# ctrl_addr_seq

### Clock nets, ctrl_addr_seq

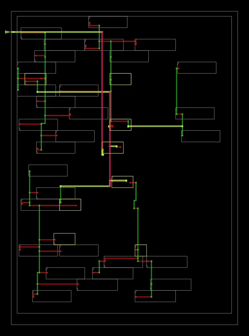
### Wiring by layer, ctrl_addr_seq

Only two layers are drawn.
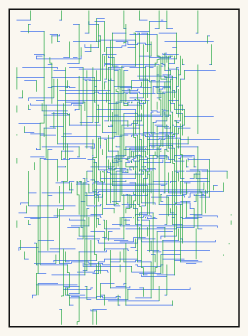
### Wire density map, ctrl_addr_seq

The die is cut into 11 by 15 equal tiles; dark blue is low, red is high, scaled to the fullest tile. Values are wire area over tile area, all layers added.
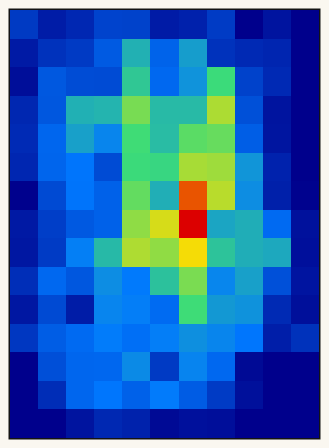
$ cat src/rtl/ctrl_addr_seq.sv
// ---------------------------------------------------------------------------
// ctrl_addr_seq
//
// Address sequencer for the echo-acquisition control path. It steps a
// channel/bank address through a programmable [first, lim] range. The address
// advances once per falling edge of a slow, asynchronous step strobe.
// It supports three modes: wrap, one-shot and ping-pong. The range and mode
// are double-buffered: a load writes the shadow copy only. The active copy
// follows the shadow at a range boundary, on clr, or on a step that arrives
// after a one-shot has finished. A load therefore never disturbs a sequence
// that is in flight.
//
// Ports
//   clk_sys   in   system clock, all logic on the rising edge
//   rst_n     in   asynchronous active-low reset
//   step      in   asynchronous advance strobe, one step per falling edge
//   load      in   capture first_in / lim_in / mode_in into the shadow set
//   first_in  in   first (lowest) address of the range
//   lim_in    in   last (highest) address of the range
//   mode_in   in   00 wrap, 01 one-shot, 10 ping-pong, 11 behaves as 00
//   clr       in   synchronous restart from the shadow configuration
//   addr_out  out  current address
//   dir       out  1 = counting up, 0 = counting down (ping-pong only)
//   wrap_p    out  one-cycle pulse when the address returns to first
//   done      out  level, one-shot range finished
// ---------------------------------------------------------------------------
module ctrl_addr_seq #(
  parameter int AW          = 4,
  parameter int SYNC_STAGES = 2,
  parameter int RST_ADDR    = 1
) (
  input  logic          clk_sys,
  input  logic          rst_n,
  input  logic          step,
  input  logic          load,
  input  logic [AW-1:0] first_in,
  input  logic [AW-1:0] lim_in,
  input  logic [1:0]    mode_in,
  input  logic          clr,
  output logic [AW-1:0] addr_out,
  output logic          dir,
  output logic          wrap_p,
  output logic          done
);

  localparam logic [AW-1:0] RST_A  = AW'(RST_ADDR);
  localparam logic [AW-1:0] ONE_A  = AW'(1);
  localparam logic [1:0]    MODE_WRAP     = 2'b00;
  localparam logic [1:0]    MODE_ONESHOT  = 2'b01;
  localparam logic [1:0]    MODE_PINGPONG = 2'b10;

  // Step synchroniser and edge detector
  logic [SYNC_STAGES-1:0] sync_q, sync_d;
  logic                   prev_q, prev_d;
  logic                   stp_q, stp_d;

  // Shadow configuration (written by load)
  logic [AW-1:0] first_s_q, first_s_d;
  logic [AW-1:0] lim_s_q,   lim_s_d;
  logic [1:0]    mode_s_q,  mode_s_d;

  // Active configuration (what the sequence actually uses)
  logic [AW-1:0] first_a_q, first_a_d;
  logic [AW-1:0] lim_a_q,   lim_a_d;
  logic [1:0]    mode_a_q,  mode_a_d;

  // Sequencer state / registered outputs
  logic [AW-1:0] addr_q, addr_d;
  logic          dir_q,  dir_d;
  logic          wrap_q, wrap_d;
  logic          done_q, done_d;

  // Helper terms
  logic          reload;
  logic          end_up;
  logic          degen;
  logic          dn_hits_first;
  logic [AW-1:0] addr_inc;
  logic [AW-1:0] addr_dec;

  assign addr_inc = addr_q + ONE_A;
  assign addr_dec = addr_q - ONE_A;

  // ">=" rather than "==" lets an out-of-range address recover on the next step.
  assign end_up = (addr_q >= lim_a_q);
  // An empty or inverted range makes every step a boundary.
  assign degen  = (lim_a_q <= first_a_q);
  // Next downward step would reach (or pass) first. Address 0 is special-cased
  // so the decrement cannot wrap around to the top of the address space.
  assign dn_hits_first = (addr_q == '0) || (addr_dec <= first_a_q);

  always_comb begin
    // Synchroniser shifts step in. stp is one cycle wide, on the registered
    // 1 -> 0 transition of the synchronised strobe.
    sync_d = {sync_q[SYNC_STAGES-2:0], step};
    prev_d = sync_q[SYNC_STAGES-1];
    stp_d  = prev_q & ~sync_q[SYNC_STAGES-1];

    first_s_d = first_s_q;
    lim_s_d   = lim_s_q;
    mode_s_d  = mode_s_q;
    if (load) begin
      first_s_d = first_in;
      lim_s_d   = lim_in;
      mode_s_d  = mode_in;
    end

    addr_d = addr_q;
    dir_d  = dir_q;
    done_d = done_q;
    wrap_d = 1'b0;
    reload = 1'b0;

    if (clr) begin
      // clr takes priority over a coincident step, and the step is dropped.
      addr_d = first_s_q;
      dir_d  = 1'b1;
      done_d = 1'b0;
      reload = 1'b1;
    end else if (stp_q) begin
      if (done_q) begin
        // A finished one-shot ignores steps. It only picks up new config.
        reload = 1'b1;
      end else begin
        case (mode_a_q)
          MODE_ONESHOT: begin
            if (end_up || degen) begin
              done_d = 1'b1;
            end else begin
              addr_d = addr_inc;
            end
          end
          MODE_PINGPONG: begin
            if (degen || (dir_q ? (end_up && dn_hits_first) : dn_hits_first)) begin
              // Arrival at first closes one ping-pong period.
              addr_d = first_s_q;
              dir_d  = 1'b1;
              wrap_d = 1'b1;
              reload = 1'b1;
            end else if (dir_q && end_up) begin
              dir_d  = 1'b0;
              addr_d = addr_dec;
            end else if (dir_q) begin
              addr_d = addr_inc;
            end else begin
              addr_d = addr_dec;
            end
          end
          default: begin
            // Wrap (mode 00, and the reserved encoding 11)
            if (end_up || degen) begin
              addr_d = first_s_q;
              dir_d  = 1'b1;
              wrap_d = 1'b1;
              reload = 1'b1;
            end else begin
              addr_d = addr_inc;
            end
          end
        endcase
      end
    end

    // The reload uses the shadow value held before this edge, so a load that
    // coincides with a boundary takes effect at the following boundary.
    first_a_d = first_a_q;
    lim_a_d   = lim_a_q;
    mode_a_d  = mode_a_q;
    if (reload) begin
      first_a_d = first_s_q;
      lim_a_d   = lim_s_q;
      mode_a_d  = mode_s_q;
    end
  end

  always_ff @(posedge clk_sys or negedge rst_n) begin
    if (!rst_n) begin
      // The synchroniser resets to the idle-high level, so a step edge that is
      // in flight during reset is discarded.
      sync_q    <= '1;
      prev_q    <= 1'b1;
      stp_q     <= 1'b0;
      first_s_q <= RST_A;
      lim_s_q   <= RST_A;
      mode_s_q  <= MODE_WRAP;
      first_a_q <= RST_A;
      lim_a_q   <= RST_A;
      mode_a_q  <= MODE_WRAP;
      addr_q    <= RST_A;
      dir_q     <= 1'b1;
      wrap_q    <= 1'b0;
      done_q    <= 1'b0;
    end else begin
      sync_q    <= sync_d;
      prev_q    <= prev_d;
      stp_q     <= stp_d;
      first_s_q <= first_s_d;
      lim_s_q   <= lim_s_d;
      mode_s_q  <= mode_s_d;
      first_a_q <= first_a_d;
      lim_a_q   <= lim_a_d;
      mode_a_q  <= mode_a_d;
      addr_q    <= addr_d;
      dir_q     <= dir_d;
      wrap_q    <= wrap_d;
      done_q    <= done_d;
    end
  end

  assign addr_out = addr_q;
  assign dir      = dir_q;
  assign wrap_p   = wrap_q;
  assign done     = done_q;

endmodule
$ cat config.mk
export PLATFORM = sky130hd
export DESIGN_NAME = ctrl_addr_seq
export DESIGN_NICKNAME = d
export VERILOG_FILES = /design/src/rtl/ctrl_addr_seq.sv
export SDC_FILE = /design/constraint.sdc
export NUM_CORES = 1
export LEC_CHECK = 0
export CORE_ASPECT_RATIO = 1.4
export CORE_UTILIZATION = 52
export CTS_CLUSTER_SIZE = 12
export DETAILED_ROUTE_END_ITERATION = 6
export MAX_ROUTING_LAYER = met4
export PLACE_DENSITY = 0.84
export SLEW_MARGIN = 5
export SYNTH_ARGS = -nofsm -noshare
export SYNTH_HDL_FRONTEND = slang
export SYNTH_SLANG_ARGS = --single-unit
$ cat constraint.sdc
create_clock -name clk_sys -period 3.2 [get_ports clk_sys]
set_input_delay 0.64 -clock clk_sys [delete_from_list [all_inputs] [get_ports clk_sys]]
set_output_delay 0.64 -clock clk_sys [all_outputs]
set_load 0.05 [all_outputs]
==> impl_metrics.csv <==
group,metric,value,unit
outcome,status,"finished, final reports clean",
drt,vias,1482,
yosys,yosys_cells,179,
sta,drv_slew,0,
yosys,edf_count,0,
drt,wire_per_inst,15.4,um
yosys,syn_inst,179,
yosys,yosysChipArea,1960,um^2
final_layout,fin_cells,249,
yosys,syn_nets,210,
critical_path,cp-start-kind,"flop",
floorplanning,well_tap_count,42,
final_layout,num-multi-input-gates,129,
drt,drc_errors,0,
yosys,fa_ha_area_share,10.2,%
placed_design,placed_area,2220,um^2
final_layout,n_clock_buffer,7,
final_layout,clockNetworkAreaShare,4.46,%
sta,worst-slew-pin-transition,516,ps
final_layout,seq_area,787,um^2
floorplanning,fp_util,54.3,%
critical_path,cp_max_fo,7,
cts,clk_latency,290,ps
min_path,hp-start,"sync_q[0]",
yosys,syn_avg_cell_area,10.9,um^2
cts,cts_resized,0,
placed_design,gp_congestion,0.973,
critical_path,ff2ff_path_depth,12,
floorplanning,std_cell_rows,26,
drt,routed_wl,3830,um
final_layout,seq_cells,31,
sta,period_used_share,94.5,%
placed_design,place_hpwl,2830,um
critical_path,critPathLaunch,"addr_out[0]",
cts,clkTransAtPathRegs,70,ps
sta,finalCriticalPeriod,3020,ps
floorplanning,fp.dieH,74.6,um
yosys,yosysWarnings,0,
yosys,synthMuxAreaShare,13.9,%
Notes on 'Clock nets' of ctrl_addr_seq above:
Clk power: 343 uW
CTS Sinks: 31
total CTS buffers: 5

Notes on 'Wiring by layer' of ctrl_addr_seq above:
Key: metal 1 = blue [wire length 1620 um]; metal 2 = green [wire length 1930 um]

Notes on 'Wire density map' of ctrl_addr_seq above:
The emptiest ninth of the die: lower right. The mean over all tiles is 0.15. 12% of the tiles are nearly empty. 11% of the tiles are over half the peak.

report_power, final:
group	internal [mW]	leakage, nW	switching [mW]	total, mW
logic	0.736	0.620	0.957	1.69
registers	0.526	0.360	0.129	0.654
clock network	0.195	0.0505	0.148	0.343
total	1.46	1.03	1.23	2.69
state kept, by name (all words and copies together) (netlist names):
name	count
addr_out	4
first_a_q	4
first_s_q	4
lim_a_q	4
lim_s_q	4
mode_a_q	2
mode_s_q	2
sync_q	2
dir	1
done	1
prev_q	1
stp_q	1
wrap_p	1
Yosys cell counts, drive strengths merged (2+ instances only):
library cell	instances	area, um^2
dfrtp	22	551
mux2	20	263
o21ai	17	85.1
ha	16	200
inv	15	56.3
a21oi	12	86.3
dfstp	9	236
nand2	9	33.8
nor2	7	26.3
nor2b	6	45.0
o211ai	5	61.3
clkbuf	3	11.3
nand2b	3	18.8
nand4	3	18.8
nor3	3	15.0
nor3b	3	27.5
a2111oi	2	23.8
and2	2	12.5
and3	2	12.5
o2bb2ai	2	23.8
xor2	2	17.5
metal layers:
layer	vias to the layer above	track usage [%]
li1	697	-
met1	723	28.5
met2	48	36.4
met3	14	4.85
met4	0	10.8
met5	-	-

# multi_alarm_clock_flat

### Nets reached from selected ports, multi_alarm_clock_flat

Bar = 50 um.
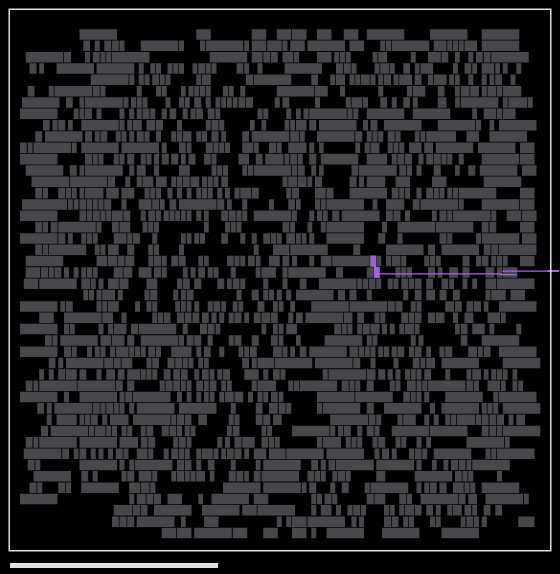
### Clock nets, multi_alarm_clock_flat

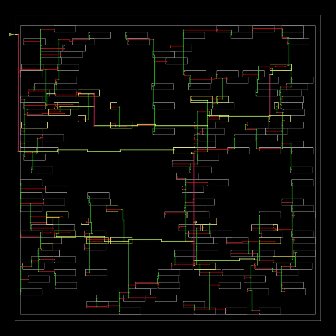
$ cat src/rtl/multi_alarm_clock_if.sv
// Control and display bundle for the multi-alarm clock core.
interface multi_alarm_clock_if #(
  parameter int NUM_ALARMS = 4
);
  localparam int SEL_W = (NUM_ALARMS > 1) ? $clog2(NUM_ALARMS) : 1;

  logic                  time_set;
  logic                  fast_count;
  logic                  alarm_time_set;
  logic [SEL_W-1:0]      alarm_sel;
  logic                  hour_inc;
  logic                  minute_inc;
  logic [NUM_ALARMS-1:0] alarm_enable;
  logic                  snooze;
  logic                  dismiss;
  logic                  mode_24h;
  logic [4:0]            disp_hour;
  logic [5:0]            disp_min;
  logic [5:0]            disp_sec;
  logic                  pm;
  logic                  ringing;
  logic                  ring_led;
  logic [SEL_W-1:0]      ring_id;
  logic                  tick_1hz;

  modport master (
    output time_set, fast_count, alarm_time_set, alarm_sel, hour_inc, minute_inc,
           alarm_enable, snooze, dismiss, mode_24h,
    input  disp_hour, disp_min, disp_sec, pm, ringing, ring_led, ring_id, tick_1hz
  );

  modport slave (
    input  time_set, fast_count, alarm_time_set, alarm_sel, hour_inc, minute_inc,
           alarm_enable, snooze, dismiss, mode_24h,
    output disp_hour, disp_min, disp_sec, pm, ringing, ring_led, ring_id, tick_1hz
  );
endinterface

$ cat src/rtl/multi_alarm_clock.sv
// Binary h/m/s clock with NUM_ALARMS alarm slots, 12h/24h display and a
// ringing/snooze/dismiss state machine.
module multi_alarm_clock #(
  parameter int CLK_HZ         = 100000000,
  parameter int FAST_DIV       = 1000000,
  parameter int NUM_ALARMS     = 4,
  parameter int SNOOZE_MIN     = 9,
  parameter int RING_TIMEOUT_S = 300
) (
  input logic                CLK100MHZ,
  input logic                reset,
  multi_alarm_clock_if.slave bus
);
  localparam int SEL_W   = (NUM_ALARMS > 1) ? $clog2(NUM_ALARMS) : 1;
  localparam int PRE_W   = (CLK_HZ > 1) ? $clog2(CLK_HZ) : 1;
  localparam int FAST_W  = (FAST_DIV > 1) ? $clog2(FAST_DIV) : 1;
  localparam int SNZ_S   = SNOOZE_MIN * 60;
  localparam int TMR_MAX = (RING_TIMEOUT_S > SNZ_S) ? RING_TIMEOUT_S : SNZ_S;
  localparam int TMR_W   = (TMR_MAX > 0) ? $clog2(TMR_MAX + 1) : 1;

  typedef enum logic [1:0] {IDLE = 2'd0, RINGING = 2'd1, SNOOZE = 2'd2} state_t;

  logic [PRE_W-1:0]                 pre;
  logic [FAST_W-1:0]                fpre;
  logic                             tick, fast_tick, fast_mode;
  logic [3:0]                       btn_prev;
  logic                             hour_edge, min_edge, snz_edge, dis_edge;
  logic [4:0]                       hh, nx_h;
  logic [5:0]                       mm, ss, nx_m, nx_s;
  logic [NUM_ALARMS-1:0][4:0]       al_h;
  logic [NUM_ALARMS-1:0][5:0]       al_m;
  logic                             sel_ok, any_match, hit;
  logic [SEL_W-1:0]                 match_id, ring_id;
  state_t                           state, nstate;
  logic [TMR_W-1:0]                 tmr;
  logic                             tmr_last, en_cur, led;
  logic [4:0]                       src_h, h_show, disp_h_q;
  logic [5:0]                       src_m, src_s, disp_m_q, disp_s_q;
  logic                             pm_q;

  function automatic logic [4:0] inc_h(input logic [4:0] h);
    return (h == 5'd23) ? 5'd0 : h + 5'd1;
  endfunction

  function automatic logic [5:0] inc_m(input logic [5:0] m);
    return (m == 6'd59) ? 6'd0 : m + 6'd1;
  endfunction

  assign fast_mode = bus.time_set && bus.fast_count;
  assign tick      = !bus.time_set && (pre == PRE_W'(CLK_HZ - 1));
  assign fast_tick = fast_mode && (fpre == FAST_W'(FAST_DIV - 1));
  assign hour_edge = bus.hour_inc   & ~btn_prev[3];
  assign min_edge  = bus.minute_inc & ~btn_prev[2];
  assign snz_edge  = bus.snooze     & ~btn_prev[1];
  assign dis_edge  = bus.dismiss    & ~btn_prev[0];
  assign sel_ok    = ({1'b0, bus.alarm_sel} < (SEL_W + 1)'(NUM_ALARMS));

  // 1 Hz and fast prescalers; both park at 0 when not in use
  always_ff @(posedge CLK100MHZ or negedge reset) begin
    if (!reset) begin
      pre  <= '0;
      fpre <= '0;
    end else begin
      pre  <= (bus.time_set || tick) ? '0 : pre + PRE_W'(1);
      fpre <= (!fast_mode || fast_tick) ? '0 : fpre + FAST_W'(1);
    end
  end

  // button history for rising-edge detection
  always_ff @(posedge CLK100MHZ or negedge reset) begin
    if (!reset) btn_prev <= '0;
    else        btn_prev <= {bus.hour_inc, bus.minute_inc, bus.snooze, bus.dismiss};
  end

  // time plus one second, with minute/hour/day carries
  always_comb begin
    nx_s = ss + 6'd1;
    nx_m = mm;
    nx_h = hh;
    if (ss == 6'd59) begin
      nx_s = 6'd0;
      nx_m = inc_m(mm);
      if (mm == 6'd59) nx_h = inc_h(hh);
    end
  end

  // time registers: fast set, manual set (frozen), or normal running
  always_ff @(posedge CLK100MHZ or negedge reset) begin
    if (!reset) begin
      hh <= '0;
      mm <= '0;
      ss <= '0;
    end else if (fast_mode) begin
      if (fast_tick) {hh, mm, ss} <= {nx_h, nx_m, nx_s};
    end else if (bus.time_set) begin
      if (hour_edge) hh <= inc_h(hh);
      if (min_edge)  mm <= inc_m(mm);
    end else if (tick) begin
      {hh, mm, ss} <= {nx_h, nx_m, nx_s};
    end
  end

  // alarm slot editing; time_set owns the buttons when both modes are up
  always_ff @(posedge CLK100MHZ or negedge reset) begin
    if (!reset) begin
      al_h <= '0;
      al_m <= '0;
    end else if (bus.alarm_time_set && !bus.time_set && sel_ok) begin
      if (hour_edge) al_h[bus.alarm_sel] <= inc_h(al_h[bus.alarm_sel]);
      if (min_edge)  al_m[bus.alarm_sel] <= inc_m(al_m[bus.alarm_sel]);
    end
  end

  // lowest enabled slot equal to the upcoming hh:mm
  always_comb begin
    any_match = 1'b0;
    match_id  = '0;
    for (int i = NUM_ALARMS - 1; i >= 0; i--) begin
      if (bus.alarm_enable[i] && al_h[i] == nx_h && al_m[i] == nx_m) begin
        any_match = 1'b1;
        match_id  = SEL_W'(i);
      end
    end
  end

  assign hit      = tick && (nx_s == 6'd0) && any_match;
  assign en_cur   = bus.alarm_enable[ring_id];
  assign tmr_last = tick && (tmr <= TMR_W'(1));

  // ring FSM state register
  always_ff @(posedge CLK100MHZ or negedge reset) begin
    if (!reset) state <= IDLE;
    else        state <= nstate;
  end

  // ring FSM next state; dismiss outranks snooze
  always_comb begin
    nstate = state;
    case (state)
      IDLE:    if (hit) nstate = RINGING;
      RINGING: if (dis_edge || !en_cur || tmr_last) nstate = IDLE;
               else if (snz_edge)                   nstate = SNOOZE;
      SNOOZE:  if (dis_edge || !en_cur) nstate = IDLE;
               else if (tmr_last)       nstate = RINGING;
      default: nstate = IDLE;
    endcase
  end

  // shared ring/snooze timer, triggering slot and LED blink
  always_ff @(posedge CLK100MHZ or negedge reset) begin
    if (!reset) begin
      tmr     <= '0;
      ring_id <= '0;
      led     <= 1'b0;
    end else begin
      if (state == IDLE && nstate == RINGING) begin
        ring_id <= match_id;
        tmr     <= TMR_W'(RING_TIMEOUT_S);
      end else if (state == SNOOZE && nstate == RINGING) begin
        tmr <= TMR_W'(RING_TIMEOUT_S);
      end else if (state == RINGING && nstate == SNOOZE) begin
        tmr <= TMR_W'(SNZ_S);
      end else if (tick && tmr != '0) begin
        tmr <= tmr - TMR_W'(1);
      end
      if (nstate != RINGING)             led <= 1'b0;
      else if (state == RINGING && tick) led <= ~led;
    end
  end

  // ring FSM outputs
  always_comb begin
    bus.ringing  = (state == RINGING);
    bus.ring_led = led;
    bus.ring_id  = ring_id;
    bus.tick_1hz = tick;
  end

  // display source select and 12h conversion
  always_comb begin
    src_h = hh;
    src_m = mm;
    src_s = ss;
    if (bus.alarm_time_set) begin
      src_h = sel_ok ? al_h[bus.alarm_sel] : 5'd0;
      src_m = sel_ok ? al_m[bus.alarm_sel] : 6'd0;
      src_s = 6'd0;
    end
    if (bus.mode_24h || (src_h != 5'd0 && src_h <= 5'd12)) h_show = src_h;
    else if (src_h == 5'd0)                                 h_show = 5'd12;
    else                                                    h_show = src_h - 5'd12;
  end

  // registered display outputs
  always_ff @(posedge CLK100MHZ or negedge reset) begin
    if (!reset) begin
      disp_h_q <= '0;
      disp_m_q <= '0;
      disp_s_q <= '0;
      pm_q     <= 1'b0;
    end else begin
      disp_h_q <= h_show;
      disp_m_q <= src_m;
      disp_s_q <= src_s;
      pm_q     <= (src_h >= 5'd12);
    end
  end

  assign bus.disp_hour = disp_h_q;
  assign bus.disp_min  = disp_m_q;
  assign bus.disp_sec  = disp_s_q;
  assign bus.pm        = pm_q;
endmodule

$ cat src/flat_wrapper.sv
// flat-port wrapper written by rule: the top's interface ports become plain ports
module multi_alarm_clock_flat 
#(
  parameter int CLK_HZ         = 100000000,
  parameter int FAST_DIV       = 1000000,
  parameter int NUM_ALARMS     = 4,
  parameter int SNOOZE_MIN     = 9,
  parameter int RING_TIMEOUT_S = 300
)
  (CLK100MHZ, reset, bus_time_set, bus_fast_count, bus_alarm_time_set, bus_alarm_sel, bus_hour_inc, bus_minute_inc, bus_alarm_enable, bus_snooze, bus_dismiss, bus_mode_24h, bus_disp_hour, bus_disp_min, bus_disp_sec, bus_pm, bus_ringing, bus_ring_led, bus_ring_id, bus_tick_1hz);
  multi_alarm_clock_if #(.NUM_ALARMS(NUM_ALARMS)) bus_i ();
  input logic CLK100MHZ;
  input logic reset;
  input wire logic [$bits(bus_i.time_set)-1:0] bus_time_set;
  input wire logic [$bits(bus_i.fast_count)-1:0] bus_fast_count;
  input wire logic [$bits(bus_i.alarm_time_set)-1:0] bus_alarm_time_set;
  input wire logic [$bits(bus_i.alarm_sel)-1:0] bus_alarm_sel;
  input wire logic [$bits(bus_i.hour_inc)-1:0] bus_hour_inc;
  input wire logic [$bits(bus_i.minute_inc)-1:0] bus_minute_inc;
  input wire logic [$bits(bus_i.alarm_enable)-1:0] bus_alarm_enable;
  input wire logic [$bits(bus_i.snooze)-1:0] bus_snooze;
  input wire logic [$bits(bus_i.dismiss)-1:0] bus_dismiss;
  input wire logic [$bits(bus_i.mode_24h)-1:0] bus_mode_24h;
  output wire logic [$bits(bus_i.disp_hour)-1:0] bus_disp_hour;
  output wire logic [$bits(bus_i.disp_min)-1:0] bus_disp_min;
  output wire logic [$bits(bus_i.disp_sec)-1:0] bus_disp_sec;
  output wire logic [$bits(bus_i.pm)-1:0] bus_pm;
  output wire logic [$bits(bus_i.ringing)-1:0] bus_ringing;
  output wire logic [$bits(bus_i.ring_led)-1:0] bus_ring_led;
  output wire logic [$bits(bus_i.ring_id)-1:0] bus_ring_id;
  output wire logic [$bits(bus_i.tick_1hz)-1:0] bus_tick_1hz;
  assign bus_i.time_set = bus_time_set;
  assign bus_i.fast_count = bus_fast_count;
  assign bus_i.alarm_time_set = bus_alarm_time_set;
  assign bus_i.alarm_sel = bus_alarm_sel;
  assign bus_i.hour_inc = bus_hour_inc;
  assign bus_i.minute_inc = bus_minute_inc;
  assign bus_i.alarm_enable = bus_alarm_enable;
  assign bus_i.snooze = bus_snooze;
  assign bus_i.dismiss = bus_dismiss;
  assign bus_i.mode_24h = bus_mode_24h;
  assign bus_disp_hour = bus_i.disp_hour;
  assign bus_disp_min = bus_i.disp_min;
  assign bus_disp_sec = bus_i.disp_sec;
  assign bus_pm = bus_i.pm;
  assign bus_ringing = bus_i.ringing;
  assign bus_ring_led = bus_i.ring_led;
  assign bus_ring_id = bus_i.ring_id;
  assign bus_tick_1hz = bus_i.tick_1hz;
  multi_alarm_clock #(.CLK_HZ(CLK_HZ), .FAST_DIV(FAST_DIV), .NUM_ALARMS(NUM_ALARMS), .SNOOZE_MIN(SNOOZE_MIN), .RING_TIMEOUT_S(RING_TIMEOUT_S)) u_core (.CLK100MHZ(CLK100MHZ), .reset(reset), .bus(bus_i));
endmodule
$ cat config.mk
export PLATFORM = sky130hd
export DESIGN_NAME = multi_alarm_clock_flat
export DESIGN_NICKNAME = d
export VERILOG_FILES = /design/src/rtl/multi_alarm_clock_if.sv /design/src/rtl/multi_alarm_clock.sv /design/src/flat_wrapper.sv
export SDC_FILE = /design/constraint.sdc
export NUM_CORES = 1
export LEC_CHECK = 0
export ABC_AREA = 1
export CAP_MARGIN = 10
export CORE_MARGIN = 2
export CORE_UTILIZATION = 57
export CTS_CLUSTER_SIZE = 40
export DETAILED_ROUTE_END_ITERATION = 10
export PLACE_DENSITY = 0.73
export RECOVER_POWER = 100
export SLEW_MARGIN = 25
export SYNTH_ARGS = -nofsm -noshare
export SYNTH_HDL_FRONTEND = slang
export SYNTH_SLANG_ARGS = --single-unit
$ cat constraint.sdc
create_clock -name CLK100MHZ -period 4.6 [get_ports CLK100MHZ]
set_clock_uncertainty 0.2 [all_clocks]
set_input_delay 0.69 -clock CLK100MHZ [delete_from_list [all_inputs] [get_ports CLK100MHZ]]
set_output_delay 0.69 -clock CLK100MHZ [all_outputs]
set_load 0.01 [all_outputs]
==> impl_metrics.csv <==
group,metric,value,unit
outcome,status,"finished with violations",
final_layout,nets,1365,
final_layout,clockNetworkAreaShare,5.50,%
min_path,min_path_type,"in -> async",
critical_path,ff2ff_path_depth,19,
final_layout,n_clock_buffer,21,
cts,hold_buffers,0,
sta,slew_headroom,-45.5,%
grt,use_met2,43.8,%
yosys,top_cells_by_area,"dfrtp_1, nand2_1, inv_1, nand3_1, o21ai_0",
cts,post_cts_buffers,0,
final_layout,fillers,1383,
yosys,post_synth_num_cell_types,49,
final_layout,antennaDiodeCount,0,
final_layout,num-multi-input-gates,932,
final_layout,buf_share,4.09,%
sta,worst-slew-pin-transition,2180,ps
yosys,yosysTopAreaCell,"dfrtp_1",
floorplanning,core,15300,um^2
critical_path,cp.depth,19,
grt,grtUsageTotal,29.7,%
floorplanning,fp.dieW,130,um
yosys,top_area_share,40.3,%
final_layout,final-comb-area,4470,um^2
outcome,violations,"max-capacitance violations, max-slew violations",
grt,grt_pass1_vias,7867,
drt,wire_per_inst,14.9,um
sta,drv_slew,83,
yosys,synth_seq_share,40.3,%
run,drv_cap,2,
drt,top_layer_used,"met4",
Notes on 'Nets reached from selected ports' of multi_alarm_clock_flat above:
Key: bus_fast_count = purple [bits 1, direction input, end cells 2, wire 48.1 um]

Notes on 'Clock nets' of multi_alarm_clock_flat above:
Clk power: 1.30 mW
clock latency (worst-skew pair): 420 ps
flip-flops: 145
total CTS buffers: 17

## where the power goes
group	leakage [nW]	internal [mW]	switching [mW]
Combinational	2.62	0.350	0.669
Sequential	1.88	1.42	0.182
Clock	0.271	0.779	0.524
## state kept, by name, indices dropped and copies added (netlist names)
signal	count
u_core.bus.ring_led	1
u_core.mm	6
u_core.hh	5
u_core.bus.pm	1
u_core.state	2
u_core.fpre	20
u_core.al_m	24
u_core.ss	6
u_core.btn_prev	4
u_core.bus.disp_sec	6
u_core.pre	27
u_core.bus.ring_id	2
u_core.al_h	20
u_core.bus.disp_min	6
u_core.bus.disp_hour	5
u_core.tmr	10
## through the flow
stage	hold WS [ps]	instance area [um^2]	setup slack, ps	util, %
floorplan	194	9000	1810	-
global placement	234	9590	970	62.6
detailed placement	253	9590	832	62.6
CTS	73.0	10100	1030	66.2
global route	93.2	10100	406	65.7
finish	31.6	10100	752	65.7
## cells by family after synthesis
family	after synthesis	share of synthesized area, %
AOI/OAI and AO/OA	195	12.2
adders and majority gates	12	1.67
xor gates and xnor gates	19	1.85
and+or+nand+nor	706	34.6
buffers and inverters	218	9.37
DFF	145	40.3

# demultiplexor_1a4_tdm_flat

### Sequential cells grouped by signal name, demultiplexor_1a4_tdm_flat

Bar = 10 um. Other sequential cells in the stronger gray, the rest of the logic in the fainter gray.
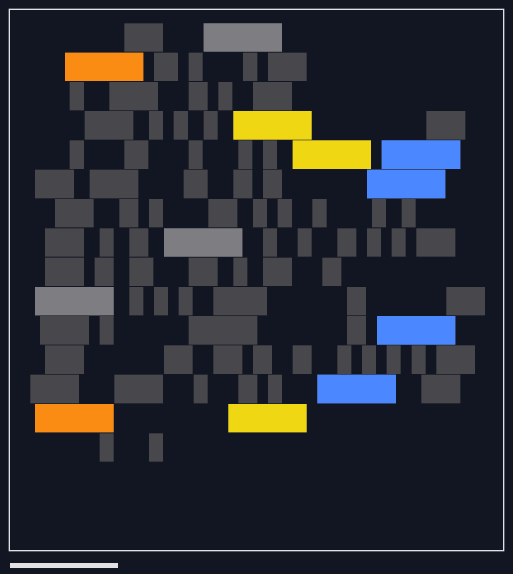
<file path="src/rtl/demultiplexor_1a4_tdm_if.sv">
// Link-side bundle of the 1-to-4 TDM demultiplexor: one serialized input
// stream in, one rebuilt 4-channel word plus framing status out.
interface demultiplexor_1a4_tdm_if #(
  parameter int WIDTH = 1
);
  logic [WIDTH-1:0]   din;
  logic               din_valid;
  logic               frame_sync;
  logic [4*WIDTH-1:0] dout;
  logic               dout_valid;
  logic [1:0]         slot;
  logic               locked;
  logic               sync_err;

  // Source of the serialized stream (and consumer of the rebuilt words).
  modport master (
    output din, din_valid, frame_sync,
    input  dout, dout_valid, slot, locked, sync_err
  );

  // The demultiplexor itself.
  modport slave (
    input  din, din_valid, frame_sync,
    output dout, dout_valid, slot, locked, sync_err
  );
endinterface

</file>
<file path="src/rtl/demultiplexor_1a4_tdm.sv">
// 1-to-4 TDM demultiplexor. A frame-synchronised 2-bit slot counter steers
// each accepted beat into a shadow lane; the slot-3 beat is merged directly
// with lanes 0..2 into the published word, so only three shadow lanes exist.
// Framing violations pulse sync_err and either resync (early sync) or fall
// back to HUNT (missing sync on slot 0).

// One shadow lane: holds the sample of its slot until the frame completes.
// A write wins over a clear so an early-sync beat can restart slot 0 while
// the rest of the partial frame is dropped.
module demultiplexor_1a4_tdm_lane #(
  parameter int WIDTH = 1
) (
  input  logic             clk,
  input  logic             rst,
  input  logic             wr,
  input  logic             clr,
  input  logic [WIDTH-1:0] d,
  output logic [WIDTH-1:0] q
);
  // Lane storage: reset, then write, then clear.
  always_ff @(posedge clk) begin
    if (rst)      q <= '0;
    else if (wr)  q <= d;
    else if (clr) q <= '0;
  end
endmodule

module demultiplexor_1a4_tdm #(
  parameter int WIDTH = 1
) (
  input  logic                 clk,
  input  logic                 rst,
  demultiplexor_1a4_tdm_if.slave bus
);
  localparam int NUM_LANES = 4;
  localparam int SHD_LANES = NUM_LANES - 1;

  localparam logic [0:0] HUNT   = 1'b0;
  localparam logic [0:0] LOCKED = 1'b1;

  logic [0:0] state, state_n;
  logic [1:0] slot_q, slot_n;
  logic [SHD_LANES-1:0] wr;
  logic clr, pub, err;
  logic [SHD_LANES-1:0][WIDTH-1:0] shadow;
  logic [NUM_LANES-1:0][WIDTH-1:0] dout_q;
  logic dv_q, err_q;

  // Shadow lanes for slots 0..2.
  genvar gi;
  generate
    for (gi = 0; gi < SHD_LANES; gi++) begin : g_lane
      demultiplexor_1a4_tdm_lane #(.WIDTH(WIDTH)) u_lane (
        .clk (clk),
        .rst (rst),
        .wr  (wr[gi]),
        .clr (clr),
        .d   (bus.din),
        .q   (shadow[gi])
      );
    end
  endgenerate

  // Beat decode: next state/slot, lane writes, clear, publish and error.
  always_comb begin
    state_n = state;
    slot_n  = slot_q;
    wr      = '0;
    clr     = 1'b0;
    pub     = 1'b0;
    err     = 1'b0;
    if (bus.din_valid) begin
      if (state == HUNT) begin
        if (bus.frame_sync) begin
          wr[0]   = 1'b1;
          clr     = 1'b1;
          slot_n  = 2'd1;
          state_n = LOCKED;
        end
      end else if (bus.frame_sync) begin
        // Slot 0 (normal) or early sync: either way this beat starts a frame.
        wr[0]  = 1'b1;
        slot_n = 2'd1;
        if (slot_q != 2'd0) begin
          err = 1'b1;
          clr = 1'b1;
        end
      end else if (slot_q == 2'd0) begin
        // Missing sync where a frame must start: lose lock.
        err     = 1'b1;
        clr     = 1'b1;
        state_n = HUNT;
        slot_n  = 2'd0;
      end else if (slot_q == 2'd3) begin
        pub    = 1'b1;
        clr    = 1'b1;
        slot_n = 2'd0;
      end else begin
        for (int i = 0; i < SHD_LANES; i++)
          if (slot_q == 2'(i)) wr[i] = 1'b1;
        slot_n = slot_q + 2'd1;
      end
    end
  end

  // Control and output registers; pulses last one cycle by construction.
  always_ff @(posedge clk) begin
    if (rst) begin
      state  <= HUNT;
      slot_q <= 2'd0;
      dout_q <= '0;
      dv_q   <= 1'b0;
      err_q  <= 1'b0;
    end else begin
      state  <= state_n;
      slot_q <= slot_n;
      dv_q   <= pub;
      err_q  <= err;
      if (pub) dout_q <= {bus.din, shadow};
    end
  end

  assign bus.dout       = dout_q;
  assign bus.dout_valid = dv_q;
  assign bus.slot       = slot_q;
  assign bus.locked     = (state == LOCKED);
  assign bus.sync_err   = err_q;
endmodule

</file>
<file path="src/flat_wrapper.sv">
// flat-port wrapper written by rule: the top's interface ports become plain ports
module demultiplexor_1a4_tdm_flat 
#(
  parameter int WIDTH = 1
)
  (clk, rst, bus_din, bus_din_valid, bus_frame_sync, bus_dout, bus_dout_valid, bus_slot, bus_locked, bus_sync_err);
  demultiplexor_1a4_tdm_if #(.WIDTH(WIDTH)) bus_i ();
  input  logic clk;
  input  logic rst;
  input wire logic [$bits(bus_i.din)-1:0] bus_din;
  input wire logic [$bits(bus_i.din_valid)-1:0] bus_din_valid;
  input wire logic [$bits(bus_i.frame_sync)-1:0] bus_frame_sync;
  output wire logic [$bits(bus_i.dout)-1:0] bus_dout;
  output wire logic [$bits(bus_i.dout_valid)-1:0] bus_dout_valid;
  output wire logic [$bits(bus_i.slot)-1:0] bus_slot;
  output wire logic [$bits(bus_i.locked)-1:0] bus_locked;
  output wire logic [$bits(bus_i.sync_err)-1:0] bus_sync_err;
  assign bus_i.din = bus_din;
  assign bus_i.din_valid = bus_din_valid;
  assign bus_i.frame_sync = bus_frame_sync;
  assign bus_dout = bus_i.dout;
  assign bus_dout_valid = bus_i.dout_valid;
  assign bus_slot = bus_i.slot;
  assign bus_locked = bus_i.locked;
  assign bus_sync_err = bus_i.sync_err;
  demultiplexor_1a4_tdm #(.WIDTH(WIDTH)) u_core (.clk(clk), .rst(rst), .bus(bus_i));
endmodule
</file>
<file path="config.mk">
export PLATFORM = sky130hd
export DESIGN_NAME = demultiplexor_1a4_tdm_flat
export DESIGN_NICKNAME = d
export VERILOG_FILES = /design/src/rtl/demultiplexor_1a4_tdm_if.sv /design/src/rtl/demultiplexor_1a4_tdm.sv /design/src/flat_wrapper.sv
export SDC_FILE = /design/constraint.sdc
export NUM_CORES = 1
export LEC_CHECK = 0
export ABC_AREA = 1
export CELL_PAD_IN_SITES_DETAIL_PLACEMENT = 1
export CELL_PAD_IN_SITES_GLOBAL_PLACEMENT = 2
export CORE_ASPECT_RATIO = 1.1
export CORE_UTILIZATION = 27
export DETAILED_ROUTE_END_ITERATION = 16
export PLACE_DENSITY = 0.89
export SLEW_MARGIN = 20
export SYNTH_ARGS = -nofsm -noshare
export SYNTH_HDL_FRONTEND = slang
export SYNTH_SLANG_ARGS = --single-unit
</file>
<file path="constraint.sdc">
create_clock -name clk -period 3.6 [get_ports clk]
set_clock_uncertainty 0.2 [all_clocks]
set_input_delay 0.54 -clock clk [delete_from_list [all_inputs] [get_ports clk]]
set_output_delay 0.54 -clock clk [all_outputs]
set_load 0.02 [all_outputs]
</file>
==> impl_metrics.csv <==
group,metric,value,unit
final_layout,fillers,262,
min_path,holdPathStages,2,
sta,hold_viol,0,
yosys,simple_gate_area_share,26.6,%
cts,cts.path.max_buffers,2,
yosys,syn_area,569,um^2
yosys,post_synth_num_cell_types,15,
run,stage_log_warnings,30,
yosys,synth_seq_share,42.2,%
floorplanning,std_cell_rows,17,
cts,clk_latency,270,ps
critical_path,worstPathCellList,"clkdlybuf4s50_1",
final_layout,fin_cells,118,
drt,wl_met1,579,um
final_layout,drive_above_1_share,12.2,%
yosys,xor_area_share,0,%
outcome,status,"finished, final reports clean",
min_path,min_path_type,"reg -> reg",
sta,fin_ws,1490,ps
yosys,synth-async-reset-ratio,0,%
yosys,syn_inst,73,
cts,cts_tree,"yes",
yosys,yosys_cells,73,
drt,drt-initial-drc-count,8,
critical_path,critPathLaunch,"u_core.bus.locked",
sta,fmax,475,MHz
critical_path,endpoint_kind,"primary output",
critical_path,ff2ff_path_depth,8,
cts,cts_resized,0,
sta,worst-slew-pin-transition,228,ps
pwr,p_leak,0.311,nW
grt,grt_pass1_vias,498,
sta,period_used_share,58.5,%
critical_path,reg2reg_to,"u_core.g_lane[2].u_lane.q",
pwr,vdd_drop_max,0.137,mV
floorplanning,dieArea,2300,um^2
critical_path,criticalPathCategory,"reg -> out",
yosys,yosysChipArea,569,um^2
About 'Sequential cells grouped by signal name' of demultiplexor_1a4_tdm_flat:
Key: u_core.g_lane.u_lane.q = yellow [sequential cells 3]; u_core.bus.slot = orange [sequential cells 2]; u_core.bus.dout = blue [sequential cells 4, where middle right]

[placed cells by master (no fill, tap or decap)]
cell type and count:
a211oi_1 1, a21oi_1 4, clkbuf_4 3, clkbuf_8 1, clkdlybuf4s50_1 13, clkinv_2 2, dfxtp_1 12, ha_1 6
inv_1 6, inv_2 1, nand2_1 14, nand2_2 3, nand3_1 2, nand3_4 1, nor2_1 14, o211ai_1 1
o21ai_0 5, o22ai_1 1
[metrics by stage]
step / utilization [%] / instance area, um^2
2_1_floorplan: - / 569
3_3_place_gp: 36.7 / 734
3_5_place_dp: 36.7 / 734
4_1_cts: 38.5 / 771
5_1_grt: 38.5 / 771
6_report: 38.5 / 771
[power by group]
part | internal [mW] | switching (mW) | leakage [nW]
clock network | 0.0614 | 0.0478 | 0.0210
registers | 0.135 | 0.00274 | 0.0973
logic | 0.0133 | 0.0188 | 0.193
[final cells by class]
class | count | area share (%)
tap | 28 | 4.55
inverter | 9 | 4.71
clock buffer | 4 | 4.71
multi-input combinational | 52 | 38.0
sequential | 12 | 31.2
timing repair buffer | 13 | 16.9
[metal layers]
layer / track usage [%] / vias up
met1: 15.7 / 233
li1: - / 265
met5: 0 / -
met4: 5.88 / 0
met3: 3.24 / 2
met2: 23.1 / 13

# serial_to_parallel

## src/rtl/rx_pkg.sv

```systemverilog
// rx_pkg: shared receive-path definitions for serial_to_parallel and
// byte_unstripping.
//   COM      - comma/idle symbol that byte alignment locks on
//   PAD      - pad/idle filler symbol used further down the receive path
//   rx_state_e - deserializer alignment FSM encoding
package rx_pkg;

  localparam logic [7:0] COM = 8'hBC;
  localparam logic [7:0] PAD = 8'h7C;

  typedef enum logic [1:0] {
    SEARCH = 2'd0,
    ALIGN  = 2'd1,
    ACTIVE = 2'd2
  } rx_state_e;

endpackage

```

## src/rtl/serial_to_parallel.sv

```systemverilog
// serial_to_parallel: one-lane receive deserializer. Shifts in one serial bit
// per clk_32f edge (MSB first), finds byte alignment on the COM symbol and,
// after COM_LOCK consecutive aligned COMs, delivers bytes.
//
// Ports:
//   clk_32f   - bit clock, one serial bit per rising edge
//   reset     - asynchronous, active-high
//   data_in   - serial bit
//   data_out  - last deserialized byte (holds between boundaries)
//   valid_out - data_out is a non-COM byte received while ACTIVE
//   byte_stb  - one-cycle pulse on each byte boundary while ACTIVE
//   active    - lane aligned and locked (sticky until reset)
//   state     - alignment FSM state, exposed for debug/checkers
//
// Output semantics: there is no back-pressure. byte_stb marks the single
// cycle in which a new byte appears on data_out; valid_out qualifies that
// byte (and the following 7 cycles it is held) as payload rather than COM.
module serial_to_parallel #(
  parameter logic [7:0]  COM      = rx_pkg::COM,
  parameter int unsigned COM_LOCK = 4
) (
  input  logic       clk_32f,
  input  logic       reset,
  input  logic       data_in,
  output logic [7:0] data_out,
  output logic       valid_out,
  output logic       byte_stb,
  output logic       active,
  output logic [1:0] state
);

  import rx_pkg::*;

  localparam logic [3:0] LOCK_CNT = COM_LOCK[3:0];

  rx_state_e  state_q;
  logic [7:0] sr;
  logic [2:0] bit_cnt;
  logic [3:0] com_cnt;
  logic [7:0] cand;
  logic       boundary;

  // The byte ending with the bit being sampled right now.
  assign cand     = {sr[6:0], data_in};
  assign boundary = (bit_cnt == 3'd7);
  assign state    = state_q;

  always_ff @(posedge clk_32f or posedge reset) begin
    if (reset) begin
      state_q   <= SEARCH;
      sr        <= 8'h00;
      bit_cnt   <= 3'd0;
      com_cnt   <= 4'd0;
      data_out  <= 8'h00;
      valid_out <= 1'b0;
      byte_stb  <= 1'b0;
      active    <= 1'b0;
    end else begin
      sr <= cand;
      case (state_q)
        SEARCH: begin
          // Sliding window: any bit position may start a byte.
          if (cand == COM) begin
            bit_cnt <= 3'd0;
            if (COM_LOCK == 1) begin
              state_q <= ACTIVE;
            end else begin
              com_cnt <= 4'd1;
              state_q <= ALIGN;
            end
          end
        end
        ALIGN: begin
          bit_cnt <= bit_cnt + 3'd1;
          if (boundary) begin
            if (cand == COM) begin
              com_cnt <= com_cnt + 4'd1;
              if (com_cnt + 4'd1 == LOCK_CNT) begin
                state_q <= ACTIVE;
              end
            end else begin
              com_cnt <= 4'd0;
              state_q <= SEARCH;
            end
          end
        end
        ACTIVE: begin
          // active follows the state one edge later, so it rises on the
          // edge after the locking COM completes.
          active  <= 1'b1;
          bit_cnt <= bit_cnt + 3'd1;
          if (boundary) begin
            data_out  <= cand;
            valid_out <= (cand != COM);
            byte_stb  <= 1'b1;
          end else begin
            byte_stb  <= 1'b0;
          end
        end
        default: begin
          state_q <= SEARCH;
        end
      endcase
    end
  end

endmodule
```

## config.mk

```make
export PLATFORM = sky130hd
export DESIGN_NAME = serial_to_parallel
export DESIGN_NICKNAME = d
export VERILOG_FILES = /design/src/rtl/rx_pkg.sv /design/src/rtl/serial_to_parallel.sv
export SDC_FILE = /design/constraint.sdc
export NUM_CORES = 1
export LEC_CHECK = 0
export ABC_AREA = 1
export CORE_MARGIN = 3
export CORE_UTILIZATION = 47
export DETAILED_ROUTE_END_ITERATION = 8
export GPL_TIMING_DRIVEN = 0
export PLACE_DENSITY = 0.73
export SLEW_MARGIN = 40
export SYNTH_ARGS = -nofsm -noshare
export SYNTH_HDL_FRONTEND = slang
export SYNTH_SLANG_ARGS = --single-unit
```

## constraint.sdc

```tcl
create_clock -name clk_32f -period 1.35 [get_ports clk_32f]
set_input_delay 0.27 -clock clk_32f [delete_from_list [all_inputs] [get_ports clk_32f]]
set_output_delay 0.27 -clock clk_32f [all_outputs]
set_load 0.01 [all_outputs]
```

### Wire density map, serial_to_parallel

The die is cut into 11 by 11 equal tiles; dark blue is low, red is high, scaled to the fullest tile. Values are wire area over tile area, all layers added.
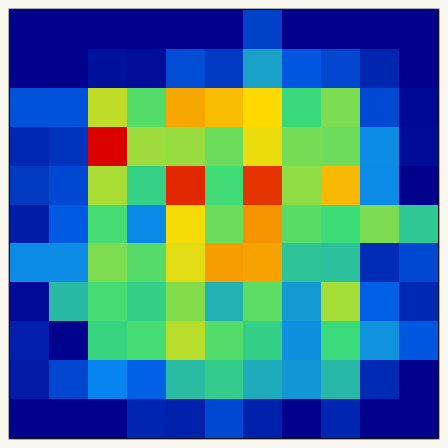
31% of the tiles are over half the peak. The mean over all tiles is 0.12. The densest ninth of the die: center. 19% of the tiles are nearly empty. The fullest tile reaches 0.37.

### Nets reached from selected ports, serial_to_parallel

Bar = 20 um.
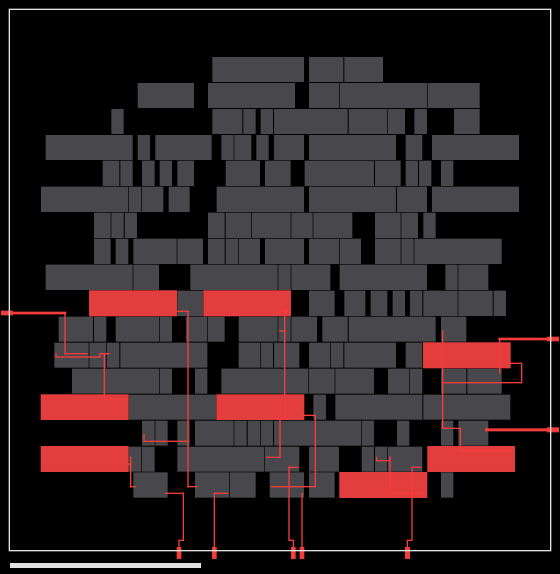
Key: data_out = red [bits 8, direction output, end cells 8, wire 183 um]

==> impl_metrics.csv <==
group,metric,value,unit
yosys,top_logic_kind,"simple AND/OR/NAND/NOR gates",
drt,drc_errors,0,
yosys,syn_nets,132,
critical_path,rrSetupSlack,-80,ps
cts,cts_tree,"yes",
critical_path,cp-start-kind,"flop",
final_layout,antennaDiodeCount,0,
placed_design,placed_cells,165,
final_layout,lay_top_count,"nand2_1",
yosys,syn_area,1200,um^2
final_layout,drive_above_1_share,34.6,%
run,stage_log_warnings,32,
yosys,synth_seq_share,56.3,%
grt,grtUsageTotal,15.4,%
cts,clock-root-buffer,"clkbuf_4",
critical_path,worstPathCellList,"buf_6, inv_6, ha_4, inv_4, or2_4, o211ai_4, nand2_1, o21ai_1",
sta,finalSetupViolations,7,
final_layout,finish.instance_area,1680,um^2
yosys,synth.most_common_cell,"nand2_1",
grt,grt_pass1_wl,3830,um
yosys,yosysWarnings,0,
yosys,top_cells_by_area,"dfrtp_1, nand2_1, ha_1, inv_1, nand3_1",
placed_design,dp_slack,-258,ps
cts,clk_latency,340,ps
final_layout,nets,170,
sta,period_used_share,106,%
yosys,syn_inst,122,
yosys,ff_type,"dfrtp_1",
outcome,status,"finished with violations",
final_layout,fillers,171,
drt,drtAntennaViolNets,0,
cts,hold_buffers,0,
min_path,min_path_type,"in -> async",
final_layout,area_growth,40.2,%
floorplanning,fp.dieH,56.6,um
sta,rsz0062_at_grt,"true",
sta,fin_ws,-76.7,ps
critical_path,path_delay_family,"flip-flops",
final_layout,largest_reg_flops,8,
outcome,violations,"negative setup slack",
sta,fin_tns_setup,-404,ps
yosys,edf_count,0,
### Wiring by layer, serial_to_parallel

Only two layers are drawn.
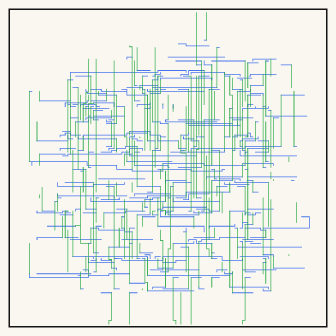
Key: metal 1 = blue [wire length 1110 um]; metal 2 = green [wire length 1240 um]

[path summary, 6_finish.rpt]
path | start | endpoint | cells past startpoint
worst max-delay path | state[1] | com_cnt[1] | 8
worst min-delay path | reset | data_out[6] | 2
worst max register to register | state[1] | com_cnt[1] | 8
worst min register to register | sr[0] | sr[1] | 0
max in group asynchronous | reset | state[0] | 2
min in group clk_32f | data_in | sr[0] | 1
[power by group]
part | leakage (nW) | total, mW | internal, mW | switching, mW
Combinational | 0.484 | 1.01 | 0.500 | 0.507
Clock | 0.0183 | 0.387 | 0.121 | 0.266
Sequential | 0.344 | 0.959 | 0.898 | 0.0619
Total | 0.845 | 2.35 | 1.52 | 0.834
[area by class of cell]
cell class	instances	area share, %
Buffer	1	0.892
Timing Repair Buffer	33	17.8
Sequential cell	27	40.2
Multi-Input combinational cell	82	33.9
Tap cell	28	2.08
Clock buffer	3	1.34
Clock inverter	1	0.520
Inverter	12	3.27
[layer usage]
| metal | part of all wire, % | global-route usage [%] | up-vias |
|---|---|---|---|
| li1 | - | - | 459 |
| met1 | 45 | 20.2 | 446 |
| met2 | 50 | 24.8 | 13 |
| met3 | 3.3 | 3.22 | 5 |
| met4 | 1.5 | 6.10 | 0 |
| met5 | 0 | 0 | - |

# digit_counter

### Nets reached from selected ports, digit_counter

Bar = 20 um.
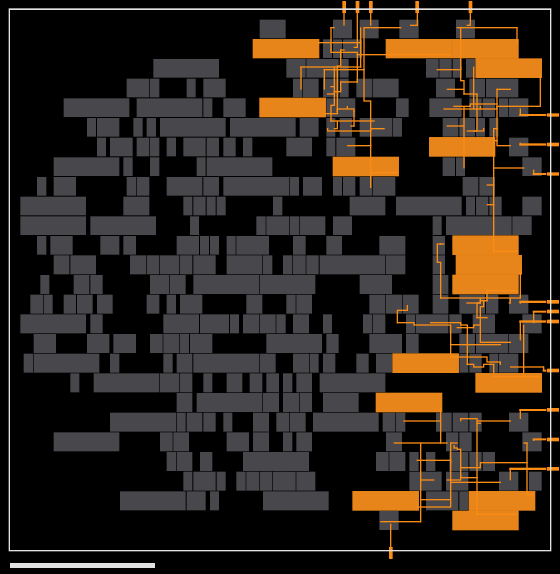
### Wiring by layer, digit_counter

Only two layers are drawn.
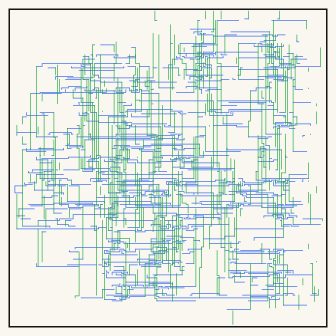
### config.mk
export PLATFORM = sky130hd
export DESIGN_NAME = digit_counter
export DESIGN_NICKNAME = d
export VERILOG_FILES = /design/src/rtl/digit_counter.sv
export SDC_FILE = /design/constraint.sdc
export NUM_CORES = 1
export LEC_CHECK = 0
export ABC_AREA = 0
export CORE_UTILIZATION = 47
export DETAILED_ROUTE_END_ITERATION = 16
export PLACE_DENSITY = 0.67
export SYNTH_ARGS = -nofsm -noshare
export SYNTH_HDL_FRONTEND = slang
export SYNTH_SLANG_ARGS = --single-unit
### constraint.sdc
create_clock -name Clock -period 3.1 [get_ports Clock]
set_input_delay 0.775 -clock Clock [delete_from_list [all_inputs] [get_ports Clock]]
set_output_delay 0.775 -clock Clock [all_outputs]
set_load 0.1 [all_outputs]
### src/rtl/digit_counter.sv
`default_nettype none
// ============================================================================
// Module      : digit_counter
// Description : Prescaled free-running BCD counter feeding the digits renderer.
//               Optional frame latch via macro DIGIT_COUNTER_FRAME_LATCH_EN.
// Revision    : 1.0 - initial release
// ============================================================================
module digit_counter #(
    parameter int CLK_HZ  = 25_000_000,
    parameter int TICK_HZ = 1,
    parameter int NDIGITS = 4
) (
    input  logic                 Clock,
    input  logic                 reset,
    input  logic                 run,
    input  logic                 clear,
    input  logic                 vsync,
    output logic [4*NDIGITS-1:0] digits,
    output logic                 tick,
    output logic                 overflow
);

    localparam int              c_div  = CLK_HZ / TICK_HZ;
    localparam int              c_pw   = (c_div > 1) ? $clog2(c_div) : 1;
    localparam logic [c_pw-1:0] c_pmax = c_pw'(c_div - 1);

    logic [c_pw-1:0]      r_presc;
    logic [4*NDIGITS-1:0] r_count;
    logic                 r_tick;
    logic                 r_overflow;

    logic [4*NDIGITS-1:0] w_count_inc;
    logic                 w_carry;
    logic                 w_wrap;
    logic                 w_step;

    assign w_wrap = (r_presc == c_pmax);
    // clear wins over a coincident step, so no tick or overflow escapes
    assign w_step = run & w_wrap & ~clear;

    // Ripple BCD increment; a carry out of the top digit means all-9s wrap
    always_comb begin
        w_count_inc = r_count;
        w_carry     = 1'b1;
        for (int i = 0; i < NDIGITS; i++) begin
            if (w_carry) begin
                if (r_count[4*i +: 4] == 4'd9) begin
                    w_count_inc[4*i +: 4] = 4'd0;
                end else begin
                    w_count_inc[4*i +: 4] = r_count[4*i +: 4] + 4'd1;
                    w_carry               = 1'b0;
                end
            end
        end
    end

    always_ff @(posedge Clock or negedge reset) begin
        if (!reset) begin
            r_presc    <= '0;
            r_count    <= '0;
            r_tick     <= 1'b0;
            r_overflow <= 1'b0;
        end else begin
            if (clear) begin
                r_presc <= '0;
                r_count <= '0;
            end else if (run) begin
                r_presc <= w_wrap ? '0 : r_presc + c_pw'(1);
                if (w_wrap) begin
                    r_count <= w_count_inc;
                end
            end
            r_tick     <= w_step;
            r_overflow <= w_step & w_carry;
        end
    end

    assign tick     = r_tick;
    assign overflow = r_overflow;

`ifdef DIGIT_COUNTER_FRAME_LATCH_EN
    logic                 r_vsync_q;
    logic                 r_latch;
    logic [4*NDIGITS-1:0] r_digits;

    // History resets high so releasing reset with vsync low is not an edge
    always_ff @(posedge Clock or negedge reset) begin
        if (!reset) begin
            r_vsync_q <= 1'b1;
            r_latch   <= 1'b0;
            r_digits  <= '0;
        end else begin
            r_vsync_q <= vsync;
            r_latch   <= r_vsync_q & ~vsync;
            if (r_latch) begin
                r_digits <= r_count;
            end
        end
    end

    assign digits = r_digits;
`else
    logic w_unused_vsync;

    assign w_unused_vsync = vsync;
    assign digits         = r_count;
`endif

endmodule
`default_nettype wire

==> impl_metrics.csv <==
group,metric,value,unit
cts,clkTransAtPathRegs,80,ps
final_layout,fin_cells,376,
yosys,syn_avg_cell_area,8.84,um^2
sta,slew_headroom,34.1,%
final_layout,comb-cell-share,46.9,%
critical_path,critPathSlowestCell,"or4_4",
min_path,min_path_type,"reg -> reg",
drt,drtAntennaViolNets,0,
critical_path,cpPeakStageDelay,600,ps
yosys,yosysChipArea,2480,um^2
sta,whs,519,ps
yosys,synth_seq_share,43.3,%
pwr,intPower,731,uW
critical_path,worstPathCellList,"or4_4, nor4_4, nand4_2, o311a_2, a21o_1",
run,drv_cap,0,
floorplanning,fp.dieW,74.7,um
pwr,fin_total_pwr,957,uW
final_layout,area_growth,13.4,%
sta,fmax,402,MHz
final_layout,fin_util,55.2,%
cts,clock-root-buffer,"clkbuf_8",
cts,cts_resized,0,
critical_path,critPathArrivalTime,2680,ps
drt,wl_met1,2510,um
yosys,synth-async-reset-ratio,100,%
sta,rsz0062_at_grt,"false",
cts,cts_tree,"yes",
critical_path,cp-start-kind,"flop",
final_layout,antennaDiodeCount,0,
yosys,yosys_cells,281,
yosys,yosysTopAreaCell,"dfrtp_1",
critical_path,cp_max_fo,13,
grt,grt_pass1_vias,1910,
yosys,edf_count,0,
final_layout,dominant_cells,"logic gates",
sta,finalCriticalPeriod,2490,ps
final_layout,inv_count,11,
critical_path,rrSetupSlack,610,ps
final_layout,sh_seq_area,38.2,%
pwr,p_leak,1.22,nW
pwr,p_sw_share,23.6,%
outcome,status,"finished, final reports clean",
floorplanning,fp_util,48.7,%
critical_path,criticalPathCategory,"reg -> reg",
sta,worst-slew-pin-transition,988,ps
About 'Nets reached from selected ports' of digit_counter:
Key: digits = orange [bits 16, direction output, end cells 16, wire 546 um]

About 'Wiring by layer' of digit_counter:
Key: metal 2 = green [wire length 2390 um]; metal 1 = blue [wire length 2510 um]

cells by family after synthesis:
group	Yosys count	share of synthesized area, %
xor+xnor	13	4.58
flops	43	43.3
compound gates	45	10.6
mux	4	1.61
buf+inv	21	3.47
fa+ha+maj	9	4.53
simple gates	146	31.9
power by group through the flow:
stage	clock network, mW	registers, mW	logic (mW)
floorplan	0	0.576	0.0213
global placement	0	0.576	0.0454
detailed placement	0	0.576	0.0452
CTS	0.361	0.565	0.0452
global route	0.380	0.566	0.0502
finish	0.347	0.566	0.0444
routing by layer:
metal | up-vias | global-route usage [%]
li1 | 1046 | -
met5 | - | 0
met2 | 34 | 33.5
met3 | 9 | 2.95
met1 | 967 | 25.6
met4 | 0 | 8.60
final timing paths:
| check | startpoint | to | cells past startpoint |
|---|---|---|---|
| min reg2reg | r_presc[24] | r_presc[24] | 1 |
| max in group asynchronous | reset | r_presc[23] | 1 |
| min in group asynchronous | reset | digits[6] | 1 |
| max reg2reg | r_presc[17] | digits[15] | 5 |
| max | r_presc[17] | digits[15] | 5 |
| min | r_presc[24] | r_presc[24] | 1 |
flip-flops by register name, summed over array words and instances, names as in the netlist:
| name | count |
|---|---|
| tick | 1 |
| digits | 16 |
| r_presc | 25 |
| overflow | 1 |

# uart_tx_arbiter

### Layout detail, uart_tx_arbiter

Region (0, 38) to (40, 78) um. Cells in gray, sequential cells in the stronger gray; small squares are vias.
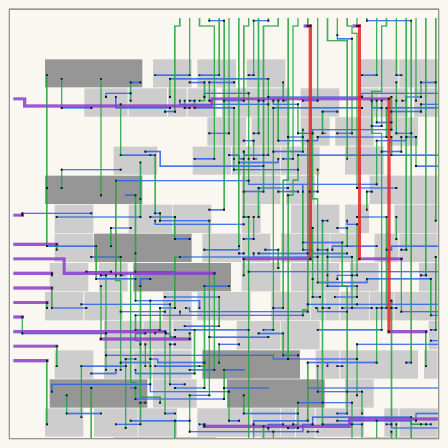
### Wiring by layer, uart_tx_arbiter

Only two layers are drawn.
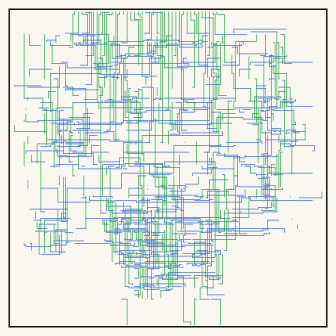
==> src/rtl/uart_tx_arbiter_pkg.sv <==
// Shared types and constants for the UART transmit arbiter.
package uart_arb_pkg;

  localparam int BYTE_W = 8;
  localparam int GNT_W  = 3;

  typedef enum logic [1:0] {
    IDLE   = 2'd0,
    ISSUE  = 2'd1,
    SETTLE = 2'd2,
    DRAIN  = 2'd3
  } arb_state_t;

  // Advance an index by one, wrapping at n.
  function automatic logic [GNT_W-1:0] wrap_inc(input logic [GNT_W-1:0] idx, input logic [GNT_W-1:0] last);
    return (idx == last) ? '0 : idx + 1'b1;
  endfunction

endpackage

==> src/rtl/uart_tx_arbiter_rr_pick.sv <==
// Combinational round-robin picker: first set request at or after ptr, wrapping.
module rr_pick
  import uart_arb_pkg::*;
#(
  parameter int NREQ = 4
) (
  input  logic [NREQ-1:0]  req,
  input  logic [GNT_W-1:0] ptr,
  output logic [NREQ-1:0]  gnt,
  output logic [GNT_W-1:0] idx,
  output logic             any
);

  localparam logic [GNT_W:0] N_L = (GNT_W+1)'(NREQ);

  logic [2*NREQ-1:0] req2;
  logic [NREQ-1:0]   rot;
  logic [GNT_W:0]    sum     [NREQ];
  logic [GNT_W-1:0]  abs_idx [NREQ];

  // Rotate so that bit k of rot is request (ptr+k) mod NREQ.
  assign req2 = {req, req} >> ptr;
  assign rot  = req2[NREQ-1:0];

  genvar gi;
  generate
    for (gi = 0; gi < NREQ; gi++) begin : g_off
      assign sum[gi]     = {1'b0, ptr} + (GNT_W+1)'(gi);
      assign abs_idx[gi] = (sum[gi] >= N_L) ? GNT_W'(sum[gi] - N_L) : GNT_W'(sum[gi]);
      assign gnt[gi]     = any && (idx == GNT_W'(gi));
    end
  endgenerate

  always_comb begin
    idx = '0;
    any = 1'b0;
    for (int k = NREQ - 1; k >= 0; k--) begin
      if (rot[k]) begin
        idx = abs_idx[k];
        any = 1'b1;
      end
    end
  end

endmodule

==> src/rtl/uart_tx_arbiter.sv <==
// Round-robin arbiter sharing one UartTx byte transmitter between NREQ requesters,
// with an optional per-requester lock for uninterleaved multi-byte messages.
module uart_tx_arbiter
  import uart_arb_pkg::*;
#(
  parameter int NREQ    = 4,
  parameter int LOCK_TO = 1024,
  parameter int TOW     = 11
) (
  input  logic                   CLK,
  input  logic                   RST_X,
  input  logic [NREQ-1:0]        req_valid,
  input  logic [BYTE_W*NREQ-1:0] req_data,
  input  logic [NREQ-1:0]        req_lock,
  output logic [NREQ-1:0]        req_ready,
  input  logic                   tx_ready,
  output logic [BYTE_W-1:0]      tx_data,
  output logic                   tx_we,
  output logic                   busy,
  output logic [GNT_W-1:0]       gnt_id
);

  localparam logic [GNT_W-1:0] LAST_IDX = GNT_W'(NREQ - 1);
  localparam logic [TOW-1:0]   TO_LAST  = TOW'(LOCK_TO - 1);

  arb_state_t         state_reg;
  logic [BYTE_W-1:0]  tx_data_reg;
  logic               tx_we_reg;
  logic [GNT_W-1:0]   gnt_id_reg;
  logic [GNT_W-1:0]   rr_ptr_reg;
  logic               lock_held_reg;
  logic [GNT_W-1:0]   lock_owner_reg;
  logic [TOW-1:0]     to_cnt_reg;

  logic [BYTE_W-1:0]  req_byte [NREQ];
  logic [NREQ-1:0]    owner_onehot;
  logic [NREQ-1:0]    eligible;
  logic [NREQ-1:0]    win_gnt;
  logic [GNT_W-1:0]   win_idx;
  logic               win_any;
  logic [BYTE_W-1:0]  win_byte;
  logic               accept;
  logic               owner_valid;
  logic               to_run;

  genvar gi;
  generate
    for (gi = 0; gi < NREQ; gi++) begin : g_req
      assign req_byte[gi]     = req_data[BYTE_W*gi +: BYTE_W];
      assign owner_onehot[gi] = (lock_owner_reg == GNT_W'(gi));
    end
  endgenerate

  // While a lock is held only the owner may compete.
  assign eligible = lock_held_reg ? (req_valid & owner_onehot) : req_valid;

  rr_pick #(.NREQ(NREQ)) u_pick (
    .req (eligible),
    .ptr (rr_ptr_reg),
    .gnt (win_gnt),
    .idx (win_idx),
    .any (win_any)
  );

  always_comb begin
    win_byte = '0;
    for (int k = 0; k < NREQ; k++) begin
      win_byte = win_byte | ({BYTE_W{win_gnt[k]}} & req_byte[k]);
    end
  end

  assign accept      = RST_X && (state_reg == IDLE) && tx_ready && win_any;
  assign req_ready   = accept ? win_gnt : '0;
  assign owner_valid = |(req_valid & owner_onehot);
  // An idle owner only burns down the lock while the arbiter is otherwise free.
  assign to_run      = (state_reg == IDLE) && lock_held_reg && !owner_valid;

  always_ff @(posedge CLK or negedge RST_X) begin
    if (!RST_X) begin
      state_reg      <= IDLE;
      tx_data_reg    <= '0;
      tx_we_reg      <= 1'b0;
      gnt_id_reg     <= '0;
      rr_ptr_reg     <= '0;
      lock_held_reg  <= 1'b0;
      lock_owner_reg <= '0;
      to_cnt_reg     <= '0;
    end else begin
      tx_we_reg <= 1'b0;
      case (state_reg)
        IDLE: begin
          if (accept) begin
            tx_data_reg    <= win_byte;
            tx_we_reg      <= 1'b1;
            gnt_id_reg     <= win_idx;
            rr_ptr_reg     <= wrap_inc(win_idx, LAST_IDX);
            lock_held_reg  <= |(req_lock & win_gnt);
            lock_owner_reg <= win_idx;
            state_reg      <= ISSUE;
          end
        end
        ISSUE:   state_reg <= SETTLE;
        // UartTx only drops READY the cycle after WE, so READY is not trusted here.
        SETTLE:  state_reg <= DRAIN;
        DRAIN:   if (tx_ready) state_reg <= IDLE;
        default: state_reg <= IDLE;
      endcase

      if (to_run) begin
        if (to_cnt_reg == TO_LAST) begin
          lock_held_reg <= 1'b0;
          to_cnt_reg    <= '0;
        end else begin
          to_cnt_reg <= to_cnt_reg + 1'b1;
        end
      end else begin
        to_cnt_reg <= '0;
      end
    end
  end

  assign tx_data = tx_data_reg;
  assign tx_we   = tx_we_reg;
  assign gnt_id  = gnt_id_reg;
  assign busy    = (state_reg != IDLE) || lock_held_reg;

endmodule

==> config.mk <==
export PLATFORM = sky130hd
export DESIGN_NAME = uart_tx_arbiter
export DESIGN_NICKNAME = d
export VERILOG_FILES = /design/src/rtl/uart_tx_arbiter_pkg.sv /design/src/rtl/uart_tx_arbiter_rr_pick.sv /design/src/rtl/uart_tx_arbiter.sv
export SDC_FILE = /design/constraint.sdc
export NUM_CORES = 1
export LEC_CHECK = 0
export CAP_MARGIN = 0
export CORE_MARGIN = 3
export CORE_UTILIZATION = 40
export CTS_CLUSTER_SIZE = 25
export DETAILED_ROUTE_END_ITERATION = 10
export PLACE_DENSITY = 0.66
export SLEW_MARGIN = 20
export SYNTH_ARGS = -nofsm -noshare
export SYNTH_HDL_FRONTEND = slang
export SYNTH_SLANG_ARGS = --single-unit
==> constraint.sdc <==
create_clock -name CLK -period 4.6 [get_ports CLK]
set_input_delay 0.92 -clock CLK [delete_from_list [all_inputs] [get_ports CLK]]
set_output_delay 0.92 -clock CLK [all_outputs]
set_load 0.05 [all_outputs]
==> impl_metrics.csv <==
group,metric,value,unit
critical_path,reg2reg_to,"tx_data[6]",
grt,gr-usage-met1,23.5,%
final_layout,num-multi-input-gates,154,
outcome,status,"finished, final reports clean",
pwr,vdd_drop_max,0.442,mV
yosys,yosys_cells,206,
final_layout,area_growth,40.1,%
final_layout,buf_share,23.8,%
floorplanning,ios,60,
sta,hold_viol,0,
cts,clkTransAtPathRegs,60,ps
drt,routed_wl,5210,um
final_layout,drive_above_1_share,13.0,%
min_path,holdPathStages,1,
critical_path,critPathArrivalTime,3400,ps
floorplanning,core,4850,um^2
grt,overflow,0,
critical_path,cp_max_fo,6,
pwr,powerDensity,709,nW/um^2
critical_path,path_delay_family,"AND-OR/OR-AND gates",
sta,worst-slew-pin-transition,700,ps
drt,top_layer_used,"met4",
final_layout,dominant_cells,"logic gates",
final_layout,clockNetworkAreaShare,4.05,%
yosys,syn_area,2050,um^2
## Picture notes: 'Layout detail' of uart_tx_arbiter
Key: metal 3 = purple; metal 1 = blue; metal 2 = green; metal 4 = red
88 logic cells have their middle in the window. Netlist names of flops here include tx_data (6), rr_ptr_reg (1). Most frequent: clkdlybuf4s50_1 (32), a22oi_1 (12). Sequential cells in the window: 7.

## Picture notes: 'Wiring by layer' of uart_tx_arbiter
Key: metal 1 = blue [wire length 2310 um]; metal 2 = green [wire length 2590 um]

metrics by stage:
stage	util (%)	cells	setup slack (ps)
2_1_floorplan	-	206	528
3_3_place_gp	56.9	329	333
3_5_place_dp	56.9	329	325
6_report	59.3	337	277
5_1_grt	59.3	337	198
4_1_cts	59.3	337	323
placed cells by master (no fill, tap or decap), types with 4 or more instances in the layout:
master           Yosys  layout
xor2_1               6       6
and3_1               4       4
clkdlybuf4s50_1      0      55
dfrtp_1             29      29
nand2_1              5       5
o21a_1               5       5
mux2_1               5       5
a21oi_1             12      12
buf_12               0       4
nor2_1              18      18
o211ai_1             5       5
buf_4                2       7
clkbuf_8             0       6
and2_1               6       6
inv_1               13      13
o21ai_0              5       5
mux2_2               4       4
a22oi_1             16      16
ha_1                10      10
nand3_1              9       9
report_power, final:
group / internal [mW] / leakage [nW] / switching [mW] / total, mW
logic: 0.572 / 0.779 / 0.789 / 1.36
clock network: 0.176 / 0.0585 / 0.0959 / 0.272
registers: 0.324 / 0.379 / 0.0807 / 0.404
total: 1.07 / 1.22 / 0.966 / 2.04


==> layout pictures side by side <==
Sequential cells grouped by signal name.
panel A
Bar = 50 um. Other sequential cells in the stronger gray, the rest of the logic in the fainter gray.
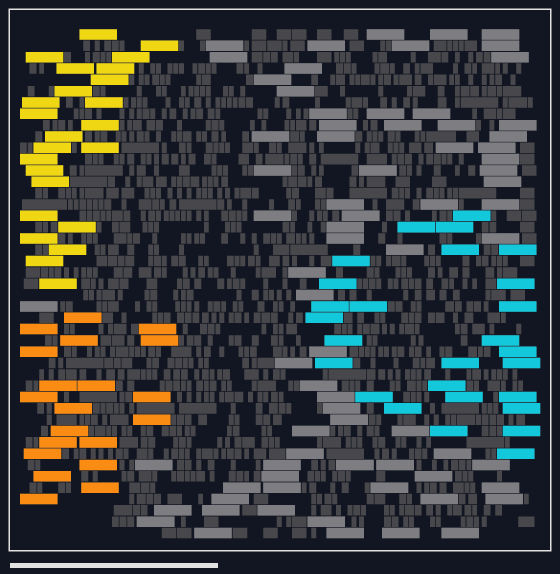
panel B
Bar = 20 um. Other sequential cells in the stronger gray, the rest of the logic in the fainter gray.
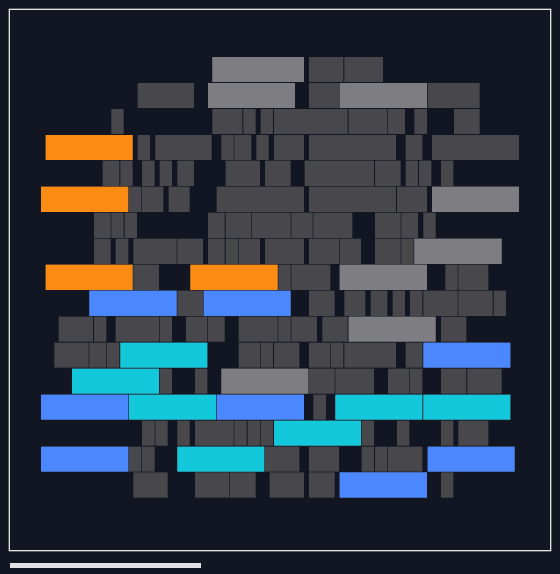
panel C
Bar = 20 um. Other sequential cells in the stronger gray, the rest of the logic in the fainter gray.
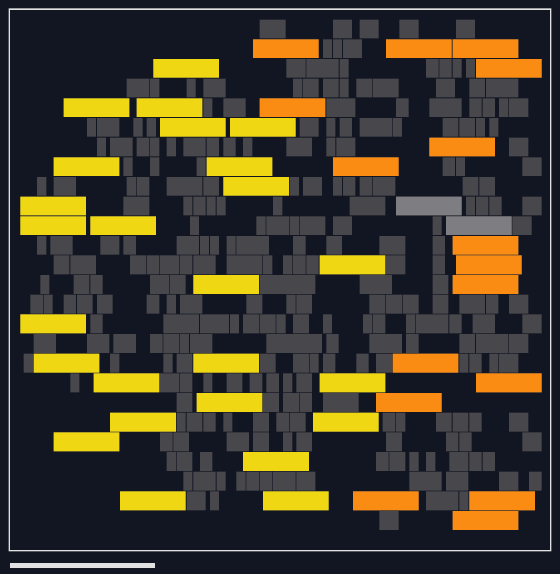
panel D
Bar = 20 um. Other sequential cells in the stronger gray, the rest of the logic in the fainter gray.
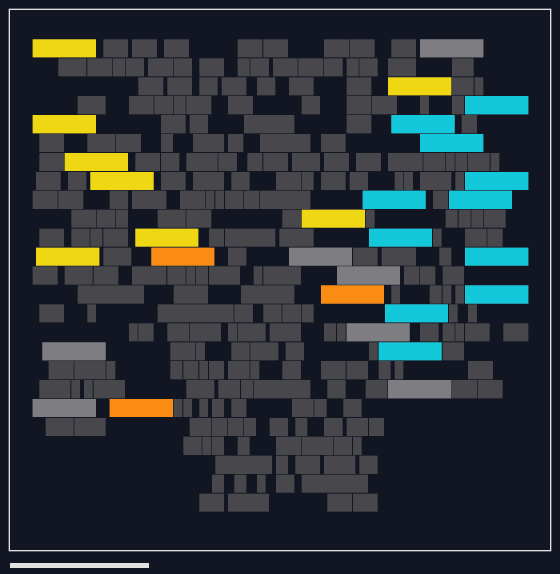
- multi_alarm_clock_flat = panel A
- digit_counter = panel C
- uart_tx_arbiter = panel D
- serial_to_parallel = panel B
The one with the most cells is panel A.
The one with the largest die is panel A.


## Gallery

Nets reached from selected ports.
(a)
Bar = 20 um.
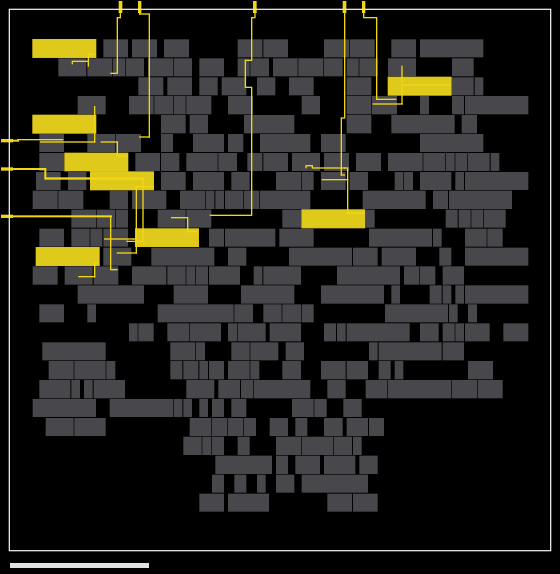
(b)
Bar = 20 um.
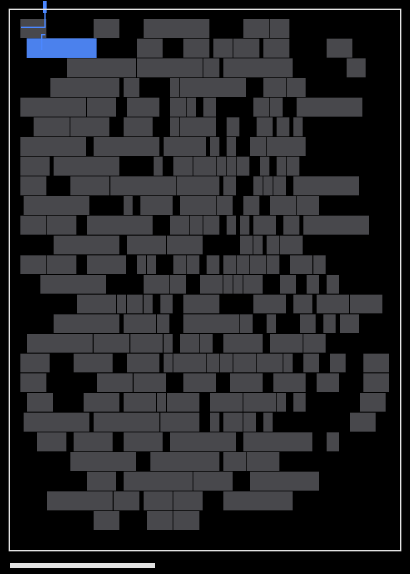
(c)
Bar = 10 um.
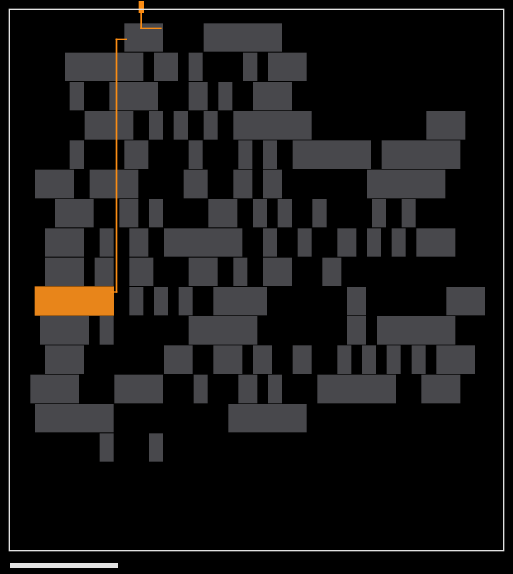
- smallest die: (c)
(b) comes from ctrl_addr_seq.
(c) comes from demultiplexor_1a4_tdm_flat.
(a) comes from uart_tx_arbiter.

Power and IR drop assume default switching activity.
